######## block 1 ########
==> src/rtl/uart_pkg.sv <==
// uart_pkg: shared UART clocking constants and feeder state encoding
package uart_pkg;
  localparam int CLK_FREQ_HZ = 50_000_000;
  localparam int BAUD = 115200;
  localparam int CLKS_PER_BIT = CLK_FREQ_HZ / BAUD;
  typedef enum logic [2:0] {IDLE, LOAD, START, WAIT_BUSY, WAIT_DONE} feeder_state_e;
endpackage

==> src/rtl/uart_tx_feeder_if.sv <==
// uart_tx_feeder_if: host write port, FIFO status and transmitter handshake of the feeder
interface uart_tx_feeder_if #(
  parameter int DEPTH = 16,
  parameter int WIDTH = 8
);
  logic wr_en;
  logic [WIDTH-1:0] wr_data;
  logic full;
  logic empty;
  logic [$clog2(DEPTH):0] count;
  logic overflow;
  logic tx_busy;
  logic tx_start;
  logic [WIDTH-1:0] tx_data;
  modport master(
    output wr_en, wr_data, tx_busy,
    input full, empty, count, overflow, tx_start, tx_data
  );
  modport slave(
    input wr_en, wr_data, tx_busy,
    output full, empty, count, overflow, tx_start, tx_data
  );
endinterface

==> src/rtl/sync_fifo.sv <==
// sync_fifo: circular-buffer byte FIFO with registered count, full, empty and overflow flags
module sync_fifo #(
  parameter int DEPTH = 16,
  parameter int WIDTH = 8
) (
  input logic clk,
  input logic rst,
  input logic push,
  input logic [WIDTH-1:0] push_data,
  input logic pop,
  output logic [WIDTH-1:0] pop_data,
  output logic [$clog2(DEPTH):0] count,
  output logic [$clog2(DEPTH):0] count_nxt,
  output logic full,
  output logic empty,
  output logic overflow
);
  localparam int AW = $clog2(DEPTH);
  logic [WIDTH-1:0] mem [DEPTH];
  logic [AW-1:0] rd_ptr_q, rd_ptr_d, wr_ptr_q, wr_ptr_d;
  logic [AW:0] count_q, count_d;
  logic full_q, full_d, empty_q, empty_d, overflow_q, overflow_d, do_push;
  always_comb begin
    do_push = push && !full_q;
    wr_ptr_d = wr_ptr_q + AW'(do_push);
    rd_ptr_d = rd_ptr_q + AW'(pop);
    count_d = count_q + (AW+1)'(do_push) - (AW+1)'(pop);
    full_d = count_d == (AW+1)'(DEPTH);
    empty_d = count_d == '0;
    overflow_d = push && full_q;
  end
  always_ff @(posedge clk or posedge rst) begin
    if (rst) begin
      rd_ptr_q <= '0;
      wr_ptr_q <= '0;
      count_q <= '0;
      full_q <= 1'b0;
      empty_q <= 1'b1;
      overflow_q <= 1'b0;
    end else begin
      rd_ptr_q <= rd_ptr_d;
      wr_ptr_q <= wr_ptr_d;
      count_q <= count_d;
      full_q <= full_d;
      empty_q <= empty_d;
      overflow_q <= overflow_d;
    end
  end
  always_ff @(posedge clk) begin
    if (do_push) mem[wr_ptr_q] <= push_data;
  end
  assign pop_data = mem[rd_ptr_q];
  assign count = count_q;
  assign count_nxt = count_d;
  assign full = full_q;
  assign empty = empty_q;
  assign overflow = overflow_q;
endmodule

==> src/rtl/uart_tx_feeder.sv <==
// uart_tx_feeder: buffers host bytes and launches them one at a time into the UART transmitter
module uart_tx_feeder
  import uart_pkg::*;
#(
  parameter int DEPTH = 16,
  parameter int WIDTH = 8,
  parameter int SETUP_CYCLES = 2
) (
  input logic clk,
  input logic rst,
  uart_tx_feeder_if.slave bus
);
  localparam int AW = $clog2(DEPTH);
  localparam int SW = $clog2(SETUP_CYCLES + 1);
  feeder_state_e state_q, state_d;
  logic [SW-1:0] setup_q, setup_d;
  logic [WIDTH-1:0] tx_data_q, tx_data_d, rd_data;
  logic tx_start_q, tx_start_d, empty_q, empty_d, pop, fifo_empty, full, overflow;
  logic [AW:0] count, count_nxt;
  sync_fifo #(.DEPTH(DEPTH), .WIDTH(WIDTH)) u_fifo (
    .clk(clk),
    .rst(rst),
    .push(bus.wr_en),
    .push_data(bus.wr_data),
    .pop(pop),
    .pop_data(rd_data),
    .count(count),
    .count_nxt(count_nxt),
    .full(full),
    .empty(fifo_empty),
    .overflow(overflow)
  );
  always_comb begin
    state_d = state_q;
    setup_d = setup_q;
    tx_data_d = tx_data_q;
    pop = 1'b0;
    case (state_q)
      IDLE: if (!fifo_empty) begin
        pop = 1'b1;
        tx_data_d = rd_data;
        setup_d = SW'(SETUP_CYCLES);
        state_d = LOAD;
      end
      LOAD: begin
        setup_d = setup_q - SW'(1);
        state_d = setup_q == SW'(1) ? START : LOAD;
      end
      START: state_d = WAIT_BUSY;
      WAIT_BUSY: state_d = bus.tx_busy ? WAIT_DONE : WAIT_BUSY;
      WAIT_DONE: state_d = bus.tx_busy ? WAIT_DONE : IDLE;
      default: state_d = IDLE;
    endcase
    tx_start_d = state_d == START;
    empty_d = (count_nxt == '0) && (state_d == IDLE);
  end
  always_ff @(posedge clk or posedge rst) begin
    if (rst) begin
      state_q <= IDLE;
      setup_q <= '0;
      tx_data_q <= '0;
      tx_start_q <= 1'b0;
      empty_q <= 1'b1;
    end else begin
      state_q <= state_d;
      setup_q <= setup_d;
      tx_data_q <= tx_data_d;
      tx_start_q <= tx_start_d;
      empty_q <= empty_d;
    end
  end
  assign bus.tx_data = tx_data_q;
  assign bus.tx_start = tx_start_q;
  assign bus.empty = empty_q;
  assign bus.full = full;
  assign bus.count = count;
  assign bus.overflow = overflow;
endmodule

==> src/flat_wrapper.sv <==
// flat-port wrapper written by rule: the top's interface ports become plain ports
module uart_tx_feeder_flat import uart_pkg::*;
#(
  parameter int DEPTH = 16,
  parameter int WIDTH = 8,
  parameter int SETUP_CYCLES = 2
)
  (clk, rst, bus_wr_en, bus_wr_data, bus_tx_busy, bus_full, bus_empty, bus_count, bus_overflow, bus_tx_start, bus_tx_data);
  uart_tx_feeder_if #(.DEPTH(DEPTH), .WIDTH(WIDTH)) bus_i ();
  input logic clk;
  input logic rst;
  input wire logic [$bits(bus_i.wr_en)-1:0] bus_wr_en;
  input wire logic [$bits(bus_i.wr_data)-1:0] bus_wr_data;
  input wire logic [$bits(bus_i.tx_busy)-1:0] bus_tx_busy;
  output wire logic [$bits(bus_i.full)-1:0] bus_full;
  output wire logic [$bits(bus_i.empty)-1:0] bus_empty;
  output wire logic [$bits(bus_i.count)-1:0] bus_count;
  output wire logic [$bits(bus_i.overflow)-1:0] bus_overflow;
  output wire logic [$bits(bus_i.tx_start)-1:0] bus_tx_start;
  output wire logic [$bits(bus_i.tx_data)-1:0] bus_tx_data;
  assign bus_i.wr_en = bus_wr_en;
  assign bus_i.wr_data = bus_wr_data;
  assign bus_i.tx_busy = bus_tx_busy;
  assign bus_full = bus_i.full;
  assign bus_empty = bus_i.empty;
  assign bus_count = bus_i.count;
  assign bus_overflow = bus_i.overflow;
  assign bus_tx_start = bus_i.tx_start;
  assign bus_tx_data = bus_i.tx_data;
  uart_tx_feeder #(.DEPTH(DEPTH), .WIDTH(WIDTH), .SETUP_CYCLES(SETUP_CYCLES)) u_core (.clk(clk), .rst(rst), .bus(bus_i));
endmodule
==> config.mk <==
export PLATFORM = sky130hd
export DESIGN_NAME = uart_tx_feeder_flat
export DESIGN_NICKNAME = d
export VERILOG_FILES = /design/src/rtl/uart_pkg.sv /design/src/rtl/uart_tx_feeder_if.sv /design/src/rtl/sync_fifo.sv /design/src/rtl/uart_tx_feeder.sv /design/src/flat_wrapper.sv
export SDC_FILE = /design/constraint.sdc
export NUM_CORES = 1
export LEC_CHECK = 0
export CORE_UTILIZATION = 40
export DETAILED_ROUTE_END_ITERATION = 16
export GPL_TIMING_DRIVEN = 0
export HOLD_SLACK_MARGIN = 0.03
export PLACE_DENSITY_LB_ADDON = 0.12
export SETUP_SLACK_MARGIN = 0.1
export SYNTH_ARGS = -nofsm -noshare
export SYNTH_HDL_FRONTEND = slang
export SYNTH_HIERARCHICAL = 1
export SYNTH_SLANG_ARGS = --single-unit
export TNS_END_PERCENT = 20
==> constraint.sdc <==
create_clock -name clk -period 3 [get_ports clk]
set_input_delay 0.3 -clock clk [delete_from_list [all_inputs] [get_ports clk]]
set_output_delay 0.3 -clock clk [all_outputs]
set_load 0.005 [all_outputs]
######## block 2 ########
### src/rtl/alu_pkg.sv
// Shared definitions for the ALU execution unit: opcode encodings, flag bit
// positions, FSM states and the shift-magnitude helper.
package alu_pkg;

    localparam logic [7:0] OP_AND  = 8'h01;
    localparam logic [7:0] OP_OR   = 8'h02;
    localparam logic [7:0] OP_XOR  = 8'h03;
    localparam logic [7:0] OP_ADD  = 8'h05;
    localparam logic [7:0] OP_ADDU = 8'h06;
    localparam logic [7:0] OP_ADDC = 8'h07;
    localparam logic [7:0] OP_SUB  = 8'h09;
    localparam logic [7:0] OP_SUBC = 8'h0A;
    localparam logic [7:0] OP_CMP  = 8'h0B;
    localparam logic [7:0] OP_MOV  = 8'h0D;
    localparam logic [7:0] OP_LSH  = 8'h84;
    localparam logic [7:0] OP_ASHU = 8'h86;
    localparam logic [3:0] OP_LUI_HI = 4'hF;

    localparam int FLAG_C = 4;
    localparam int FLAG_L = 3;
    localparam int FLAG_F = 2;
    localparam int FLAG_Z = 1;
    localparam int FLAG_N = 0;

    typedef enum logic [0:0] {
        ST_IDLE  = 1'b0,
        ST_SHIFT = 1'b1
    } alu_state_e;

    // Magnitude of a signed 5-bit shift amount; -16 maps to 16.
    function automatic logic [4:0] shift_mag(input logic [4:0] amt);
        return amt[4] ? (5'd0 - amt) : amt;
    endfunction

endpackage

### src/rtl/alu_shift_unit.sv
// Shifter for LSH/ASHU: iterative one-bit-per-cycle shift register by default,
// single-cycle barrel shifter when ALU_BARREL_SHIFT_EN is defined.
module alu_shift_unit
    import alu_pkg::*;
#(
    parameter int WIDTH = 16
) (
`ifndef ALU_BARREL_SHIFT_EN
    input  logic             clock,
    input  logic             reset,
    input  logic             load_i,
    input  logic             step_i,
`endif
    input  logic             ashu_i,
    input  logic [WIDTH-1:0] a_i,
    input  logic [4:0]       amt_i,
`ifndef ALU_BARREL_SHIFT_EN
    output logic [WIDTH-1:0] next_o,
    output logic [4:0]       cnt_o
`else
    output logic [WIDTH-1:0] result_o
`endif
);

`ifndef ALU_BARREL_SHIFT_EN
    logic [WIDTH-1:0] sreg_q, sreg_d, next_s;
    logic [4:0]       cnt_q, cnt_d;
    logic             left_q, left_d;
    logic             arith_q, arith_d;

    // One-bit step; right shifts replicate the sign only for arithmetic mode.
    always_comb begin
        next_s = sreg_q;
        if (left_q) begin
            next_s = {sreg_q[WIDTH-2:0], 1'b0};
        end else begin
            next_s = {arith_q & sreg_q[WIDTH-1], sreg_q[WIDTH-1:1]};
        end
    end

    // Load operand and count on accept, otherwise advance one bit per step.
    always_comb begin
        sreg_d  = sreg_q;
        cnt_d   = cnt_q;
        left_d  = left_q;
        arith_d = arith_q;
        if (load_i) begin
            sreg_d  = a_i;
            cnt_d   = shift_mag(amt_i);
            left_d  = ~amt_i[4];
            arith_d = ashu_i;
        end else if (step_i) begin
            sreg_d = next_s;
            cnt_d  = cnt_q - 5'd1;
        end else begin
            sreg_d = sreg_q;
        end
    end

    // Shift register state.
    always_ff @(posedge clock or negedge reset) begin
        if (!reset) begin
            sreg_q  <= '0;
            cnt_q   <= 5'd0;
            left_q  <= 1'b0;
            arith_q <= 1'b0;
        end else begin
            sreg_q  <= sreg_d;
            cnt_q   <= cnt_d;
            left_q  <= left_d;
            arith_q <= arith_d;
        end
    end

    assign next_o = next_s;
    assign cnt_o  = cnt_q;
`else
    logic [4:0] mag_s;

    // Full shift in one cycle.
    always_comb begin
        mag_s = shift_mag(amt_i);
        if (!amt_i[4]) begin
            result_o = a_i << mag_s;
        end else if (ashu_i) begin
            result_o = $signed(a_i) >>> mag_s;
        end else begin
            result_o = a_i >> mag_s;
        end
    end
`endif

endmodule

### src/rtl/alu_exec_unit.sv
// ALU execution unit with start/busy/done handshake and persistent flags.
// Define ALU_BARREL_SHIFT_EN for single-cycle shifts (busy tied low).
module alu_exec_unit
    import alu_pkg::*;
#(
    parameter int WIDTH = 16
) (
    input  logic             clock,
    input  logic             reset,
    input  logic             start,
    input  logic [7:0]       aluOpcode,
    input  logic [WIDTH-1:0] a,
    input  logic [WIDTH-1:0] b,
    output logic             busy,
    output logic             done,
    output logic [WIDTH-1:0] result,
    output logic [4:0]       flags
);

    logic [WIDTH-1:0] result_q, result_d;
    logic [4:0]       flags_q, flags_d;
    logic             done_q, done_d;

    logic [WIDTH:0]   add_s, sub_s;
    logic             add_ovf_s, sub_ovf_s;
    logic [WIDTH-1:0] ex_result_s;
    logic [4:0]       ex_flags_s;
    logic             ex_keep_s;
    logic             is_shift_s;

`ifndef ALU_BARREL_SHIFT_EN
    alu_state_e       state_q, state_d;
    logic             busy_q, busy_d;
    logic             ex_iter_s;
    logic             shift_load_s, shift_step_s;
    logic [WIDTH-1:0] shift_next_s;
    logic [4:0]       shift_cnt_s;

    alu_shift_unit #(.WIDTH(WIDTH)) u_shift (
        .clock  (clock),
        .reset  (reset),
        .load_i (shift_load_s),
        .step_i (shift_step_s),
        .ashu_i (aluOpcode == OP_ASHU),
        .a_i    (a),
        .amt_i  (b[4:0]),
        .next_o (shift_next_s),
        .cnt_o  (shift_cnt_s)
    );
`else
    logic [WIDTH-1:0] shift_res_s;

    alu_shift_unit #(.WIDTH(WIDTH)) u_shift (
        .ashu_i   (aluOpcode == OP_ASHU),
        .a_i      (a),
        .amt_i    (b[4:0]),
        .result_o (shift_res_s)
    );
`endif

    // Borrow/carry-in come from the current C flag only for ADDC/SUBC.
    always_comb begin
        add_s = {1'b0, a} + {1'b0, b}
              + {{WIDTH{1'b0}}, (aluOpcode == OP_ADDC) & flags_q[FLAG_C]};
        sub_s = {1'b0, a} - {1'b0, b}
              - {{WIDTH{1'b0}}, (aluOpcode == OP_SUBC) & flags_q[FLAG_C]};
        add_ovf_s = (a[WIDTH-1] == b[WIDTH-1]) && (add_s[WIDTH-1] != a[WIDTH-1]);
        sub_ovf_s = (a[WIDTH-1] != b[WIDTH-1]) && (sub_s[WIDTH-1] != a[WIDTH-1]);
    end

    // Opcode decode: single-cycle result and the flag update it implies.
    always_comb begin
        ex_result_s = '0;
        ex_flags_s  = flags_q;
        ex_keep_s   = 1'b0;
        is_shift_s  = 1'b0;
`ifndef ALU_BARREL_SHIFT_EN
        ex_iter_s   = 1'b0;
`endif
        case (aluOpcode)
            OP_AND:  ex_result_s = a & b;
            OP_OR:   ex_result_s = a | b;
            OP_XOR:  ex_result_s = a ^ b;
            OP_MOV:  ex_result_s = b;
            OP_ADDU: ex_result_s = add_s[WIDTH-1:0];
            OP_ADD, OP_ADDC: begin
                ex_result_s        = add_s[WIDTH-1:0];
                ex_flags_s[FLAG_C] = add_s[WIDTH];
                ex_flags_s[FLAG_F] = add_ovf_s;
            end
            OP_SUB, OP_SUBC: begin
                ex_result_s        = sub_s[WIDTH-1:0];
                ex_flags_s[FLAG_C] = sub_s[WIDTH];
                ex_flags_s[FLAG_F] = sub_ovf_s;
            end
            OP_CMP: begin
                ex_keep_s          = 1'b1;
                ex_flags_s[FLAG_Z] = (a == b);
                ex_flags_s[FLAG_N] = ($signed(a) < $signed(b));
                ex_flags_s[FLAG_L] = (a < b);
            end
            OP_LSH, OP_ASHU: is_shift_s = 1'b1;
            default: begin
                if (aluOpcode[7:4] == OP_LUI_HI) begin
                    ex_result_s[15:0] = {b[7:0], 8'h00};
                end else begin
                    ex_result_s = '0;
                end
            end
        endcase
        if (is_shift_s) begin
`ifndef ALU_BARREL_SHIFT_EN
            if (b[4:0] == 5'd0) begin
                ex_result_s = a;
            end else begin
                ex_iter_s = 1'b1;
                ex_keep_s = 1'b1;
            end
`else
            ex_result_s = shift_res_s;
`endif
        end else begin
            ex_keep_s = ex_keep_s;
        end
    end

    // Handshake control: accept in IDLE, finish an iterative shift in SHIFT.
    always_comb begin
        result_d = result_q;
        flags_d  = flags_q;
        done_d   = 1'b0;
`ifndef ALU_BARREL_SHIFT_EN
        state_d      = state_q;
        busy_d       = busy_q;
        shift_load_s = 1'b0;
        shift_step_s = 1'b0;
        if (state_q == ST_SHIFT) begin
            shift_step_s = 1'b1;
            if (shift_cnt_s == 5'd1) begin
                result_d = shift_next_s;
                done_d   = 1'b1;
                busy_d   = 1'b0;
                state_d  = ST_IDLE;
            end else begin
                busy_d = 1'b1;
            end
        end else
`endif
        if (start) begin
            done_d  = 1'b1;
            flags_d = ex_flags_s;
            if (!ex_keep_s) begin
                result_d = ex_result_s;
            end else begin
                result_d = result_q;
            end
`ifndef ALU_BARREL_SHIFT_EN
            if (ex_iter_s) begin
                done_d       = 1'b0;
                shift_load_s = 1'b1;
                busy_d       = 1'b1;
                state_d      = ST_SHIFT;
            end else begin
                busy_d = 1'b0;
            end
`endif
        end else begin
            done_d = 1'b0;
        end
    end

    // Output and flag registers.
    always_ff @(posedge clock or negedge reset) begin
        if (!reset) begin
            result_q <= '0;
            flags_q  <= 5'd0;
            done_q   <= 1'b0;
        end else begin
            result_q <= result_d;
            flags_q  <= flags_d;
            done_q   <= done_d;
        end
    end

`ifndef ALU_BARREL_SHIFT_EN
    // FSM state and busy flag.
    always_ff @(posedge clock or negedge reset) begin
        if (!reset) begin
            state_q <= ST_IDLE;
            busy_q  <= 1'b0;
        end else begin
            state_q <= state_d;
            busy_q  <= busy_d;
        end
    end

    assign busy = busy_q;
`else
    assign busy = 1'b0;
`endif

    assign done   = done_q;
    assign result = result_q;
    assign flags  = flags_q;

endmodule

### config.mk
export PLATFORM = sky130hd
export DESIGN_NAME = alu_exec_unit
export DESIGN_NICKNAME = d
export VERILOG_FILES = /design/src/rtl/alu_pkg.sv /design/src/rtl/alu_shift_unit.sv /design/src/rtl/alu_exec_unit.sv
export SDC_FILE = /design/constraint.sdc
export NUM_CORES = 1
export LEC_CHECK = 0
export CORE_UTILIZATION = 55
export DETAILED_ROUTE_END_ITERATION = 16
export HOLD_SLACK_MARGIN = 0.15
export PLACE_DENSITY = 0.81
export SYNTH_ARGS = -nofsm -noshare
export SYNTH_HDL_FRONTEND = slang
export SYNTH_SLANG_ARGS = --single-unit
### constraint.sdc
create_clock -name clock -period 4 [get_ports clock]
set_clock_uncertainty 0.2 [all_clocks]
set_input_delay 0.6 -clock clock [delete_from_list [all_inputs] [get_ports clock]]
set_output_delay 0.6 -clock clock [all_outputs]
set_load 0.05 [all_outputs]
######## block 3 ########
==> src/rtl/scan_pkg.sv <==
// Shared types and the round-robin search for the scan slot scheduler.
// The top's NUM_SLOTS parameter defaults to NUM_SLOTS_DEF; the slot/mask types below are sized from it.
package scan_pkg;

  localparam int DIV_W_DEF     = 20;
  localparam int NUM_SLOTS_DEF = 4;
  localparam int SLOT_W        = (NUM_SLOTS_DEF > 1) ? $clog2(NUM_SLOTS_DEF) : 1;

  typedef logic [SLOT_W-1:0]        slot_t;
  typedef logic [NUM_SLOTS_DEF-1:0] mask_t;

  typedef enum logic {
    CFG_IDLE,
    CFG_PEND
  } cfg_state_e;

  // First enabled slot strictly after cur, wrapping; returns cur when only cur (or nothing) is enabled.
  function automatic slot_t next_slot(slot_t cur, mask_t m);
    slot_t nxt;
    slot_t cand;
    logic  found;
    nxt   = cur;
    found = 1'b0;
    for (int k = 1; k <= NUM_SLOTS_DEF; k++) begin
      cand = slot_t'((int'(cur) + k) % NUM_SLOTS_DEF);
      if (!found && m[cand]) begin
        nxt   = cand;
        found = 1'b1;
      end
    end
    return nxt;
  endfunction

endpackage

==> src/rtl/scan_prescaler.sv <==
// Clock-enable prescaler: counts 0..div-1 and emits a registered one-cycle tick after the last count.
// restart loads a new divisor and restarts the count at zero.
module scan_prescaler #(
  parameter int DIV_W       = 20,
  parameter int DEFAULT_DIV = 262144
) (
  input  logic             clk,
  input  logic             reset,
  input  logic             en,
  input  logic             restart,
  input  logic [DIV_W-1:0] new_div,
  output logic             tick,
  output logic [DIV_W-1:0] div_cur
);

  logic [DIV_W-1:0] pre_cnt_q, pre_cnt_d;
  logic [DIV_W-1:0] div_q, div_d;
  logic             tick_q, tick_d;
  logic             term;

  always_comb begin
    term      = (div_q <= DIV_W'(1)) || (pre_cnt_q >= (div_q - DIV_W'(1)));
    pre_cnt_d = pre_cnt_q;
    div_d     = div_q;
    tick_d    = tick_q;
    if (restart) begin
      div_d     = new_div;
      pre_cnt_d = '0;
      tick_d    = 1'b0;
    end else if (en) begin
      tick_d    = term;
      pre_cnt_d = term ? '0 : pre_cnt_q + DIV_W'(1);
    end
  end

  always_ff @(posedge clk or posedge reset) begin
    if (reset) begin
      pre_cnt_q <= '0;
      div_q     <= DIV_W'(DEFAULT_DIV);
      tick_q    <= 1'b0;
    end else begin
      pre_cnt_q <= pre_cnt_d;
      div_q     <= div_d;
      tick_q    <= tick_d;
    end
  end

  // A pending tick survives en=0 and reappears when en returns.
  assign tick    = tick_q & en;
  assign div_cur = div_q;

endmodule

==> src/rtl/scan_slot_scheduler.sv <==
// Scan slot scheduler: prescaled round-robin slot pointer with a one-deep config handshake.
// Optional build macro SCAN_BLANK_EN adds anti-ghosting blanking of slot_onehot.
//
// state    | meaning
// CFG_IDLE | nothing pending, cfg_ready high
// CFG_PEND | config captured, applied on next tick (or next edge while en is low)
module scan_slot_scheduler
  import scan_pkg::*;
#(
  parameter int DIV_W       = DIV_W_DEF,
  parameter int NUM_SLOTS   = NUM_SLOTS_DEF,
  parameter int DEFAULT_DIV = 262144,
  parameter int BLANK_CYC   = 4
) (
  input  logic                         clk,
  input  logic                         reset,
  input  logic                         en,
  input  logic                         cfg_valid,
  input  logic [DIV_W-1:0]             cfg_div,
  input  logic [NUM_SLOTS-1:0]         cfg_mask,
  output logic                         cfg_ready,
  output logic                         tick,
  output logic [$clog2(NUM_SLOTS)-1:0] slot,
  output logic [NUM_SLOTS-1:0]         slot_onehot,
  output logic                         busy
);

  cfg_state_e       state_q, state_d;
  logic [DIV_W-1:0] pend_div_q, pend_div_d;
  mask_t            pend_mask_q, pend_mask_d;
  mask_t            mask_q, mask_d;
  slot_t            slot_q, slot_d;
  logic             apply;
  logic             tick_en;
  logic [DIV_W-1:0] div_cur;
  logic             show;

  scan_prescaler #(
    .DIV_W       (DIV_W),
    .DEFAULT_DIV (DEFAULT_DIV)
  ) u_prescaler (
    .clk     (clk),
    .reset   (reset),
    .en      (en),
    .restart (apply),
    .new_div (pend_div_q),
    .tick    (tick_en),
    .div_cur (div_cur)
  );

  always_comb begin
    state_d     = state_q;
    pend_div_d  = pend_div_q;
    pend_mask_d = pend_mask_q;
    mask_d      = mask_q;
    slot_d      = slot_q;
    apply       = 1'b0;
    case (state_q)
      CFG_IDLE: begin
        if (cfg_valid) begin
          pend_div_d  = cfg_div;
          pend_mask_d = cfg_mask;
          state_d     = CFG_PEND;
        end
      end
      CFG_PEND: begin
        if (tick_en || !en) begin
          apply   = 1'b1;
          mask_d  = pend_mask_q;
          state_d = CFG_IDLE;
        end
      end
      default: state_d = CFG_IDLE;
    endcase
    // The advance on an apply edge already sees the new mask.
    if (tick_en) slot_d = next_slot(slot_q, mask_d);
  end

  always_ff @(posedge clk or posedge reset) begin
    if (reset) begin
      state_q     <= CFG_IDLE;
      pend_div_q  <= '0;
      pend_mask_q <= '0;
      mask_q      <= '1;
      slot_q      <= '0;
    end else begin
      state_q     <= state_d;
      pend_div_q  <= pend_div_d;
      pend_mask_q <= pend_mask_d;
      mask_q      <= mask_d;
      slot_q      <= slot_d;
    end
  end

`ifdef SCAN_BLANK_EN
  localparam int BLK_W = $clog2(BLANK_CYC + 1);
  logic [BLK_W-1:0] blank_q, blank_d;

  always_comb begin
    blank_d = blank_q;
    if (apply || (slot_d != slot_q)) blank_d = BLK_W'(BLANK_CYC);
    else if (blank_q != '0)          blank_d = blank_q - BLK_W'(1);
  end

  always_ff @(posedge clk or posedge reset) begin
    if (reset) blank_q <= '0;
    else       blank_q <= blank_d;
  end

  // A dwell no longer than the dead time would never show a slot, so keep the drivers off.
  assign show = (blank_q == '0) && (div_cur > DIV_W'(BLANK_CYC));
`else
  logic unused_blank;
  assign unused_blank = ^{div_cur, BLANK_CYC[0]};
  assign show         = 1'b1;
`endif

  assign cfg_ready   = (state_q == CFG_IDLE);
  assign busy        = (state_q == CFG_PEND);
  assign tick        = tick_en;
  assign slot        = slot_q;
  // Out-of-range slots shift past the top bit and decode to zero.
  assign slot_onehot = (show && (mask_q != '0)) ? (mask_t'(1) << slot_q) : '0;

endmodule

==> config.mk <==
export PLATFORM = sky130hd
export DESIGN_NAME = scan_slot_scheduler
export DESIGN_NICKNAME = d
export VERILOG_FILES = /design/src/rtl/scan_pkg.sv /design/src/rtl/scan_prescaler.sv /design/src/rtl/scan_slot_scheduler.sv
export SDC_FILE = /design/constraint.sdc
export NUM_CORES = 1
export LEC_CHECK = 0
export CORE_ASPECT_RATIO = 1.1
export CORE_MARGIN = 4
export CORE_UTILIZATION = 55
export DETAILED_ROUTE_END_ITERATION = 12
export HOLD_SLACK_MARGIN = 0.05
export PLACE_DENSITY = 0.76
export SYNTH_ARGS = -nofsm -noshare
export SYNTH_HDL_FRONTEND = slang
export SYNTH_HIERARCHICAL = 1
export SYNTH_SLANG_ARGS = --single-unit
==> constraint.sdc <==
create_clock -name clk -period 4.1 [get_ports clk]
set_input_delay 0.82 -clock clk [delete_from_list [all_inputs] [get_ports clk]]
set_output_delay 0.82 -clock clk [all_outputs]
set_load 0.01 [all_outputs]
######## block 4 ########
File: src/rtl/fht_stage_ctrl.sv
// Stage/butterfly sequencer for an in-place radix-2 FHT over ping-pong memory.
// Optional `FHT_STAGE_CTRL_HOLD_EN adds iHOLD to stall butterfly issue in RUN.
module fht_stage_ctrl #(
   parameter  int A_BIT   = 4,
   parameter  int RD_LAT  = 1,
   parameter  int BUT_LAT = 2,
   localparam int SW      = (A_BIT > 1) ? $clog2(A_BIT) : 1
) (
   input  logic             iCLK,
   input  logic             iRESET,
   input  logic             iSTART,
`ifdef FHT_STAGE_CTRL_HOLD_EN
   input  logic             iHOLD,
`endif
   output logic             oBUSY,
   output logic             oRDY,
   output logic             oRD_EN,
   output logic [A_BIT-1:0] oRD_ADDR_1,
   output logic [A_BIT-1:0] oRD_ADDR_2,
   output logic [A_BIT-1:0] oRD_ADDR_0,
   output logic             oRD_EN_0,
   output logic [A_BIT-2:0] oROM_ADDR,
   output logic             oRD_BANK,
   output logic             oWR_EN,
   output logic [A_BIT-1:0] oWR_ADDR_0,
   output logic [A_BIT-1:0] oWR_ADDR_1,
   output logic             oWR_BANK,
   output logic [SW-1:0]    oSTAGE
);

   localparam int N   = 1 << A_BIT;
   localparam int NB  = N / 2;
   localparam int DLY = RD_LAT + BUT_LAT;
   localparam int JW  = A_BIT - 1;
   localparam int DW  = $clog2(DLY + 1);
   localparam logic [A_BIT-1:0] ONE = 1;

   typedef enum logic [1:0] {IDLE, RUN, DRAIN, DONE} state_t;

   state_t          state_q, state_d;
   logic [SW-1:0]   stage_q, stage_d;
   logic [JW-1:0]   bfly_q, bfly_d;
   logic [DW-1:0]   drain_q, drain_d;
   logic            hold;
   logic            issue;
   logic            busy;

   logic [A_BIT-1:0] half_w, mask_w, j_w, k_w, x0_w, x1_w, x2_w;
   logic [JW-1:0]    k_j, rom_w;

   logic             rd_en0_q;
   logic [A_BIT-1:0] rd_addr0_q;
   logic [DLY-1:0]   wv_q;
   logic [A_BIT-1:0] wa0_q [DLY];
   logic [A_BIT-1:0] wa1_q [DLY];

`ifdef FHT_STAGE_CTRL_HOLD_EN
   assign hold = iHOLD;
`else
   assign hold = 1'b0;
`endif

   // Butterfly index j enumerates k fastest then g: x0 is j with a 0 inserted at bit s.
   always_comb begin
      half_w = ONE << stage_q;
      mask_w = half_w - ONE;
      j_w    = {1'b0, bfly_q};
      k_w    = j_w & mask_w;
      x0_w   = ((j_w & ~mask_w) << 1) | k_w;
      x1_w   = x0_w | half_w;
      x2_w   = (x0_w & ~mask_w) | half_w | ((~k_w + ONE) & mask_w);
      k_j    = k_w[JW-1:0];
      rom_w  = k_j << (SW'(A_BIT - 1) - stage_q);
   end

   always_ff @(posedge iCLK or negedge iRESET) begin
      if (!iRESET) begin
         state_q <= IDLE;
         stage_q <= '0;
         bfly_q  <= '0;
         drain_q <= '0;
      end else begin
         state_q <= state_d;
         stage_q <= stage_d;
         bfly_q  <= bfly_d;
         drain_q <= drain_d;
      end
   end

   always_comb begin
      state_d = state_q;
      stage_d = stage_q;
      bfly_d  = bfly_q;
      drain_d = drain_q;
      issue   = 1'b0;
      unique case (state_q)
         IDLE: begin
            if (iSTART) begin
               state_d = RUN;
               stage_d = '0;
               bfly_d  = '0;
               drain_d = '0;
            end
         end
         RUN: begin
            if (!hold) begin
               issue = 1'b1;
               if (bfly_q == JW'(NB - 1)) begin
                  bfly_d  = '0;
                  drain_d = '0;
                  state_d = DRAIN;
               end else begin
                  bfly_d = bfly_q + 1'b1;
               end
            end
         end
         // Next stage may only read once the last write of this stage is presented.
         DRAIN: begin
            if (drain_q == DW'(DLY - 1)) begin
               if (stage_q == SW'(A_BIT - 1)) begin
                  state_d = DONE;
               end else begin
                  stage_d = stage_q + 1'b1;
                  state_d = RUN;
               end
            end else begin
               drain_d = drain_q + 1'b1;
            end
         end
         DONE: begin
            state_d = IDLE;
            stage_d = '0;
         end
         default: state_d = IDLE;
      endcase
   end

   // x0 trails x1/x2 by one cycle; write addresses ride a DLY-deep shift register.
   always_ff @(posedge iCLK or negedge iRESET) begin
      if (!iRESET) begin
         rd_en0_q   <= 1'b0;
         rd_addr0_q <= '0;
         wv_q       <= '0;
         for (int i = 0; i < DLY; i++) begin
            wa0_q[i] <= '0;
            wa1_q[i] <= '0;
         end
      end else begin
         rd_en0_q   <= issue;
         rd_addr0_q <= issue ? x0_w : '0;
         wv_q[0]    <= issue;
         wa0_q[0]   <= issue ? x0_w : '0;
         wa1_q[0]   <= issue ? x1_w : '0;
         for (int i = 1; i < DLY; i++) begin
            wv_q[i]  <= wv_q[i-1];
            wa0_q[i] <= wa0_q[i-1];
            wa1_q[i] <= wa1_q[i-1];
         end
      end
   end

   assign busy       = (state_q == RUN) || (state_q == DRAIN);
   assign oBUSY      = busy;
   assign oRDY       = (state_q == DONE);
   assign oRD_EN     = issue;
   assign oRD_ADDR_1 = issue ? x1_w : '0;
   assign oRD_ADDR_2 = issue ? x2_w : '0;
   assign oROM_ADDR  = issue ? rom_w : '0;
   assign oRD_EN_0   = rd_en0_q;
   assign oRD_ADDR_0 = rd_addr0_q;
   assign oRD_BANK   = busy & stage_q[0];
   assign oWR_BANK   = busy & ~stage_q[0];
   assign oWR_EN     = wv_q[DLY-1];
   assign oWR_ADDR_0 = wa0_q[DLY-1];
   assign oWR_ADDR_1 = wa1_q[DLY-1];
   assign oSTAGE     = stage_q;

endmodule

File: config.mk
export PLATFORM = sky130hd
export DESIGN_NAME = fht_stage_ctrl
export DESIGN_NICKNAME = d
export VERILOG_FILES = /design/src/rtl/fht_stage_ctrl.sv
export SDC_FILE = /design/constraint.sdc
export NUM_CORES = 1
export LEC_CHECK = 0
export CORE_MARGIN = 2
export CORE_UTILIZATION = 50
export DETAILED_ROUTE_END_ITERATION = 8
export HOLD_SLACK_MARGIN = 0.06
export PLACE_DENSITY_LB_ADDON = 0.08
export SYNTH_ARGS = -nofsm -noshare
export SYNTH_HDL_FRONTEND = slang
export SYNTH_SLANG_ARGS = --single-unit
File: constraint.sdc
create_clock -name iCLK -period 3.01 [get_ports iCLK]
set_input_delay 0.602 -clock iCLK [delete_from_list [all_inputs] [get_ports iCLK]]
set_output_delay 0.602 -clock iCLK [all_outputs]
set_load 0.05 [all_outputs]
==> block_4/drive_strength.png <==
Bar = 20 um.
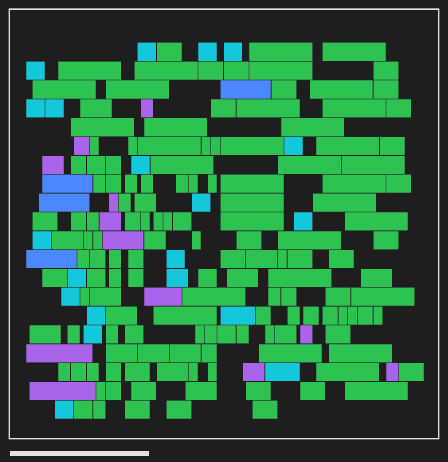
| size | color | cells | share |
|---|---|---|---|
| drive 3 to 4 | cyan | 20 | 11% |
| drive 2 | purple | 12 | 6.8% |
| drive 1 or less | green | 141 | 80% |
| drive 6 and up | blue | 4 | 2.3% |
Non-clk bufs: 39
area grow syn2layout: 24.3%

==> block_4/registers.png <==
Bar = 20 um. Other sequential cells in the stronger gray, the rest of the logic in the fainter gray.
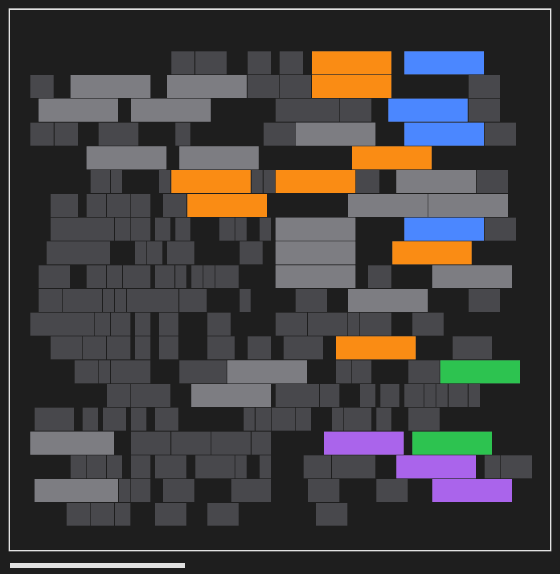
| name in the netlist | color | flops |
|---|---|---|
| `oWR_ADDR_0` | blue | 4 |
| `wv_q` | purple | 3 |
| `wa0_q` | orange | 8 |
| `drain_q` | green | 2 |
not colored: 19

==> deck_impl_summary.md, block 4 <==
Flow Results at a Glance

GRT
  – M2 GR Usage: 26.5%
  – Met1 global-route usage: 24.6%

Critical path
  – Crit-path max cell delay: 460 ps
  – Reg-to-reg startpoint: oSTAGE[0]
  – Startpoint types: flip-flop
  – Critical Path End Type: output port

Cells and area
  – Seq. cell area: 903 um^2
  – CLK BUF: 5
  – Most numerous logic cells after layout: dfrtp_1 (34), clkdlybuf4s50_1 (22), ha_1 (13), buf_4 (12), nor2_1 (10)
  – Biggest regs: wa0_q (8), wa1_q (8)
  – Multi-input gates: 87
  – Proportion of cell area occupied by registers: 43.5%

Synthesis
  – Synthesized netlist cell count: 148
  – Top cells by count, synth: dfrtp_1 (36), buf_4 (14), ha_1 (14)
  – Top logic family: simple AND/OR/NAND/NOR gates
  – Area leader share: 53.9%

Run
  – Max-cap viol count: 0

Min path
  – Worst hold path class: input pin to async pin

Placed design
  – DP Cell Count: 209

Final timing
  – Worst setup margin: 114 ps
  – Setup TNS: 0 ps
  – Worst slew pin tran: 757 ps

Floorplan
  – Core area: 3130 um^2
  – Full die area: 3820 um^2

Power and ir drop
  – NetSw: 1.03 mW

Clock tree
  – CTS tree: done

Routing
  – Met3 WL: 183 um
  – DRT iter0 DRCs: 83
  – Final ANT Viol Nets: 0

Run status
  – Outcome: complete, no violations
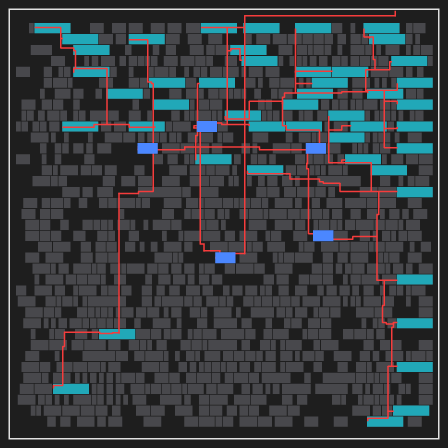
(block_2/clock_map.png)
[clock wires] red | length: 809 um
[flip-flops] cyan | count: 47
[cells driving clock nets] blue | count: 5
flops lie: all over the die
routed clock nets: 6
Power Clock: 462 uW
Skew-Pair Late Insertion Delay: 330 ps
clock power share: 15.6%

==> deck_impl_summary.md, block 2 <==
Flow Results at a Glance

Run status
  – Outcome: complete, no violations

Synthesis
  – Post-synth mux share: 4.23%
  – Synth async-reset ratio: 100%

Critical path
  – Setup crit start: aluOpcode[4]
  – Critical Path End Type: flip-flop
  – Worst Path Class, Setup: input pin to flip-flop
  – Worst Setup EP: result[14]
  – CP Buf/Inv Count: 3

GRT
  – Total track usage: 42.0%
  – First-pass GRT wire length: 35,900 um
  – M2 GR Usage: 68.8%

Final timing
  – Hold WS: 291 ps
  – Slew HR: 43.0%
  – Worst setup margin: 51.4 ps

Power and ir drop
  – Reg power frac: 27.2%
  – P_seq: 806 uW

Clock tree
  – CTS Sinks: 47

Cells and area
  – Logic cell area: 4440 um^2
  – Layout cells sized above 1: 19.4%
==> block_3/drive_strength.png <==
Bar = 20 um.
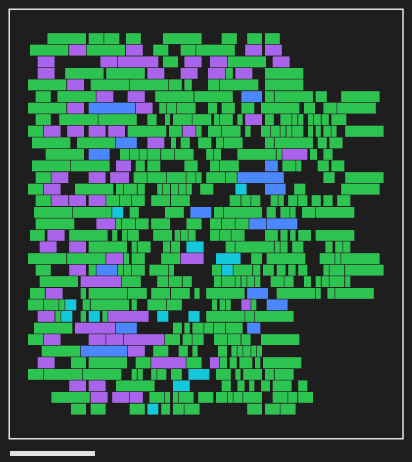
| size | color | cells | share |
|---|---|---|---|
| drive 1 or less | green | 356 | 80% |
| drive 3 to 4 | cyan | 13 | 2.9% |
| drive 2 | purple | 62 | 14% |
| drive 6 and up | blue | 16 | 3.6% |
Non-clk bufs: 45
worst setup margin: 305 ps

==> deck_impl_summary.md, block 3 <==
Flow Results at a Glance

Final timing
  – Slew HR: 52.3%
  – Setup TNS: 0 ps
  – Final Setup Violations: 0
  – Final hold violations: 0
  – Tcrit/Tclk final: 92.6%
  – Worst slew pin tran: 708 ps

Clock tree
  – Skew-Pair Late Insertion Delay: 340 ps
  – Post-CTS Setup Inserts: 0
  – Cts hold-fix bufs: 0

Power and ir drop
  – Clock power share: 21.8%
  – Total chip power: 3.19 mW
  – P_comb: 1.19 mW
  – Highest-power group: sequential cells
  – Reg power frac: 40.7%
  – Int Pwr: 2.04 mW

Synthesis
  – Synth async-reset ratio: 100%
  – Synth Area in XOR/XNOR: 3.68%
  – Synthesized netlist cell count: 401
  – Post-Syn Area: 4290 um^2
  – Area reported by Yosys stat: 4290 um^2
  – Yosys reg bits: 72
  – Top area cell types: dfrtp_1 (39%), mux2_2 (12%), ha_1 (7.9%), dfstp_2 (3.1%), nor2_1 (2.5%)
  – Commonest flop: dfrtp_1
  – Area leader share: 39.1%
  – Post-synth mux share: 13.8%
  – Yosys adder share: 7.88%
  – Largest area contributor in the netlist: dfrtp_1

Min path
  – Worst hold path class: flip-flop to flip-flop
  – Worst Hold Launch: pend_div_q[0]
  – Hold Path End: u_prescaler/div_cur[0]

Floorplan
  – Tap cells: 105
  – Core area: 7510 um^2

Placed design
  – DP HPWL: 6410 um
  – DP Area: 4770 um^2
  – DP Cell Count: 536

Cells and area
  – Commonest Layout Cell: dfrtp_1
  – FILL cells: 581
  – Util after Layout: 67.0%
  – Layout cells sized above 1: 20.4%
  – Layout Cells excl Fill: 552
  – Logic inverters: 12
  – Seq. cell area: 1810 um^2
  – Proportion of cell area occupied by registers: 35.9%

Critical path
  – Worst Path Class, Setup: flip-flop to flip-flop
  – Startpoint types: flip-flop
  – CP Max Fanout: 9
  – Worst path top cell family by delay: simple AND/OR/NAND/NOR gates
  – CP Depth: 13
  – Worst Setup EP: u_prescaler/pre_cnt_q[19]
  – Critical R2R Capture: u_prescaler/pre_cnt_q[19]
  – Crit-path max cell delay: 600 ps

Routing
  – DR vias: 3,228
  – DRT iter0 DRCs: 149
  – Highest routing layer actually used: met4
  – DR DRC count: 0
  – Met3 WL: 321 um
  – TritonRoute pass-1 iters: 4

Run
  – Tool warnings: 30

GRT
  – Met1 global-route usage: 27.1%
  – Most used routing layer: met2

Run status
  – Outcome: complete, no violations
==> block_1/registers.png <==
Bar = 50 um. Other sequential cells in the stronger gray, the rest of the logic in the fainter gray.
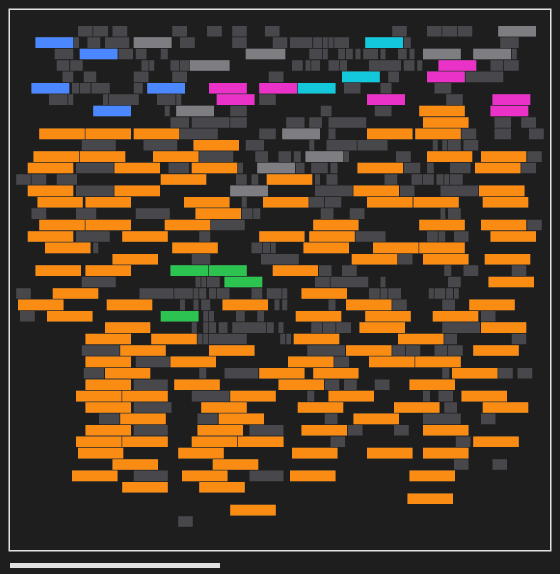
| name in the netlist | color | flops |
|---|---|---|
| `u_core/state_q` | cyan | 3 |
| `u_core/u_fifo/wr_ptr_q` | green | 4 |
| `u_core/bus.tx_data` | magenta | 8 |
| `u_core/u_fifo/count` | blue | 5 |
| `u_core/u_fifo/mem` | orange | 128 |
not colored: 11

==> deck_impl_summary.md, block 1 <==
Flow Results at a Glance

Final timing
  – Final Setup Violations: 0
  – Max Slew Vio Count: 0
  – Slew HR: 16.7%
  – Post-layout min period: 2700 ps

Cells and area
  – Nets: 436
  – Layout cells sized above 1: 19.0%
  – Multi-input combinational area share: 21.5%
  – Flip-flops: 159
  – CLK BUF: 26
  – FILL cells: 1,318
  – Logic inverters: 11
  – Util after Layout: 49.2%
  – Proportion of cell area occupied by registers: 60.9%
  – Cell area after layout: 7590 um^2
  – Area grow syn2layout: 17.9%
  – ANT cells: 0
  – Commonest Layout Cell: edfxtp_1
  – Layout Cells excl Fill: 637

Min path
  – Worst hold path class: input pin to async pin

Placed design
  – DP Cell Count: 602
  – DP Area: 6980 um^2
  – PortBufs: 28

Routing
  – Routed WL: 13,100 um
  – DR vias: 3,263
  – Met3 WL: 655 um

Critical path
  – Reg-to-reg startpoint: u_core/state_q[2]
  – Worst Path Class, Setup: flip-flop to flip-flop
  – Worst Setup EP: u_core/bus.empty
  – Register-to-register setup slack: 300 ps
  – Worst Path Required: 3340 ps
  – Crit-path max cell delay: 410 ps
  – Critical Path End Type: flip-flop
  – CP Buf/Inv Count: 2

Synthesis
  – Area reported by Yosys stat: 6430 um^2
  – Yosys adder share: 2.26%
  – Largest area contributor in the netlist: edfxtp_1
  – Post-synthesis sequential area ratio: 71.8%
  – Yosys reg bits: 159
  – Distinct lib cells used: 37
  – Top area cell types: edfxtp_1 (60%), dfrtp_1 (11%), mux4_2 (5.6%), mux2i_1 (5.3%), a221oi_1 (2.3%)
  – Mean Syn Cell Area: 17.7 um^2
  – Net Count, Synth: 386

Floorplan
  – Core area: 15,400 um^2
  – I/O pins: 29
  – Tap cells: 211
  – Core utilization at floorplan: 41.7%

Power and ir drop
  – Power Clock: 1.99 mW
  – Int Pwr: 5.28 mW
  – Clock power share: 25.8%
  – Sw Ratio: 31.7%
  – Pwr/cell area: 1020 nW/um^2
  – Reg power frac: 38.2%

GRT
  – Initial antenna violation count: 0
  – Total track usage: 17.5%
  – Vias in the first global route: 3,390
  – M2 GR Usage: 27.3%

Clock tree
  – CTS tree: done
  – Library cell used as clock root buffer: clkbuf_16
  – Cts hold-fix bufs: 0
  – Reg clk slew, reported paths: 60 ps
  – Post-CTS Setup Inserts: 1
  – Num CTS Buffers: 17

Run
  – Max-cap viol count: 0

Run status
  – Outcome: complete, no violations

######## block 5 ########
==> block_5/clock_map.png <==
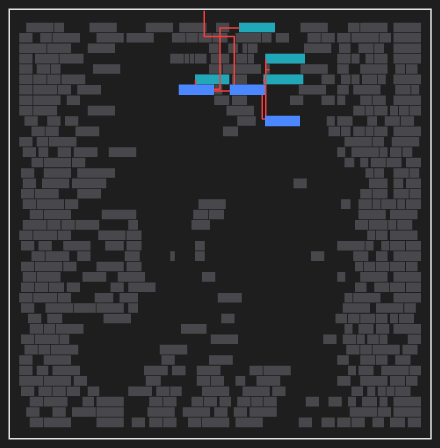

File: config.mk
export PLATFORM = sky130hd
export DESIGN_NAME = dmem_arbiter
export DESIGN_NICKNAME = d
export VERILOG_FILES = /design/src/rtl/dmem_arbiter_pkg.sv /design/src/rtl/dmem_arbiter_rr_arb2.sv /design/src/rtl/dmem_arbiter.sv
export SDC_FILE = /design/constraint.sdc
export NUM_CORES = 1
export LEC_CHECK = 0
export CORE_AREA = 2 2 108 110
export DETAILED_ROUTE_END_ITERATION = 10
export DIE_AREA = 0 0 110 112
export GPL_TIMING_DRIVEN = 0
export HOLD_SLACK_MARGIN = 0.02
export REMOVE_ABC_BUFFERS = 1
export SYNTH_ARGS = -nofsm -noshare
export SYNTH_HDL_FRONTEND = slang
export SYNTH_HIERARCHICAL = 1
export SYNTH_SLANG_ARGS = --single-unit
File: constraint.sdc
create_clock -name clk -period 1.75 [get_ports clk]
set_clock_uncertainty 0.05 [all_clocks]
set_input_delay 0.35 -clock clk [delete_from_list [all_inputs] [get_ports clk]]
set_output_delay 0.35 -clock clk [all_outputs]
set_load 0.1 [all_outputs]
File: src/rtl/dmem_arbiter_pkg.sv
// Shared encodings for the data-memory arbiter: owner tags, lock states and
// the byte-offset width that separates byte addresses from word addresses.
package dmem_arbiter_pkg;

  typedef enum logic {
    OWNER_CORE  = 1'b0,
    OWNER_DEBUG = 1'b1
  } owner_e;

  typedef enum logic {
    ST_NORMAL = 1'b0,
    ST_LOCKED = 1'b1
  } state_e;

  localparam int BYTE_OFS_W = 2;

endpackage

File: src/rtl/dmem_arbiter_rr_arb2.sv
// Two-input round-robin grant generator. On a tie, the port that was not
// granted most recently wins; the last-owner register moves only on a grant.
module rr_arb2
  import dmem_arbiter_pkg::*;
(
  input  logic clk,
  input  logic rst_n,
  input  logic req_core,
  input  logic req_dbg,
  output logic gnt_core,
  output logic gnt_dbg
);

  owner_e last_owner;

  always_comb begin
    gnt_core = 1'b0;
    gnt_dbg  = 1'b0;
    if (req_core && req_dbg) begin
      if (last_owner == OWNER_DEBUG) gnt_core = 1'b1;
      else                           gnt_dbg  = 1'b1;
    end else begin
      gnt_core = req_core;
      gnt_dbg  = req_dbg;
    end
  end

  // Reset to DEBUG so the core wins the first tie.
  always_ff @(posedge clk or negedge rst_n) begin
    if (!rst_n)        last_owner <= OWNER_DEBUG;
    else if (gnt_core) last_owner <= OWNER_CORE;
    else if (gnt_dbg)  last_owner <= OWNER_DEBUG;
  end

endmodule

File: src/rtl/dmem_arbiter.sv
// Shares the single-port data memory between the core load/store path and a
// debug/loader port, with an exclusive debug-lock mode and read-data routing.
module dmem_arbiter
  import dmem_arbiter_pkg::*;
#(
  parameter int DEPTH = 256,
  parameter int AW    = 8
) (
  input  logic          clk,
  input  logic          rst_n,
  input  logic          core_req,
  input  logic          core_we,
  input  logic [31:0]   core_addr,
  input  logic [31:0]   core_wdata,
  output logic          core_gnt,
  output logic          core_stall,
  output logic          core_rvalid,
  output logic [31:0]   core_rdata,
  input  logic          dbg_req,
  input  logic          dbg_we,
  input  logic [31:0]   dbg_addr,
  input  logic [31:0]   dbg_wdata,
  input  logic          dbg_lock,
  output logic          dbg_gnt,
  output logic          dbg_rvalid,
  output logic [31:0]   dbg_rdata,
  output logic          locked,
  output logic          mem_en,
  output logic          mem_we,
  output logic [AW-1:0] mem_addr,
  output logic [31:0]   mem_wdata,
  input  logic [31:0]   mem_rdata
);

  localparam logic [AW-1:0] WORD_MASK = AW'(DEPTH - 1);

  state_e  state_q, state_d;
  logic    core_allow;
  logic    rd_pend_q;
  owner_e  rd_owner_q;
  logic [AW-1:0] core_word, dbg_word;
  logic    unused_addr_bits;

  always_ff @(posedge clk or negedge rst_n) begin
    if (!rst_n) state_q <= ST_NORMAL;
    else        state_q <= state_d;
  end

  always_comb begin
    state_d = ST_NORMAL;
    if (dbg_lock) state_d = ST_LOCKED;
  end

  // Lock acts on registered state, so the cycle dbg_lock rises still arbitrates normally.
  always_comb begin
    locked     = 1'b0;
    core_allow = 1'b1;
    if (state_q == ST_LOCKED) begin
      locked     = 1'b1;
      core_allow = 1'b0;
    end
  end

  rr_arb2 u_rr_arb2 (
    .clk      (clk),
    .rst_n    (rst_n),
    .req_core (core_req & core_allow),
    .req_dbg  (dbg_req),
    .gnt_core (core_gnt),
    .gnt_dbg  (dbg_gnt)
  );

  assign core_stall = core_req & ~core_gnt;

  assign core_word = core_addr[AW+BYTE_OFS_W-1:BYTE_OFS_W] & WORD_MASK;
  assign dbg_word  = dbg_addr[AW+BYTE_OFS_W-1:BYTE_OFS_W] & WORD_MASK;
  assign unused_addr_bits = ^{core_addr[31:AW+BYTE_OFS_W], core_addr[BYTE_OFS_W-1:0],
                              dbg_addr[31:AW+BYTE_OFS_W], dbg_addr[BYTE_OFS_W-1:0]};

  always_comb begin
    mem_en    = core_gnt | dbg_gnt;
    mem_we    = 1'b0;
    mem_addr  = '0;
    mem_wdata = '0;
    if (dbg_gnt) begin
      mem_we    = dbg_we;
      mem_addr  = dbg_word;
      mem_wdata = dbg_wdata;
    end else if (core_gnt) begin
      mem_we    = core_we;
      mem_addr  = core_word;
      mem_wdata = core_wdata;
    end
  end

  // Tag each granted read so the next cycle's memory data reaches its owner.
  always_ff @(posedge clk or negedge rst_n) begin
    if (!rst_n) begin
      rd_pend_q  <= 1'b0;
      rd_owner_q <= OWNER_CORE;
    end else begin
      rd_pend_q <= mem_en & ~mem_we;
      if (dbg_gnt) rd_owner_q <= OWNER_DEBUG;
      else         rd_owner_q <= OWNER_CORE;
    end
  end

  assign core_rvalid = rd_pend_q && (rd_owner_q == OWNER_CORE);
  assign dbg_rvalid  = rd_pend_q && (rd_owner_q == OWNER_DEBUG);
  assign core_rdata  = core_rvalid ? mem_rdata : 32'h0;
  assign dbg_rdata   = dbg_rvalid  ? mem_rdata : 32'h0;

endmodule

######## block 6 ########
<file path="config.mk">
export PLATFORM = sky130hd
export DESIGN_NAME = range_pwm_driver
export DESIGN_NICKNAME = d
export VERILOG_FILES = /design/src/rtl/range_pwm_driver.sv
export SDC_FILE = /design/constraint.sdc
export NUM_CORES = 1
export LEC_CHECK = 0
export CAP_MARGIN = 20
export CORE_UTILIZATION = 50
export CTS_CLUSTER_DIAMETER = 40
export DETAILED_ROUTE_END_ITERATION = 8
export GPL_TIMING_DRIVEN = 0
export PLACE_DENSITY_LB_ADDON = 0.25
export SETUP_SLACK_MARGIN = 0.02
export SLEW_MARGIN = 25
export SYNTH_ARGS = -nofsm -noshare
export SYNTH_HDL_FRONTEND = slang
export SYNTH_SLANG_ARGS = --single-unit
</file>
<file path="constraint.sdc">
create_clock -name clk -period 10.5 [get_ports clk]
set_input_delay 2.1 -clock clk [delete_from_list [all_inputs] [get_ports clk]]
set_output_delay 2.1 -clock clk [all_outputs]
set_load 0.01 [all_outputs]
</file>
<file path="src/rtl/range_pwm_driver.sv">
// Two-channel PWM driver fed by upstream range registers. Duty changes are applied
// only at period boundaries and are slew-limited. A watchdog falls back to SAFE_DUTY.
module range_pwm_driver #(
    parameter int unsigned PRESCALE     = 4,
    parameter int unsigned RAMP_STEP    = 4,
    parameter int unsigned IDLE_PERIODS = 1000,
    parameter logic [7:0]  SAFE_DUTY    = 8'd128
) (
    input  logic       clk,
    input  logic       reset,
    input  logic       enable,
    input  logic [7:0] range1,
    input  logic [7:0] range2,
    output logic       pwm1,
    output logic       pwm2,
    output logic [7:0] duty1,
    output logic [7:0] duty2,
    output logic       period_start,
    output logic       settled,
    output logic       idle_fallback
);

    localparam int PW = (PRESCALE > 1) ? $clog2(PRESCALE) : 1;
    localparam logic [PW-1:0]     PRE_MAX    = PW'(PRESCALE - 1);
    localparam logic [15:0]       IDLE_LIMIT = 16'(IDLE_PERIODS);
    localparam logic signed [8:0] STEP       = 9'(RAMP_STEP);

    logic [PW-1:0] pre_q, pre_d;
    logic [7:0]    pcnt_q, pcnt_d;
    logic [7:0]    duty1_q, duty1_d, duty2_q, duty2_d;
    logic          pwm1_q, pwm1_d, pwm2_q, pwm2_d;
    logic          period_start_q, period_start_d;
    logic          settled_q, settled_d;
    logic          idle_fallback_q, idle_fallback_d;
    logic [15:0]   idle_cnt_q, idle_cnt_d;
    logic [7:0]    last_r1_q, last_r1_d, last_r2_q, last_r2_d;

    logic          tick, boundary, change;
    logic [7:0]    target1, target2;

    // The step is only taken when the gap exceeds it, so the result can never overshoot or wrap.
    function automatic logic [7:0] ramp(input logic [7:0] cur, input logic [7:0] tgt);
        logic signed [8:0] diff;
        diff = $signed({1'b0, tgt}) - $signed({1'b0, cur});
        if (diff > STEP) begin
            return cur + 8'(RAMP_STEP);
        end else if (diff < -STEP) begin
            return cur - 8'(RAMP_STEP);
        end
        return tgt;
    endfunction

    always_comb begin
        tick     = (pre_q == PRE_MAX);
        boundary = tick && (pcnt_q == 8'hFF);
        change   = (range1 != last_r1_q) || (range2 != last_r2_q);
        target1  = idle_fallback_q ? SAFE_DUTY : range1;
        target2  = idle_fallback_q ? SAFE_DUTY : range2;

        pre_d  = tick ? '0 : pre_q + 1'b1;
        pcnt_d = tick ? pcnt_q + 8'd1 : pcnt_q;

        duty1_d   = duty1_q;
        duty2_d   = duty2_q;
        settled_d = settled_q;
        if (boundary) begin
            duty1_d   = ramp(duty1_q, target1);
            duty2_d   = ramp(duty2_q, target2);
            settled_d = (duty1_d == target1) && (duty2_d == target2);
        end
        period_start_d = boundary;

        pwm1_d = enable && (pcnt_q < duty1_q);
        pwm2_d = enable && (pcnt_q < duty2_q);

        // A fresh write always wins over a boundary increment in the same cycle.
        idle_cnt_d      = idle_cnt_q;
        idle_fallback_d = idle_fallback_q;
        if (change) begin
            idle_cnt_d      = '0;
            idle_fallback_d = 1'b0;
        end else if (boundary && (IDLE_LIMIT != 16'd0) && (idle_cnt_q < IDLE_LIMIT)) begin
            idle_cnt_d = idle_cnt_q + 16'd1;
            if (idle_cnt_d == IDLE_LIMIT) begin
                idle_fallback_d = 1'b1;
            end
        end

        last_r1_d = range1;
        last_r2_d = range2;
    end

    always_ff @(posedge clk) begin
        if (reset) begin
            pre_q           <= '0;
            pcnt_q          <= '0;
            duty1_q         <= SAFE_DUTY;
            duty2_q         <= SAFE_DUTY;
            pwm1_q          <= 1'b0;
            pwm2_q          <= 1'b0;
            period_start_q  <= 1'b0;
            settled_q       <= 1'b0;
            idle_fallback_q <= 1'b0;
            idle_cnt_q      <= '0;
            last_r1_q       <= SAFE_DUTY;
            last_r2_q       <= SAFE_DUTY;
        end else begin
            pre_q           <= pre_d;
            pcnt_q          <= pcnt_d;
            duty1_q         <= duty1_d;
            duty2_q         <= duty2_d;
            pwm1_q          <= pwm1_d;
            pwm2_q          <= pwm2_d;
            period_start_q  <= period_start_d;
            settled_q       <= settled_d;
            idle_fallback_q <= idle_fallback_d;
            idle_cnt_q      <= idle_cnt_d;
            last_r1_q       <= last_r1_d;
            last_r2_q       <= last_r2_d;
        end
    end

    assign pwm1          = pwm1_q;
    assign pwm2          = pwm2_q;
    assign duty1         = duty1_q;
    assign duty2         = duty2_q;
    assign period_start  = period_start_q;
    assign settled       = settled_q;
    assign idle_fallback = idle_fallback_q;

endmodule

</file>
######## block 7 ########
===== config.mk =====
export PLATFORM = sky130hd
export DESIGN_NAME = send_seq
export DESIGN_NICKNAME = d
export VERILOG_FILES = /design/src/rtl/send_pkg.sv /design/src/rtl/send_gap_timer.sv /design/src/rtl/send_seq.sv
export SDC_FILE = /design/constraint.sdc
export NUM_CORES = 1
export LEC_CHECK = 0
export CAP_MARGIN = 20
export CORE_ASPECT_RATIO = 1.75
export CORE_UTILIZATION = 30
export CTS_CLUSTER_SIZE = 10
export DETAILED_ROUTE_END_ITERATION = 7
export GPL_TIMING_DRIVEN = 0
export SYNTH_ARGS = -nofsm -noshare
export SYNTH_HDL_FRONTEND = slang
export SYNTH_SLANG_ARGS = --single-unit

===== constraint.sdc =====
create_clock -name clk -period 6.4 [get_ports clk]
set_input_delay 1.6 -clock clk [delete_from_list [all_inputs] [get_ports clk]]
set_output_delay 1.6 -clock clk [all_outputs]
set_load 0.02 [all_outputs]

===== src/rtl/send_pkg.sv =====
// Shared types and default widths for the LED frame send sequencer.
package send_pkg;

    typedef enum logic [1:0] {
        IDLE = 2'd0,
        SEND = 2'd1,
        GAP  = 2'd2
    } send_state_t;

    localparam int ADDR_W_DEF = 8;
    localparam int CHAN_W_DEF = 2;
    localparam int GAP_W_DEF  = 16;
    localparam int REP_W_DEF  = 8;

endpackage


===== src/rtl/send_gap_timer.sv =====
// Loadable down-counter timing the inter-frame latch gap; holds at zero.
module send_gap_timer
    import send_pkg::*;
#(
    parameter int GAP_W = GAP_W_DEF
) (
    input  logic             clk,
    input  logic             reset,
    input  logic             load,
    input  logic [GAP_W-1:0] load_val,
    input  logic             en,
    output logic             zero
);

    logic [GAP_W-1:0] r_count;

    // NOTE: sequential state uses non-blocking assignments so every register
    // samples pre-edge values regardless of process ordering.
    always_ff @(posedge clk or negedge reset) begin
        if (!reset) begin
            r_count <= '0;
        end else if (load) begin
            r_count <= load_val;
        end else if (en && (r_count != '0)) begin
            r_count <= r_count - 1'b1;
        end
    end

    assign zero = (r_count == '0);

endmodule


===== src/rtl/send_seq.sv =====
// Frame send sequencer: walks (addr, chan) pairs over a pixel frame buffer.
// Optional SEND_SEQ_REVERSE_EN adds a `reverse` input for descending addresses.
module send_seq
    import send_pkg::*;
#(
    parameter int ADDR_W = ADDR_W_DEF,
    parameter int CHAN_W = CHAN_W_DEF,
    parameter int GAP_W  = GAP_W_DEF,
    parameter int REP_W  = REP_W_DEF
) (
    input  logic              clk,
    input  logic              reset,
    input  logic [ADDR_W-1:0] base,
    input  logic [ADDR_W-1:0] length,
    input  logic [CHAN_W-1:0] chans_m1,
    input  logic [REP_W-1:0]  repeat_cnt,
    input  logic [GAP_W-1:0]  gap,
    input  logic              trigger,
    input  logic              abort,
    input  logic              next,
`ifdef SEND_SEQ_REVERSE_EN
    input  logic              reverse,
`endif
    output logic [ADDR_W-1:0] addr,
    output logic [CHAN_W-1:0] chan,
    output logic              valid,
    output logic              last,
    output logic              frame_done,
    output logic              done
);

    send_state_t       r_state, w_state_nxt;
    logic [ADDR_W-1:0] r_addr, w_addr_nxt;
    logic [ADDR_W-1:0] r_offset, w_offset_nxt;
    logic [CHAN_W-1:0] r_chan, w_chan_nxt;
    logic [REP_W-1:0]  r_rep, w_rep_nxt;
    logic              r_frame_done, w_frame_done_nxt;

    // Shadow copies of the frame setup, so inputs may change after trigger.
    logic [ADDR_W-1:0] r_base, r_len;
    logic [CHAN_W-1:0] r_chans_m1;
    logic [GAP_W-1:0]  r_gap;

    logic              w_latch;
    logic              w_gap_load, w_gap_en, w_gap_zero;
    logic [ADDR_W-1:0] w_start_in, w_start_sh, w_step;

`ifdef SEND_SEQ_REVERSE_EN
    logic r_rev;

    assign w_start_in = reverse ? base + length : base;
    assign w_start_sh = r_rev ? r_base + r_len : r_base;
    assign w_step     = r_rev ? r_addr - 1'b1 : r_addr + 1'b1;

    always_ff @(posedge clk or negedge reset) begin
        if (!reset)       r_rev <= 1'b0;
        else if (w_latch) r_rev <= reverse;
    end
`else
    assign w_start_in = base;
    assign w_start_sh = r_base;
    assign w_step     = r_addr + 1'b1;
`endif

    // NOTE: every always_comb output gets a default first so no path can
    // leave it unassigned and infer a latch.
    always_comb begin
        w_state_nxt      = r_state;
        w_addr_nxt       = r_addr;
        w_offset_nxt     = r_offset;
        w_chan_nxt       = r_chan;
        w_rep_nxt        = r_rep;
        w_frame_done_nxt = 1'b0;
        w_latch          = 1'b0;
        w_gap_load       = 1'b0;

        if (abort) begin
            w_state_nxt = IDLE;
        end else begin
            unique case (r_state)
                IDLE: begin
                    if (trigger) begin
                        w_latch      = 1'b1;
                        w_state_nxt  = SEND;
                        w_addr_nxt   = w_start_in;
                        w_offset_nxt = '0;
                        w_chan_nxt   = '0;
                        w_rep_nxt    = repeat_cnt;
                    end
                end
                SEND: begin
                    if (next) begin
                        if (r_chan < r_chans_m1) begin
                            w_chan_nxt = r_chan + 1'b1;
                        end else begin
                            w_chan_nxt = '0;
                            if (r_offset == r_len) begin
                                w_frame_done_nxt = 1'b1;
                                w_gap_load       = 1'b1;
                                w_state_nxt      = GAP;
                            end else begin
                                w_offset_nxt = r_offset + 1'b1;
                                w_addr_nxt   = w_step;
                            end
                        end
                    end
                end
                GAP: begin
                    if (w_gap_zero) begin
                        if (r_rep == '0) begin
                            w_state_nxt = IDLE;
                        end else begin
                            w_rep_nxt    = r_rep - 1'b1;
                            w_addr_nxt   = w_start_sh;
                            w_offset_nxt = '0;
                            w_chan_nxt   = '0;
                            w_state_nxt  = SEND;
                        end
                    end
                end
                default: w_state_nxt = IDLE;
            endcase
        end
    end

    always_ff @(posedge clk or negedge reset) begin
        if (!reset) begin
            r_state      <= IDLE;
            r_addr       <= '0;
            r_offset     <= '0;
            r_chan       <= '0;
            r_rep        <= '0;
            r_frame_done <= 1'b0;
            r_base       <= '0;
            r_len        <= '0;
            r_chans_m1   <= '0;
            r_gap        <= '0;
        end else begin
            r_state      <= w_state_nxt;
            r_addr       <= w_addr_nxt;
            r_offset     <= w_offset_nxt;
            r_chan       <= w_chan_nxt;
            r_rep        <= w_rep_nxt;
            r_frame_done <= w_frame_done_nxt;
            if (w_latch) begin
                r_base     <= base;
                r_len      <= length;
                r_chans_m1 <= chans_m1;
                r_gap      <= gap;
            end
        end
    end

    // Loaded with gap on frame end, so GAP lasts gap+1 cycles.
    assign w_gap_en = (r_state == GAP);

    send_gap_timer #(
        .GAP_W (GAP_W)
    ) u_gap_timer (
        .clk      (clk),
        .reset    (reset),
        .load     (w_gap_load),
        .load_val (r_gap),
        .en       (w_gap_en),
        .zero     (w_gap_zero)
    );

    assign addr       = r_addr;
    assign chan       = r_chan;
    assign valid      = (r_state == SEND);
    assign done       = (r_state == IDLE);
    assign frame_done = r_frame_done;
    assign last       = valid && (r_chan == r_chans_m1) && (r_offset == r_len);

endmodule


######## block 8 ########
==> config.mk <==
export PLATFORM = sky130hd
export DESIGN_NAME = rv32i_wb_arbiter
export DESIGN_NICKNAME = d
export VERILOG_FILES = /design/src/rtl/rv32i_wb_arbiter.sv
export SDC_FILE = /design/constraint.sdc
export NUM_CORES = 1
export LEC_CHECK = 0
export CORE_MARGIN = 2
export CORE_UTILIZATION = 50
export CTS_BUF_LIST = sky130_fd_sc_hd__clkbuf_8
export CTS_CLUSTER_SIZE = 8
export DETAILED_ROUTE_END_ITERATION = 12
export PLACE_DENSITY = 0.95
export SYNTH_ARGS = -nofsm -noshare
export SYNTH_HDL_FRONTEND = slang
export SYNTH_SLANG_ARGS = --single-unit
==> constraint.sdc <==
create_clock -name clk -period 5.2 [get_ports clk]
set_clock_uncertainty 0.05 [all_clocks]
set_input_delay 1.04 -clock clk [delete_from_list [all_inputs] [get_ports clk]]
set_output_delay 1.04 -clock clk [all_outputs]
set_load 0.03 [all_outputs]
==> src/rtl/rv32i_wb_arbiter.sv <==
// Write-back arbiter and busy scoreboard for the RV32I register file's single write port.
// Optional round-robin arbitration when WB_RR_ARB_EN is defined; fixed priority (lowest index) otherwise.
module rv32i_wb_arbiter #(
    parameter int NUM_REQ = 2
) (
    input  logic                    clk,
    input  logic                    rst_n,
    input  logic [NUM_REQ-1:0]      req_valid,
    output logic [NUM_REQ-1:0]      req_ready,
    input  logic [NUM_REQ*5-1:0]    req_rd,
    input  logic [NUM_REQ*32-1:0]   req_data,
    output logic                    rf_we,
    output logic [4:0]              rf_waddr,
    output logic [31:0]             rf_wdata,
    input  logic                    issue_valid,
    input  logic [4:0]              issue_rd,
    input  logic                    flush,
    input  logic [4:0]              rs1,
    input  logic [4:0]              rs2,
    output logic                    rs1_busy,
    output logic                    rs2_busy
);

    localparam int PTR_W = (NUM_REQ > 1) ? $clog2(NUM_REQ) : 1;

    logic             grant_any;
    logic [PTR_W-1:0] grant_idx;
    logic [4:0]       sel_rd;
    logic [31:0]      sel_data;

    logic             rf_we_reg,    rf_we_next;
    logic [4:0]       rf_waddr_reg, rf_waddr_next;
    logic [31:0]      rf_wdata_reg, rf_wdata_next;
    logic [31:0]      busy_reg,     busy_next;

`ifdef WB_RR_ARB_EN
    logic [PTR_W-1:0] ptr_reg, ptr_next;
    int               cand;

    // Search begins one past the last winner so every valid requester is reached within NUM_REQ grants.
    always_comb begin
        grant_any = 1'b0;
        grant_idx = '0;
        cand      = 0;
        for (int k = 1; k <= NUM_REQ; k++) begin
            cand = int'(ptr_reg) + k;
            if (cand >= NUM_REQ) begin
                cand = cand - NUM_REQ;
            end
            if (!grant_any && req_valid[cand]) begin
                grant_any = 1'b1;
                grant_idx = cand[PTR_W-1:0];
            end
        end
    end

    always_comb begin
        ptr_next = ptr_reg;
        if (grant_any) begin
            ptr_next = grant_idx;
        end
    end

    always_ff @(posedge clk or negedge rst_n) begin
        if (!rst_n) begin
            ptr_reg <= PTR_W'(NUM_REQ - 1);
        end else begin
            ptr_reg <= ptr_next;
        end
    end
`else
    always_comb begin
        grant_any = 1'b0;
        grant_idx = '0;
        for (int k = 0; k < NUM_REQ; k++) begin
            if (!grant_any && req_valid[k]) begin
                grant_any = 1'b1;
                grant_idx = PTR_W'(k);
            end
        end
    end
`endif

    genvar gi;
    generate
        for (gi = 0; gi < NUM_REQ; gi++) begin : g_ready
            assign req_ready[gi] = grant_any && (grant_idx == PTR_W'(gi));
        end
    endgenerate

    always_comb begin
        sel_rd   = '0;
        sel_data = '0;
        for (int i = 0; i < NUM_REQ; i++) begin
            if (grant_idx == PTR_W'(i)) begin
                sel_rd   = req_rd[5*i +: 5];
                sel_data = req_data[32*i +: 32];
            end
        end
    end

    // A granted x0 write is consumed but never reaches the register file or scoreboard.
    always_comb begin
        rf_we_next    = grant_any && (sel_rd != 5'd0);
        rf_waddr_next = rf_waddr_reg;
        rf_wdata_next = rf_wdata_reg;
        if (grant_any) begin
            rf_waddr_next = sel_rd;
            rf_wdata_next = sel_data;
        end
    end

    always_ff @(posedge clk or negedge rst_n) begin
        if (!rst_n) begin
            rf_we_reg    <= 1'b0;
            rf_waddr_reg <= 5'd0;
            rf_wdata_reg <= 32'd0;
        end else begin
            rf_we_reg    <= rf_we_next;
            rf_waddr_reg <= rf_waddr_next;
            rf_wdata_reg <= rf_wdata_next;
        end
    end

    // Flush beats issue beats commit; an issue to the committing register keeps it busy.
    assign busy_next[0] = 1'b0;
    generate
        for (gi = 1; gi < 32; gi++) begin : g_busy
            assign busy_next[gi] = flush                                    ? 1'b0 :
                                   (issue_valid && issue_rd == 5'(gi))      ? 1'b1 :
                                   (rf_we_reg && rf_waddr_reg == 5'(gi))    ? 1'b0 :
                                                                              busy_reg[gi];
        end
    endgenerate

    always_ff @(posedge clk or negedge rst_n) begin
        if (!rst_n) begin
            busy_reg <= '0;
        end else begin
            busy_reg <= busy_next;
        end
    end

    assign rf_we    = rf_we_reg;
    assign rf_waddr = rf_waddr_reg;
    assign rf_wdata = rf_wdata_reg;
    assign rs1_busy = busy_reg[rs1] && (rs1 != 5'd0);
    assign rs2_busy = busy_reg[rs2] && (rs2 != 5'd0);

endmodule

==> block_6/registers.png <==
Bar = 20 um. Other sequential cells in the stronger gray, the rest of the logic in the fainter gray.
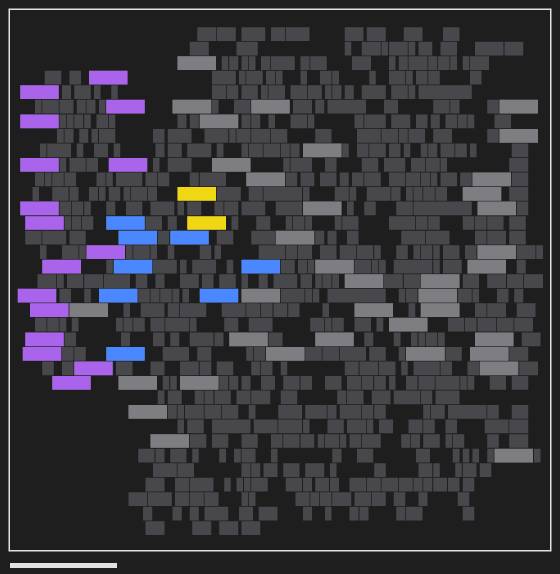
| name in the netlist | color | flops |
|---|---|---|
| `idle_cnt_q` | purple | 16 |
| `pcnt_q` | blue | 8 |
| `pre_q` | yellow | 2 |
not colored: 37

==> deck_impl_summary.md, block 6 <==
Flow Results at a Glance

Run status
  – Outcome: complete, no violations

Placed design
  – DP Area: 5430 um^2
  – PortBufs: 36
  – Place WS: 3270 ps
  – RD Place Congestion: 0.918

Min path
  – Worst Hold Launch: pre_q[0]

Clock tree
  – Cts hold-fix bufs: 0
  – Post-CTS Setup Inserts: 0
  – Skew-Pair Late Insertion Delay: 340 ps
  – Max clock buf depth: 2
  – Reg clk slew, reported paths: 70 ps
  – Num CTS Buffers: 9

Critical path
  – CP max-delay cell: a2111oi_0
  – CP Buf/Inv Count: 1
  – Worst path top cell family by delay: AND-OR/OR-AND gates
  – CP arrival: 7210 ps
  – CP Max Fanout: 6
  – Crit-path max cell delay: 680 ps

Cells and area
  – Non-clk bufs: 63
  – Max FFs per register: 16
  – Layout Cells excl Fill: 781
  – Layout cells sized above 1: 5.52%
  – Dominant kind of cell: combinational gates
  – FILL cells: 830
  – Area grow syn2layout: 15.1%
  – CLK BUF: 11
  – Util after Layout: 60.3%
  – Clock-cell share: 3.88%

Power and ir drop
  – Lkg Pwr: 2.12 nW
  – Clock power share: 41.5%
  – Reg power frac: 43.1%
  – Comb pwr share: 15.4%
  – Int Pwr: 426 uW
  – Sw Ratio: 25.4%
  – Power Clock: 237 uW
  – P_comb: 88.2 uW

Floorplan
  – I/O pins: 40
  – Row count: 35
  – Full die area: 10,200 um^2

Synthesis
  – Mean Syn Cell Area: 8.15 um^2
  – Top cells by count, synth: dfxtp_1 (63), nor2_1 (55), xnor2_1 (39)
  – Post-synthesis sequential area ratio: 25.7%
  – Post-Syn Area: 4910 um^2
  – Synth warn: 0
  – Largest area contributor in the netlist: dfxtp_1
  – Top area cell types: dfxtp_1 (26%), ha_1 (9.2%), xnor2_1 (7.0%), xor2_1 (4.5%), nor2_1 (4.2%)
  – Top-count cell post-synth: dfxtp_1
  – Distinct lib cells used: 71
  – Post-synth mux share: 1.94%

Routing
  – Routed WL: 12,800 um
  – DRT iter0 DRCs: 249
  – TritonRoute pass-1 iters: 6
  – Met2 WL: 5750 um
  – DR DRC count: 0
  – Highest routing layer actually used: met4
  – Vias/cell: 5.83

Final timing
  – Fmax: 0.144 GHz
  – Max Slew Vio Count: 0
  – Tcrit/Tclk final: 66.0%
  – Post-layout min period: 6930 ps

GRT
  – Met1 global-route usage: 33.8%
  – Total track usage: 26.3%
  – Initial antenna violation count: 0
  – Most used routing layer: met2
  – Vias in the first global route: 4,301
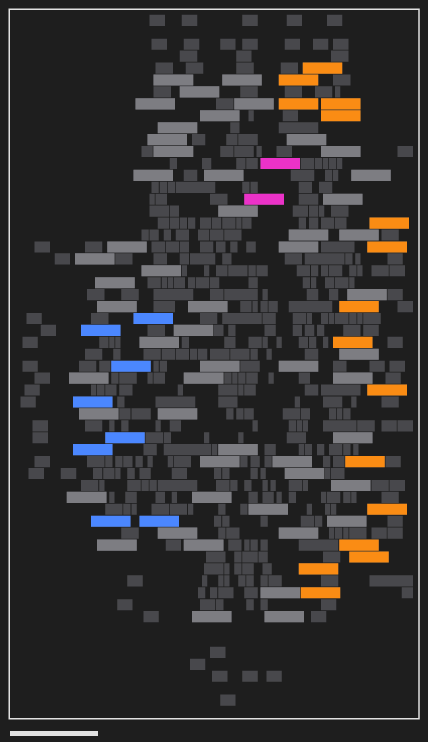
(block_7/registers.png)
Bar = 20 um. Other sequential cells in the stronger gray, the rest of the logic in the fainter gray.
| name in the netlist | color | flops |
|---|---|---|
| `r_gap` | orange | 16 |
| `chan` | magenta | 2 |
| `addr` | blue | 8 |

==> block_7/wire_density.png <==
19 x 32 tiles, from dark blue (low) to red (high), scaled to the fullest tile. Values are wire area over tile area, all layers added.
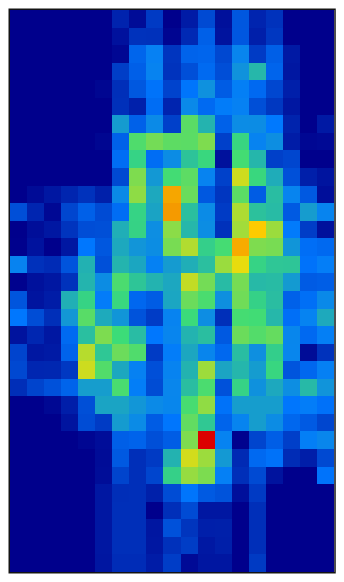
tiles over half the peak: 10%
mean over tiles: 0.12
emptiest ninth of the die: upper left
nearly empty tiles: 27%
fullest tile: 0.59
DR vias: 3,465
total track usage: 15.7%

==> deck_impl_summary.md, block 7 <==
Flow Results at a Glance

Power and ir drop
  – Reg power frac: 39.0%
  – Power Clock: 505 uW
  – NetSw: 840 uW
  – Comb pwr share: 38.9%
  – Clock power share: 22.2%

Cells and area
  – Flip-flops: 79
  – Layout Cells excl Fill: 670
  – Area grow syn2layout: 26.2%
  – Seq. cell area: 1980 um^2

Routing
  – Met2 WL: 6180 um
  – Final ANT Viol Nets: 0
  – DRT met1 WL: 4280 um

Critical path
  – Critical Path End Type: output port
  – Worst Path Class, Setup: flip-flop to output port
  – CP Max Fanout: 4
  – Worst Path Required: 4800 ps
  – CP max-delay cell: clkdlybuf4s50_1
  – CP Cell Sequence: xnor2_1 -> nand4_1 -> nor3_1 -> and3_1 -> clkdlybuf4s50_1
  – Worst path top cell family by delay: simple AND/OR/NAND/NOR gates
  – CP Depth: 5
  – Cell count of the worst reg-to-reg path: 7

Final timing
  – RSZ-0062 raised after global routing: false
  – Final Setup Violations: 0
  – Slew HR: 24.5%
  – Tcrit/Tclk final: 64.2%
  – Max Slew Vio Count: 0
  – Setup TNS: 0 ps

Synthesis
  – Post-synth mux share: 12.7%
  – Synthesized netlist cell count: 413
  – Basic Gates by Area: 18.0%
  – Synth async-reset ratio: 100%
  – Aoi share: 12.5%
  – Top logic family: simple AND/OR/NAND/NOR gates
  – Area leader share: 45.3%
  – Yosys adder share: 3.44%

Clock tree
  – CTS tree: done
  – Htree depth: 3

GRT
  – First-pass GRT wire length: 18,200 um
  – Vias in the first global route: 3,602
  – M2 GR Usage: 29.1%
  – Initial antenna violation count: 0

Run
  – Tool warnings: 31

Floorplan
  – Row count: 58
  – Core utilization at floorplan: 30.5%
  – I/O pins: 61

Placed design
  – DP Area: 5210 um^2
  – DP Cell Count: 654
  – DP HPWL: 8390 um

Run status
  – Outcome: complete, no violations
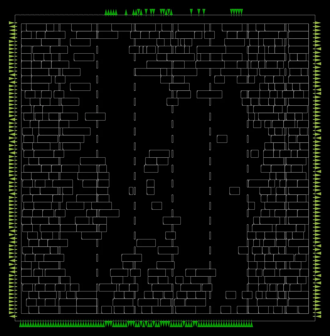
(block_5/final_placement.png)
row count: 39
Util after Layout: 48.0%
core area: 11,200 um^2
Layout Cells excl Fill: 554
proportion of cell area occupied by registers: 2.03%

==> block_5/met3.png <==
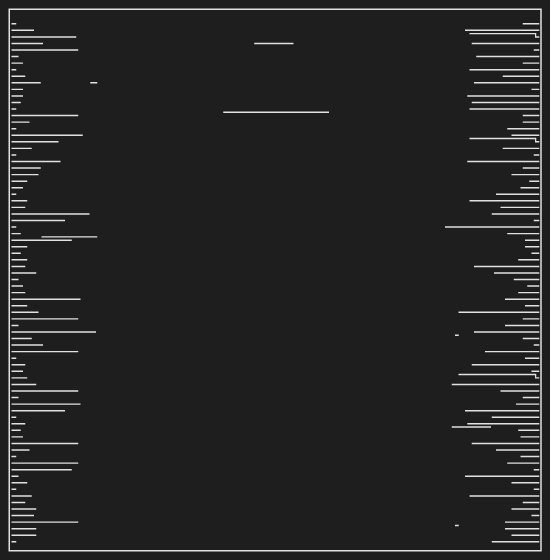
longest straight run: 21.6 um
wire length on this layer: 1,080 um
main direction: horizontal
nets with wire on the layer: 165
Routed WL: 10,500 um
met3 Use GR: 3.92%
DR vias: 2,302

Notes on block_5/clock_map.png above:
[cells driving clock nets] blue | count: 3
[clock wires] red | length: 111 um
[flip-flops] cyan | count: 4
routed clock nets: 4

==> deck_impl_summary.md, block 5 <==
Flow Results at a Glance

Critical path
  – Startpoint types: flip-flop
  – CP max-delay cell: dfstp_2
  – Cell count of the worst reg-to-reg path: 8
  – Top cell by count, worst path: buf_6
  – Setup crit start: u_rr_arb2/last_owner
  – Register-to-register setup slack: 40 ps

Cells and area
  – CLK BUF: 4
  – Area grow syn2layout: 392%
  – Multi-input gates: 123
  – Logic inverters: 3
  – Non-clock buffering overhead: 68.7%

Run status
  – Failing checks: negative setup slack
  – Outcome: complete, but fails checks

Floorplan
  – Die Wd: 110 um

Run
  – Max-cap viol count: 0

Final timing
  – Slew HR: 63.1%
  – Final Setup Violations: 97
  – Post-layout min period: 2380 ps
  – Setup TNS: -28,470 ps
  – Worst setup margin: -628 ps

Synthesis
  – Synth warn: 6
  – Post-Syn Area: 1090 um^2
  – Post-synthesis sequential area ratio: 9.31%
  – Post-synth mux share: 0%
  – Largest area contributor in the netlist: a22o_1
  – Area leader share: 33.0%
  – Post-synth EDFFs: 0
  – Synthesized netlist cell count: 144

Clock tree
  – CTS Sinks: 4
  – Library cell used as clock root buffer: clkbuf_16

Power and ir drop
  – NetSw: 1.72 mW
  – P_comb: 2.82 mW
  – Sw Ratio: 52.0%
  – Lkg Pwr: 2.44 nW
  – Pwr/cell area: 618 nW/um^2

Placed design
  – DP Area: 3480 um^2

GRT
  – Total gr overflow: 0
  – Most used routing layer: met2
  – Met1 global-route usage: 14.6%

Min path
  – Worst hold path class: input pin to async pin

Routing
  – DR DRC count: 0
  – Met2 WL: 5840 um
  – Vias/cell: 4.16
==> block_8/clock_map.png <==
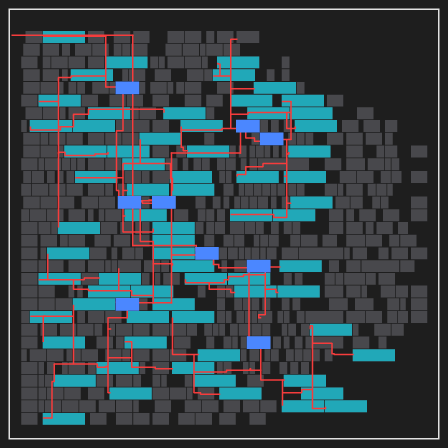
[clock wires] red | length: 878 um
[cells driving clock nets] blue | count: 9
[flip-flops] cyan | count: 69
routed clock nets: 10

==> block_8/registers.png <==
Bar = 20 um. Other sequential cells in the stronger gray, the rest of the logic in the fainter gray.
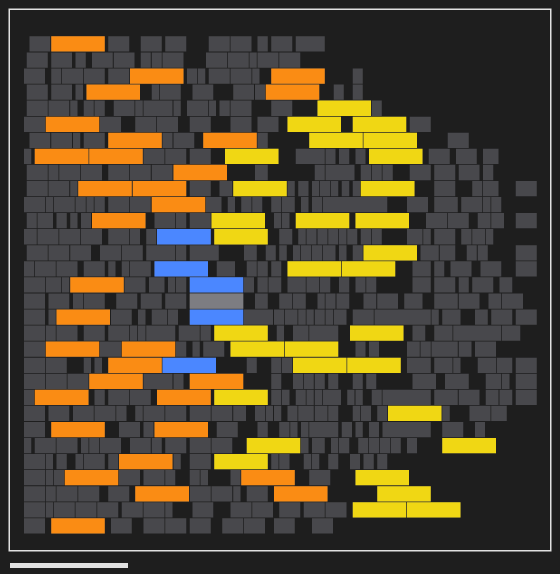
| name in the netlist | color | flops |
|---|---|---|
| `rf_waddr` | blue | 5 |
| `busy_reg` | yellow | 31 |
| `rf_wdata` | orange | 32 |
not colored: 1

==> deck_impl_summary.md, block 8 <==
Flow Results at a Glance

Run status
  – Outcome: complete, no violations

Floorplan
  – Die Y: 91.4 um
  – Core utilization at floorplan: 52.1%
  – I/O pins: 137
  – Full die area: 8360 um^2
  – Die Wd: 91.4 um

Clock tree
  – CTS resizes: 0
  – Reg clk slew, reported paths: 80 ps
  – Cts hold-fix bufs: 0

Routing
  – DR WL/cell: 18.4 um
  – Highest routing layer actually used: met4
  – DRT iter0 DRCs: 339
  – DRT met1 WL: 4430 um
  – Met2 WL: 6010 um

Final timing
  – Fmax: 0.218 GHz
  – Final Setup Violations: 0
  – Worst setup margin: 617 ps
  – Final hold violations: 0

Critical path
  – Cell count of the worst reg-to-reg path: 3
  – Register-to-register setup slack: 3670 ps
  – Crit-path max cell delay: 720 ps
  – Setup crit start: rs2[0]
  – Worst Setup EP: rs2_busy
  – Reg-to-reg startpoint: rf_waddr[2]

Synthesis
  – Net Count, Synth: 507
  – Top logic family: multiplexers
  – Mean Syn Cell Area: 9.28 um^2
  – Top-count cell post-synth: dfrtp_1
  – Distinct lib cells used: 36
  – Synth Area in XOR/XNOR: 0%

GRT
  – Met1 global-route usage: 33.2%
  – Largest net degree at the start of global routing: 77
  – Most used routing layer: met2
  – Total gr overflow: 0
  – Vias in the first global route: 3,733

Min path
  – Hold Path Stages: 2

Cells and area
  – Cell area after layout: 5410 um^2
  – Flip-flops: 69
  – Dominant kind of cell: combinational gates
  – Proportion of cell area occupied by registers: 31.9%
  – FILL cells: 487

Power and ir drop
  – Worst VDD drop: 160 uV
  – P_comb: 339 uW
  – Total chip power: 1.38 mW
  – Reg power frac: 43.0%

Run
  – Tool warnings: 26

==> screenshots <==
Cell sizes after repair.
Bar = 20 um.
(a)
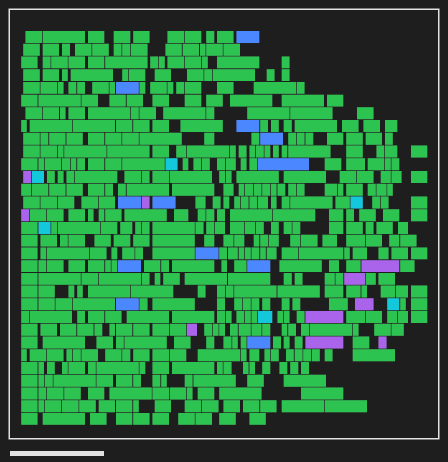
(b)
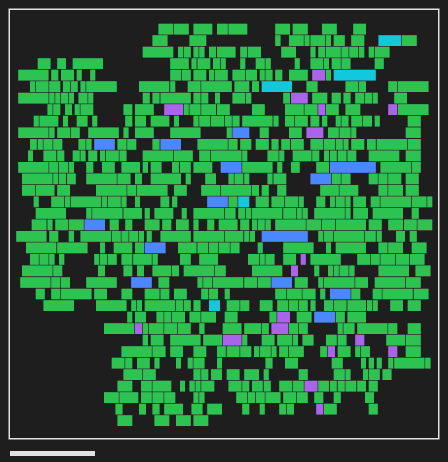
(c)
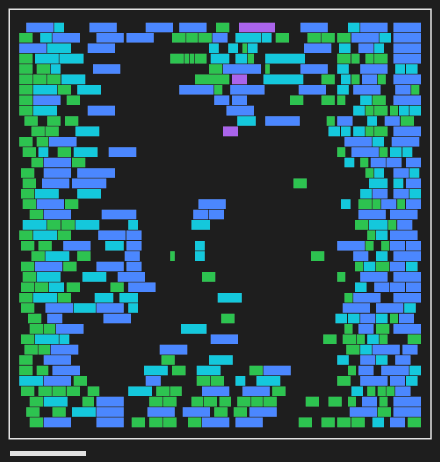
(d)
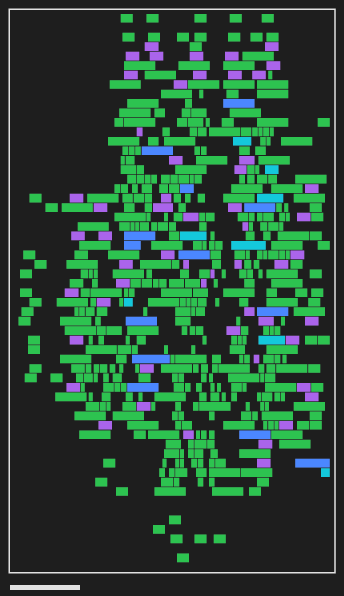
- most cells: (b)
- (d) = block 7
- (c) = block 5
- (a) = block 8
- (b) = block 6


######## block 9 ########
==> block_9/registers.png <==
Bar = 50 um. Other sequential cells in the stronger gray, the rest of the logic in the fainter gray.
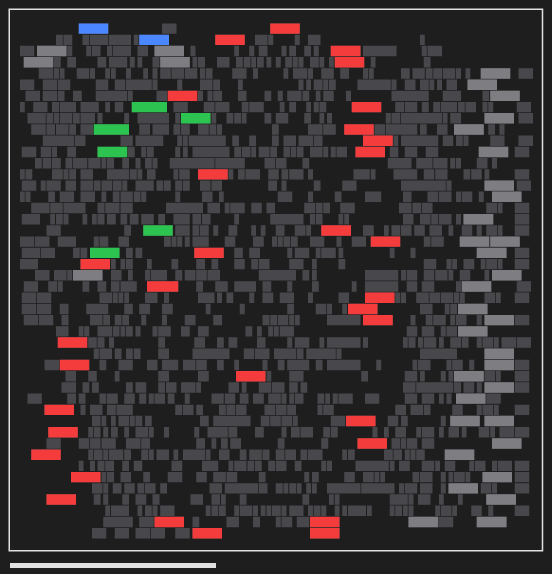

## src/rtl/float2int32_iter.sv

```systemverilog
// Iterative IEEE-754 single-precision to signed 32-bit integer converter.
// The mantissa is aligned by a multi-cycle shifter that moves SHIFT_STEP bits
// per cycle, then optionally negated. Specials (NaN, inf, overflow, |x|<1)
// finish one cycle after accept.
// Optional macro FLOAT2INT_ROUND_EN: round-to-nearest-even instead of truncation.
module float2int32_iter #(
   parameter int unsigned SHIFT_STEP = 4
) (
   input  logic        clk,
   input  logic        rst,
   input  logic        in_valid,
   output logic        in_ready,
   input  logic [31:0] in_float,
   output logic        out_valid,
   input  logic        out_ready,
   output logic [31:0] out_int,
   output logic        out_ovf,
   output logic        out_nv
);

   localparam logic [1:0] StIdle  = 2'd0;
   localparam logic [1:0] StShift = 2'd1;
   localparam logic [1:0] StNeg   = 2'd2;
   localparam logic [1:0] StDone  = 2'd3;

   localparam logic [5:0] Step = 6'(SHIFT_STEP);

   logic [1:0]  state_q, state_d;
   logic [31:0] mag_q, mag_d;
   logic [5:0]  rem_q, rem_d;
   logic        sign_q, sign_d;
   logic        left_q, left_d;
   logic [31:0] res_q, res_d;
   logic        ovf_q, ovf_d;
   logic        nv_q, nv_d;
`ifdef FLOAT2INT_ROUND_EN
   logic        guard_q, guard_d;
   logic        sticky_q, sticky_d;
   logic [31:0] shr_m1;
   logic [31:0] low_mask;
`endif

   logic [7:0]  exp_in;
   logic [22:0] mant_in;
   logic [5:0]  step;
   logic [31:0] rnd;

   assign exp_in  = in_float[30:23];
   assign mant_in = in_float[22:0];

   // Next-state: classification at accept, shifting, rounding/negation, handshake.
   always_comb begin
      state_d = state_q;
      mag_d   = mag_q;
      rem_d   = rem_q;
      sign_d  = sign_q;
      left_d  = left_q;
      res_d   = res_q;
      ovf_d   = ovf_q;
      nv_d    = nv_q;
      step    = (rem_q < Step) ? rem_q : Step;
      rnd     = mag_q;
`ifdef FLOAT2INT_ROUND_EN
      guard_d  = guard_q;
      sticky_d = sticky_q;
      shr_m1   = 32'd0;
      low_mask = 32'd0;
      rnd      = mag_q + {31'd0, guard_q & (sticky_q | mag_q[0])};
`endif

      case (state_q)
         StIdle: begin
            if (in_valid) begin
               sign_d = in_float[31];
               ovf_d  = 1'b0;
               nv_d   = 1'b0;
               mag_d  = {8'd0, 1'b1, mant_in};
               rem_d  = 6'd0;
               left_d = 1'b0;
`ifdef FLOAT2INT_ROUND_EN
               guard_d  = 1'b0;
               sticky_d = 1'b0;
`endif
               if (exp_in == 8'hFF && mant_in != 23'd0) begin
                  res_d   = 32'h8000_0000;
                  nv_d    = 1'b1;
                  state_d = StDone;
               end else if (in_float == 32'hCF00_0000) begin
                  // exactly -2^31 is representable, so no overflow flag
                  res_d   = 32'h8000_0000;
                  state_d = StDone;
               end else if (exp_in == 8'hFF || exp_in >= 8'd158) begin
                  res_d   = in_float[31] ? 32'h8000_0000 : 32'h7FFF_FFFF;
                  ovf_d   = 1'b1;
                  state_d = StDone;
`ifdef FLOAT2INT_ROUND_EN
               end else if (exp_in == 8'd126) begin
                  // 0.5 <= |x| < 1 can round up to 1
                  rem_d   = 6'd24;
                  state_d = StShift;
`endif
               end else if (exp_in < 8'd127) begin
                  res_d   = 32'd0;
                  state_d = StDone;
               end else if (exp_in >= 8'd150) begin
                  left_d  = 1'b1;
                  rem_d   = 6'(exp_in - 8'd150);
                  state_d = (exp_in == 8'd150) ? StNeg : StShift;
               end else begin
                  rem_d   = 6'(8'd150 - exp_in);
                  state_d = StShift;
               end
            end
         end
         StShift: begin
            if (left_q) begin
               mag_d = mag_q << step;
            end else begin
               mag_d = mag_q >> step;
`ifdef FLOAT2INT_ROUND_EN
               // guard is the top dropped bit; everything below folds into sticky
               shr_m1   = mag_q >> (step - 6'd1);
               low_mask = (32'd1 << (step - 6'd1)) - 32'd1;
               guard_d  = shr_m1[0];
               sticky_d = sticky_q | guard_q | ((mag_q & low_mask) != 32'd0);
`endif
            end
            rem_d = rem_q - step;
            if (rem_q == step) begin
               state_d = StNeg;
            end
         end
         StNeg: begin
            res_d   = sign_q ? (~rnd + 32'd1) : rnd;
            state_d = StDone;
         end
         StDone: begin
            if (out_ready) begin
               state_d = StIdle;
            end
         end
         default: state_d = StIdle;
      endcase
   end

   // State registers with synchronous reset; reset discards any conversion in flight.
   always_ff @(posedge clk) begin
      if (rst) begin
         state_q  <= StIdle;
         mag_q    <= 32'd0;
         rem_q    <= 6'd0;
         sign_q   <= 1'b0;
         left_q   <= 1'b0;
         res_q    <= 32'd0;
         ovf_q    <= 1'b0;
         nv_q     <= 1'b0;
`ifdef FLOAT2INT_ROUND_EN
         guard_q  <= 1'b0;
         sticky_q <= 1'b0;
`endif
      end else begin
         state_q  <= state_d;
         mag_q    <= mag_d;
         rem_q    <= rem_d;
         sign_q   <= sign_d;
         left_q   <= left_d;
         res_q    <= res_d;
         ovf_q    <= ovf_d;
         nv_q     <= nv_d;
`ifdef FLOAT2INT_ROUND_EN
         guard_q  <= guard_d;
         sticky_q <= sticky_d;
`endif
      end
   end

   assign in_ready  = (state_q == StIdle);
   assign out_valid = (state_q == StDone);
   assign out_int   = res_q;
   assign out_ovf   = ovf_q;
   assign out_nv    = nv_q;

endmodule

```

## config.mk

```make
export PLATFORM = sky130hd
export DESIGN_NAME = float2int32_iter
export DESIGN_NICKNAME = d
export VERILOG_FILES = /design/src/rtl/float2int32_iter.sv
export SDC_FILE = /design/constraint.sdc
export NUM_CORES = 1
export LEC_CHECK = 0
export CORE_AREA = 2 2 127 129
export DETAILED_ROUTE_END_ITERATION = 8
export DIE_AREA = 0 0 129 131
export GPL_TIMING_DRIVEN = 0
export PLACE_DENSITY = 0.67
export SKIP_LAST_GASP = 1
export SLEW_MARGIN = 5
export SYNTH_ARGS = -nofsm -noshare
export SYNTH_HDL_FRONTEND = slang
export SYNTH_SLANG_ARGS = --single-unit
```

## constraint.sdc

```tcl
create_clock -name clk -period 2.7 [get_ports clk]
set_clock_uncertainty 0.15 [all_clocks]
set_input_delay 0.27 -clock clk [delete_from_list [all_inputs] [get_ports clk]]
set_output_delay 0.27 -clock clk [all_outputs]
set_load 0.05 [all_outputs]
```

######## block 10 ########
**src/rtl/screen_frame_writer.sv**
```systemverilog
// 32x32 display writer: pixel commands edit a back buffer; PUSH copies it row-by-row into the front buffer (H cycles), optionally after a vblank rising edge.
// LOAD answers one cycle after acceptance; O_cmd_ready is low for the whole of WAIT_VB, COPY and CLR, so the source must hold its command.
module screen_frame_writer #(
    parameter int W         = 32,
    parameter int H         = 32,
    parameter bit SYNC_PUSH = 1'b1
) (
    input  logic             I_clk,
    input  logic             I_rst,
    input  logic             I_cmd_valid,
    output logic             O_cmd_ready,
    input  logic [2:0]       I_cmd_op,
    input  logic [4:0]       I_cmd_data,
    input  logic             I_vblank,
    output logic             O_load_valid,
    output logic             O_load_data,
    output logic             O_busy,
    output logic [W*H-1:0]   O_front
);
    localparam int CW = $clog2(W);
    localparam int RW = $clog2(H);

    localparam logic [2:0] OP_SET_X    = 3'd0;
    localparam logic [2:0] OP_SET_Y    = 3'd1;
    localparam logic [2:0] OP_DRAW     = 3'd2;
    localparam logic [2:0] OP_CLEAR    = 3'd3;
    localparam logic [2:0] OP_LOAD     = 3'd4;
    localparam logic [2:0] OP_PUSH     = 3'd5;
    localparam logic [2:0] OP_CLR_BACK = 3'd6;

    typedef enum logic [1:0] {
        S_IDLE,
        S_WAIT_VB,
        S_COPY,
        S_CLR
    } state_t;

    state_t                 state;
    logic [CW-1:0]          x;
    logic [RW-1:0]          y;
    logic [RW-1:0]          row;
    logic                   vb_q;
    logic [W-1:0]           back [H];
    logic [H-1:0][W-1:0]    front_q;
    logic [CW-1:0]          bit_idx;
    logic                   last_row;

    // Pixel x lives at bit (W-1-x) so that x=0 is the row's MSB.
    assign bit_idx  = CW'(W - 1) - x;
    assign last_row = (row == RW'(H - 1));
    assign O_front  = front_q;

    always_ff @(posedge I_clk) begin
        if (I_rst) begin
            state        <= S_IDLE;
            x            <= '0;
            y            <= '0;
            row          <= '0;
            vb_q         <= 1'b0;
            O_cmd_ready  <= 1'b1;
            O_busy       <= 1'b0;
            O_load_valid <= 1'b0;
            O_load_data  <= 1'b0;
            front_q      <= '0;
            for (int i = 0; i < H; i++) begin
                back[i] <= '0;
            end
        end else begin
            vb_q         <= I_vblank;
            O_load_valid <= 1'b0;
            case (state)
                S_IDLE: begin
                    if (I_cmd_valid) begin
                        case (I_cmd_op)
                            OP_SET_X: x <= I_cmd_data[CW-1:0];
                            OP_SET_Y: y <= I_cmd_data[RW-1:0];
                            OP_DRAW:  back[y][bit_idx] <= 1'b1;
                            OP_CLEAR: back[y][bit_idx] <= 1'b0;
                            OP_LOAD: begin
                                O_load_valid <= 1'b1;
                                O_load_data  <= back[y][bit_idx];
                            end
                            OP_PUSH: begin
                                state       <= SYNC_PUSH ? S_WAIT_VB : S_COPY;
                                O_cmd_ready <= 1'b0;
                                O_busy      <= 1'b1;
                            end
                            OP_CLR_BACK: begin
                                state       <= S_CLR;
                                O_cmd_ready <= 1'b0;
                                O_busy      <= 1'b1;
                            end
                            default: ;
                        endcase
                    end
                end
                S_WAIT_VB: begin
                    // Only a fresh rise counts; a level already high at PUSH time is ignored.
                    if (I_vblank && !vb_q) begin
                        state <= S_COPY;
                    end
                end
                S_COPY: begin
                    front_q[row] <= back[row];
                    if (last_row) begin
                        row         <= '0;
                        state       <= S_IDLE;
                        O_cmd_ready <= 1'b1;
                        O_busy      <= 1'b0;
                    end else begin
                        row <= row + 1'b1;
                    end
                end
                S_CLR: begin
                    back[row] <= '0;
                    if (last_row) begin
                        row         <= '0;
                        state       <= S_IDLE;
                        O_cmd_ready <= 1'b1;
                        O_busy      <= 1'b0;
                    end else begin
                        row <= row + 1'b1;
                    end
                end
                default: state <= S_IDLE;
            endcase
        end
    end
endmodule
```
**config.mk**
```make
export PLATFORM = sky130hd
export DESIGN_NAME = screen_frame_writer
export DESIGN_NICKNAME = d
export VERILOG_FILES = /design/src/rtl/screen_frame_writer.sv
export SDC_FILE = /design/constraint.sdc
export NUM_CORES = 2
export LEC_CHECK = 0
export CORE_UTILIZATION = 28
export DETAILED_ROUTE_END_ITERATION = 6
export PLACE_DENSITY = 0.48
export SYNTH_ARGS = -nofsm -noshare
export SYNTH_HDL_FRONTEND = slang
export SYNTH_SLANG_ARGS = --single-unit
```
**constraint.sdc**
```tcl
create_clock -name I_clk -period 3.9 [get_ports I_clk]
set_input_delay 0.39 -clock I_clk [delete_from_list [all_inputs] [get_ports I_clk]]
set_output_delay 0.39 -clock I_clk [all_outputs]
set_load 0.02 [all_outputs]
```
######## block 11 ########
File: config.mk
export PLATFORM = sky130hd
export DESIGN_NAME = truth_table_sweeper_flat
export DESIGN_NICKNAME = d
export VERILOG_FILES = /design/src/rtl/truth_table_sweeper_pkg.sv /design/src/rtl/truth_table_sweeper_if.sv /design/src/rtl/truth_table_sweeper_settle_timer.sv /design/src/rtl/truth_table_sweeper.sv /design/src/flat_wrapper.sv
export SDC_FILE = /design/constraint.sdc
export NUM_CORES = 1
export LEC_CHECK = 0
export ABC_AREA = 1
export CAP_MARGIN = 20
export CORE_MARGIN = 2
export CORE_UTILIZATION = 55
export DETAILED_ROUTE_END_ITERATION = 8
export PLACE_DENSITY = 0.81
export SYNTH_ARGS = -nofsm -noshare
export SYNTH_HDL_FRONTEND = slang
export SYNTH_SLANG_ARGS = --single-unit
File: constraint.sdc
create_clock -name clk -period 3.5 [get_ports clk]
set_input_delay 0.7 -clock clk [delete_from_list [all_inputs] [get_ports clk]]
set_output_delay 0.7 -clock clk [all_outputs]
set_load 0.02 [all_outputs]
File: src/rtl/truth_table_sweeper_pkg.sv
// Shared types and constants for the truth-table sweeper.
// State encodings, vector count and a priority-encode helper.
package truth_table_sweeper_pkg;

  localparam int NUM_VECTORS = 8;
  localparam int IDX_W = 3;

  typedef enum logic [2:0] {
    IDLE   = 3'd0,
    DRIVE  = 3'd1,
    SETTLE = 3'd2,
    SAMPLE = 3'd3,
    DONE   = 3'd4
  } state_e;

  function automatic logic [IDX_W-1:0] first_set(
    input logic [NUM_VECTORS-1:0] v
  );
    first_set = '0;
    for (int i = NUM_VECTORS - 1; i >= 0; i--) begin
      if (v[i]) first_set = IDX_W'(i);
    end
  endfunction

endpackage

File: src/rtl/truth_table_sweeper_if.sv
// Control/result bundle between a sweep requester and the sweeper.
// master starts sweeps and reads results; slave is the sweeper.
interface truth_table_sweeper_if;

  logic       start;
  logic [7:0] expected;
  logic [7:0] table_out;
  logic       busy;
  logic       done;
  logic       pass;
  logic [2:0] first_fail;

  modport master (
    output start,
    output expected,
    input  table_out,
    input  busy,
    input  done,
    input  pass,
    input  first_fail
  );

  modport slave (
    input  start,
    input  expected,
    output table_out,
    output busy,
    output done,
    output pass,
    output first_fail
  );

endinterface

File: src/rtl/truth_table_sweeper_settle_timer.sv
// Settle-time down-counter: load arms it, dec counts down to zero.
// Loaded with SETTLE_CYCLES-1 so zero flags the last settle cycle.
module settle_timer #(
  parameter int SETTLE_CYCLES = 2
) (
  input  logic clk,
  input  logic rst_n,
  input  logic load,
  input  logic dec,
  output logic zero
);

  localparam logic [7:0] LOAD_VAL =
    (SETTLE_CYCLES > 0) ? 8'(SETTLE_CYCLES - 1) : 8'd0;

  logic [7:0] cnt_q;

  always_ff @(posedge clk or negedge rst_n) begin
    if (!rst_n) begin
      cnt_q <= '0;
    end else if (load) begin
      cnt_q <= LOAD_VAL;
    end else if (dec && cnt_q != 8'd0) begin
      cnt_q <= cnt_q - 8'd1;
    end
  end

  assign zero = (cnt_q == 8'd0);

endmodule

File: src/rtl/truth_table_sweeper.sv
// Drives a,b,c through all 8 vectors, captures d into a truth
// table and compares it with a latched expected table.
module truth_table_sweeper
  import truth_table_sweeper_pkg::*;
#(
  parameter int SETTLE_CYCLES = 2
) (
  input  logic                 clk,
  input  logic                 rst_n,
  truth_table_sweeper_if.slave bus,
  output logic                 a,
  output logic                 b,
  output logic                 c,
  input  logic                 d
);

  state_e state_q, state_d;

  logic [IDX_W-1:0]       idx_q;
  logic [NUM_VECTORS-1:0] exp_q;
  logic [NUM_VECTORS-1:0] table_q;
  logic                   done_q;
  logic                   pass_q;
  logic [IDX_W-1:0]       ff_q;

  logic accept;
  logic do_drive;
  logic do_sample;
  logic timer_load;
  logic timer_dec;
  logic timer_zero;
  logic last;

  assign last = (idx_q == IDX_W'(NUM_VECTORS - 1));

  settle_timer #(
    .SETTLE_CYCLES(SETTLE_CYCLES)
  ) u_timer (
    .clk   (clk),
    .rst_n (rst_n),
    .load  (timer_load),
    .dec   (timer_dec),
    .zero  (timer_zero)
  );

  always_ff @(posedge clk or negedge rst_n) begin
    if (!rst_n) begin
      state_q <= IDLE;
    end else begin
      state_q <= state_d;
    end
  end

  always_comb begin
    state_d    = state_q;
    accept     = 1'b0;
    do_drive   = 1'b0;
    do_sample  = 1'b0;
    timer_load = 1'b0;
    timer_dec  = 1'b0;
    unique case (state_q)
      IDLE, DONE: begin
        if (bus.start) begin
          accept  = 1'b1;
          state_d = DRIVE;
        end
      end
      DRIVE: begin
        do_drive   = 1'b1;
        timer_load = 1'b1;
        state_d    = (SETTLE_CYCLES > 0) ? SETTLE : SAMPLE;
      end
      SETTLE: begin
        timer_dec = 1'b1;
        if (timer_zero) state_d = SAMPLE;
      end
      SAMPLE: begin
        do_sample = 1'b1;
        state_d   = last ? DONE : DRIVE;
      end
      default: state_d = IDLE;
    endcase
  end

  // Results are registered one cycle after entering DONE, once
  // the last sampled bit is visible in table_q.
  always_ff @(posedge clk or negedge rst_n) begin
    if (!rst_n) begin
      idx_q     <= '0;
      exp_q     <= '0;
      table_q   <= '0;
      done_q    <= 1'b0;
      pass_q    <= 1'b0;
      ff_q      <= '0;
      {a, b, c} <= 3'b000;
    end else begin
      if (accept) begin
        exp_q   <= bus.expected;
        table_q <= '0;
        idx_q   <= '0;
        done_q  <= 1'b0;
        pass_q  <= 1'b0;
        ff_q    <= '0;
      end
      if (do_drive) begin
        {a, b, c} <= idx_q;
      end
      if (do_sample) begin
        table_q[idx_q] <= d;
        if (!last) idx_q <= idx_q + 1'b1;
      end
      if (state_q == DONE && !bus.start) begin
        done_q <= 1'b1;
        pass_q <= (table_q == exp_q);
        ff_q   <= first_set(table_q ^ exp_q);
      end
    end
  end

  assign bus.busy = (state_q == DRIVE) ||
                    (state_q == SETTLE) ||
                    (state_q == SAMPLE);
  assign bus.table_out  = table_q;
  assign bus.done       = done_q;
  assign bus.pass       = pass_q;
  assign bus.first_fail = ff_q;

endmodule

File: src/flat_wrapper.sv
// flat-port wrapper written by rule: the top's interface ports become plain ports
module truth_table_sweeper_flat import truth_table_sweeper_pkg::*;
#(
  parameter int SETTLE_CYCLES = 2
)
  (clk, rst_n, a, b, c, d, bus_start, bus_expected, bus_table_out, bus_busy, bus_done, bus_pass, bus_first_fail);
  truth_table_sweeper_if bus_i ();
  input  logic clk;
  input  logic rst_n;
  output logic a;
  output logic b;
  output logic c;
  input  logic d;
  input wire logic [$bits(bus_i.start)-1:0] bus_start;
  input wire logic [$bits(bus_i.expected)-1:0] bus_expected;
  output wire logic [$bits(bus_i.table_out)-1:0] bus_table_out;
  output wire logic [$bits(bus_i.busy)-1:0] bus_busy;
  output wire logic [$bits(bus_i.done)-1:0] bus_done;
  output wire logic [$bits(bus_i.pass)-1:0] bus_pass;
  output wire logic [$bits(bus_i.first_fail)-1:0] bus_first_fail;
  assign bus_i.start = bus_start;
  assign bus_i.expected = bus_expected;
  assign bus_table_out = bus_i.table_out;
  assign bus_busy = bus_i.busy;
  assign bus_done = bus_i.done;
  assign bus_pass = bus_i.pass;
  assign bus_first_fail = bus_i.first_fail;
  truth_table_sweeper #(.SETTLE_CYCLES(SETTLE_CYCLES)) u_core (.clk(clk), .rst_n(rst_n), .bus(bus_i), .a(a), .b(b), .c(c), .d(d));
endmodule

==> screenshots <==
Clock wires, drivers and flops.
image #1
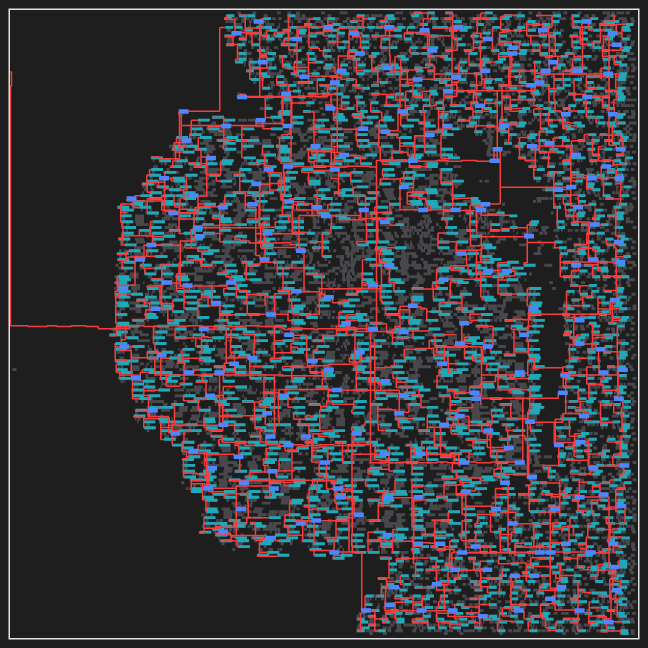
image #2
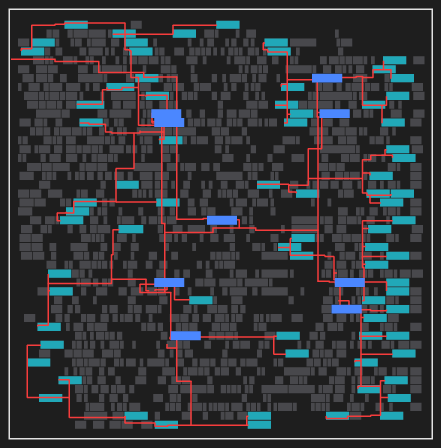
image #3
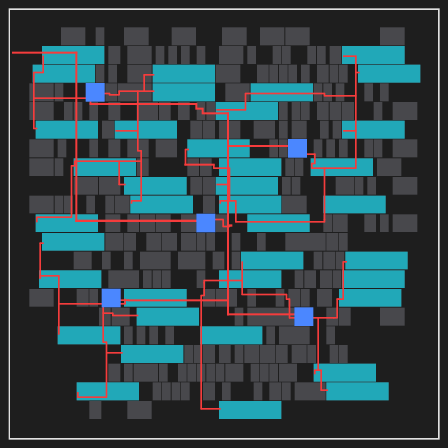
| picture | from |
|---|---|
| image #1 | block 10 |
| image #3 | block 11 |
| image #2 | block 9 |
- most sequential cells: image #1
- fewest sequential cells: image #3

Key to image #1:
[clock wires] red | length: 30.3 mm
[flip-flops] cyan | count: 2,080
[cells driving clock nets] blue | count: 232
flops lie: all over the die

==> block_9/wire_density.png <==
26 x 26 tiles, from dark blue (low) to red (high), scaled to the fullest tile. Values are wire area over tile area, all layers added.
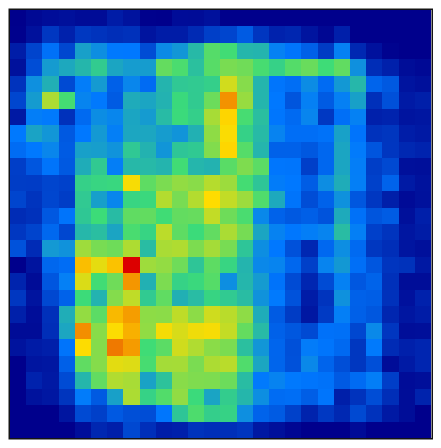
tiles over half the peak: 21%
emptiest ninth of the die: lower right
fullest tile: 1.1
nearly empty tiles: 7.1%
mean over tiles: 0.33
densest ninth of the die: center

## Picture notes: block_9/registers.png
| name in the netlist | color | flops |
|---|---|---|
| `mag_q` | red | 32 |
| `state_q` | blue | 2 |
| `rem_q` | green | 6 |
not colored: 36

==> deck_impl_summary.md, block 9 <==
Flow Results at a Glance

Run status
  – Outcome: complete, but fails checks
  – Failing checks: negative setup slack

Cells and area
  – Multi-input combinational area share: 58.1%
  – Seq. cell area: 1530 um^2

Power and ir drop
  – Sw Ratio: 55.3%
  – Reg power frac: 16.9%

Final timing
  – Final Setup Violations: 1
  – Worst setup margin: -26.5 ps

Critical path
  – CP Cell Sequence: or4_4 -> buf_12 -> nor2_4 -> buf_6 -> buf_4 -> o21ai_0 -> o221ai_1 -> nand3_1 -> a21oi_1

GRT
  – Most used routing layer: met2

Synthesis
  – Top-count cell post-synth: nand2_1

Routing
  – DR vias: 8,382

Min path
  – Worst hold path class: input pin to flip-flop
  – Hold Path Stages: 4

Floorplan
  – I/O pins: 72

Placed design
  – RD Place Congestion: 1.08
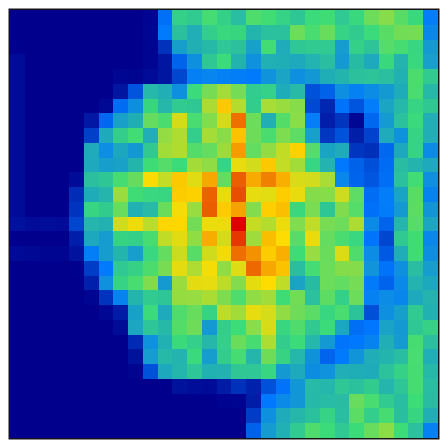
(block_10/wire_density.png)
29 x 29 tiles, from dark blue (low) to red (high), scaled to the fullest tile. Values are wire area over tile area, all layers added.
mean over tiles: 0.21
nearly empty tiles: 25%
densest ninth of the die: center
fullest tile: 0.64
tiles over half the peak: 27%
emptiest ninth of the die: lower left

==> block_10/registers.png <==
Bar = 200 um. Other sequential cells in the stronger gray, the rest of the logic in the fainter gray.
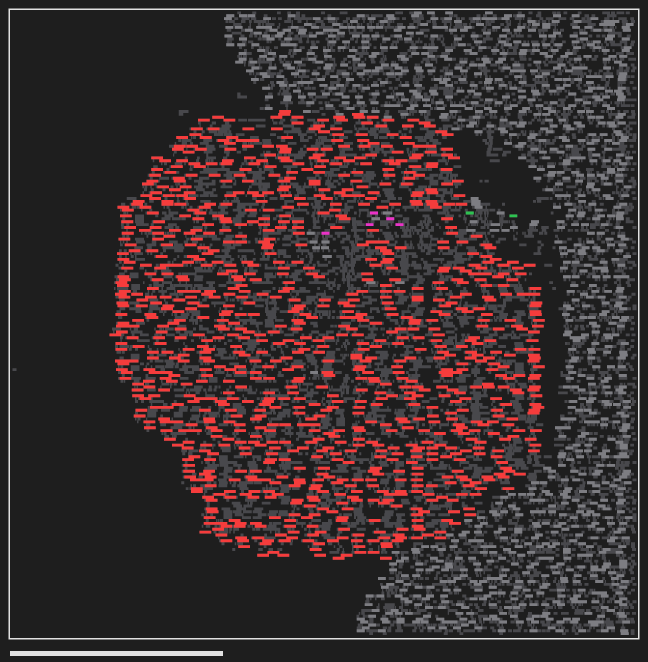
| name in the netlist | color | flops |
|---|---|---|
| `back` | red | 1,024 |
| `state` | green | 2 |
| `y` | magenta | 5 |
not colored: 1,049
P_seq: 23.5 mW
proportion of cell area occupied by registers: 42.7%
Seq. cell area: 51,900 um^2

==> deck_impl_summary.md, block 10 <==
Flow Results at a Glance

Run status
  – Outcome: complete, no violations

Clock tree
  – Num CTS Buffers: 232
  – Htree depth: 4

Min path
  – Hold Path Stages: 3

Cells and area
  – Clock-cell share: 6.25%
  – FILL cells: 33.7k
  – Area grow syn2layout: 26.2%
  – Layout Cells excl Fill: 13.8k
  – Multi-input gates: 5,276
  – Multi-input combinational area share: 33.8%
  – Util after Layout: 35.5%
  – Logic inverters: 11

Floorplan
  – Row count: 215

Final timing
  – Final Setup Violations: 0
  – Setup TNS: 0 ps
  – RSZ-0062 raised after global routing: false
  – Hold WS: 98.1 ps
  – Post-layout min period: 3830 ps
  – Final Skew: 117 ps

Synthesis
  – Basic Gates by Area: 9.46%
  – Synth Area in XOR/XNOR: 0.00908%
  – Post-Syn Area: 96,400 um^2
  – Post-synth EDFFs: 1,024

Critical path
  – Critical R2R Capture: O_load_data
  – CP Max Fanout: 20
  – Worst Path Required: 4680 ps
  – Cell count of the worst reg-to-reg path: 9
  – CP Depth: 9

Power and ir drop
  – Comb pwr share: 6.7%
  – Worst VDD drop: 431 uV

Routing
  – DRT iter0 DRCs: 9,581
  – Highest routing layer actually used: met5

GRT
  – Vias in the first global route: 72.6k
  – Total gr overflow: 0
  – Largest net degree at the start of global routing: 212

Placed design
  – DP Cell Count: 13.4k
  – RD Place Congestion: 0.895

Run
  – Max-cap viol count: 0
==> block_11/wire_density.png <==
12 x 12 tiles, from dark blue (low) to red (high), scaled to the fullest tile. Values are wire area over tile area, all layers added.
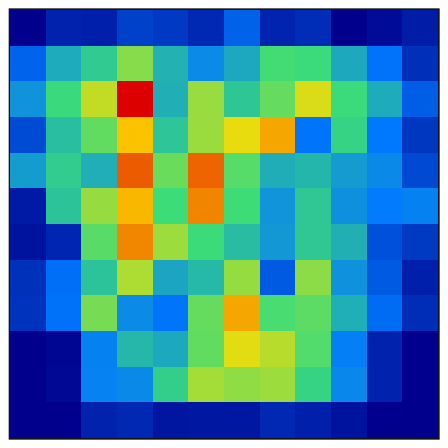
emptiest ninth of the die: lower left
mean over tiles: 0.14
fullest tile: 0.42
DR WL/cell: 11.5 um
total track usage: 21.4%
Routed WL: 3500 um
DR vias: 1,533

==> deck_impl_summary.md, block 11 <==
Flow Results at a Glance

Cells and area
  – Dominant kind of cell: flip-flops and latches
  – Commonest Layout Cell: nand2_1
  – Multi-input combinational area share: 35.6%
  – Area grow syn2layout: 20.3%
  – Most numerous logic cells after layout: nand2_1 (65), dfrtp_1 (38), clkdlybuf4s50_1 (27), inv_1 (21), nor2_1 (18)
  – Layout Cells excl Fill: 303
  – Seq. cell area: 951 um^2
  – Proportion of cell area occupied by registers: 42.2%
  – Non-clock buffering overhead: 12.6%

GRT
  – Largest net degree at the start of global routing: 39
  – Met1 global-route usage: 28.8%
  – Total gr overflow: 0
  – First-pass GRT wire length: 6490 um

Synthesis
  – Top logic family: simple AND/OR/NAND/NOR gates
  – Post-synth mux share: 0%
  – Net Count, Synth: 239

Run status
  – Outcome: complete, no violations

Power and ir drop
  – Pwr/cell area: 778 nW/um^2
  – Int Pwr: 988 uW
  – Worst VDD drop: 466 uV

Placed design
  – PortBufs: 28

Critical path
  – Startpoint types: flip-flop

Clock tree
  – Library cell used as clock root buffer: clkbuf_4

Routing
  – DRT iter0 DRCs: 84


==> screenshots <==
Sequential cells colored by netlist name.
Bar = 20 um. Other sequential cells in the stronger gray, the rest of the logic in the fainter gray.
panel A
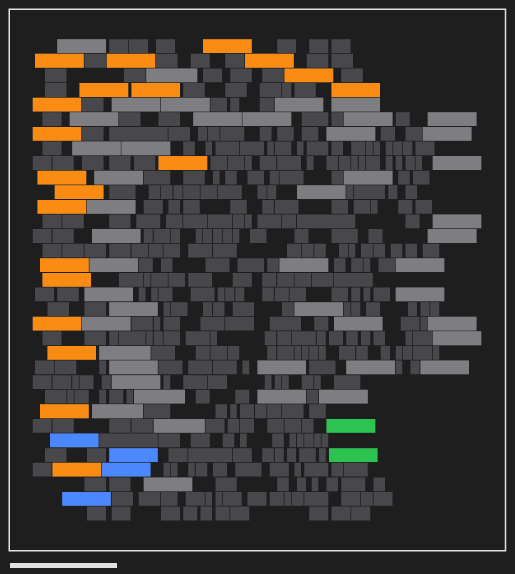
panel B
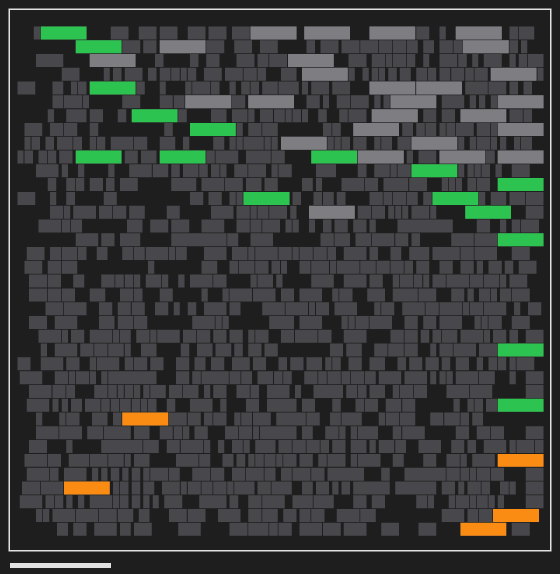
panel C
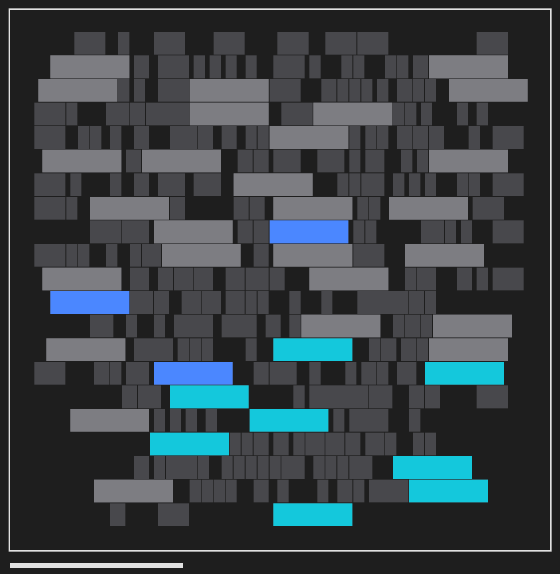
panel B: block 2
panel A: block 3
panel C: block 11

Key to panel B:
| name in the netlist | color | flops |
|---|---|---|
| `flags` | orange | 5 |
| `result` | green | 16 |


## Gallery

Cell outlines without signal wires.
picture 1
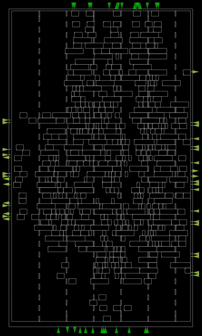
picture 2
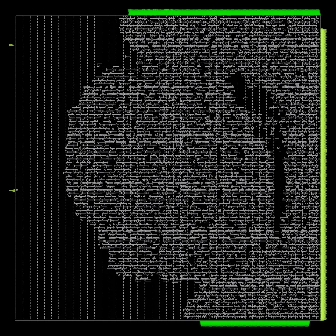
picture 3
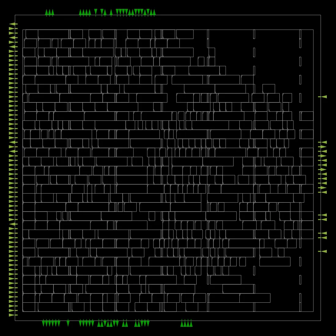
picture 4
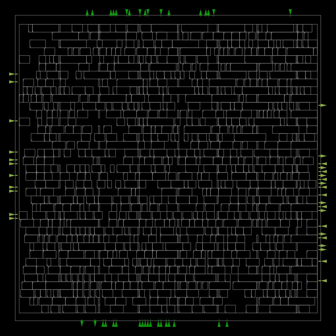
picture 5
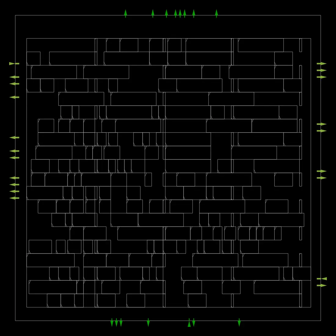
picture 6
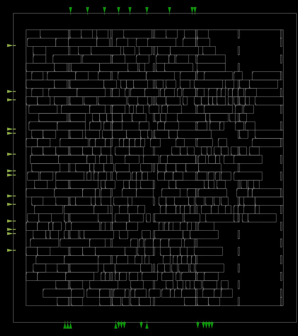
- most cells: picture 2
- fewest sequential cells: picture 5
block 4: picture 5
block 3: picture 6
block 10: picture 2
block 7: picture 1
block 2: picture 4
block 8: picture 3

Power figures rest on the tool's default switching activity, not on a simulated workload.
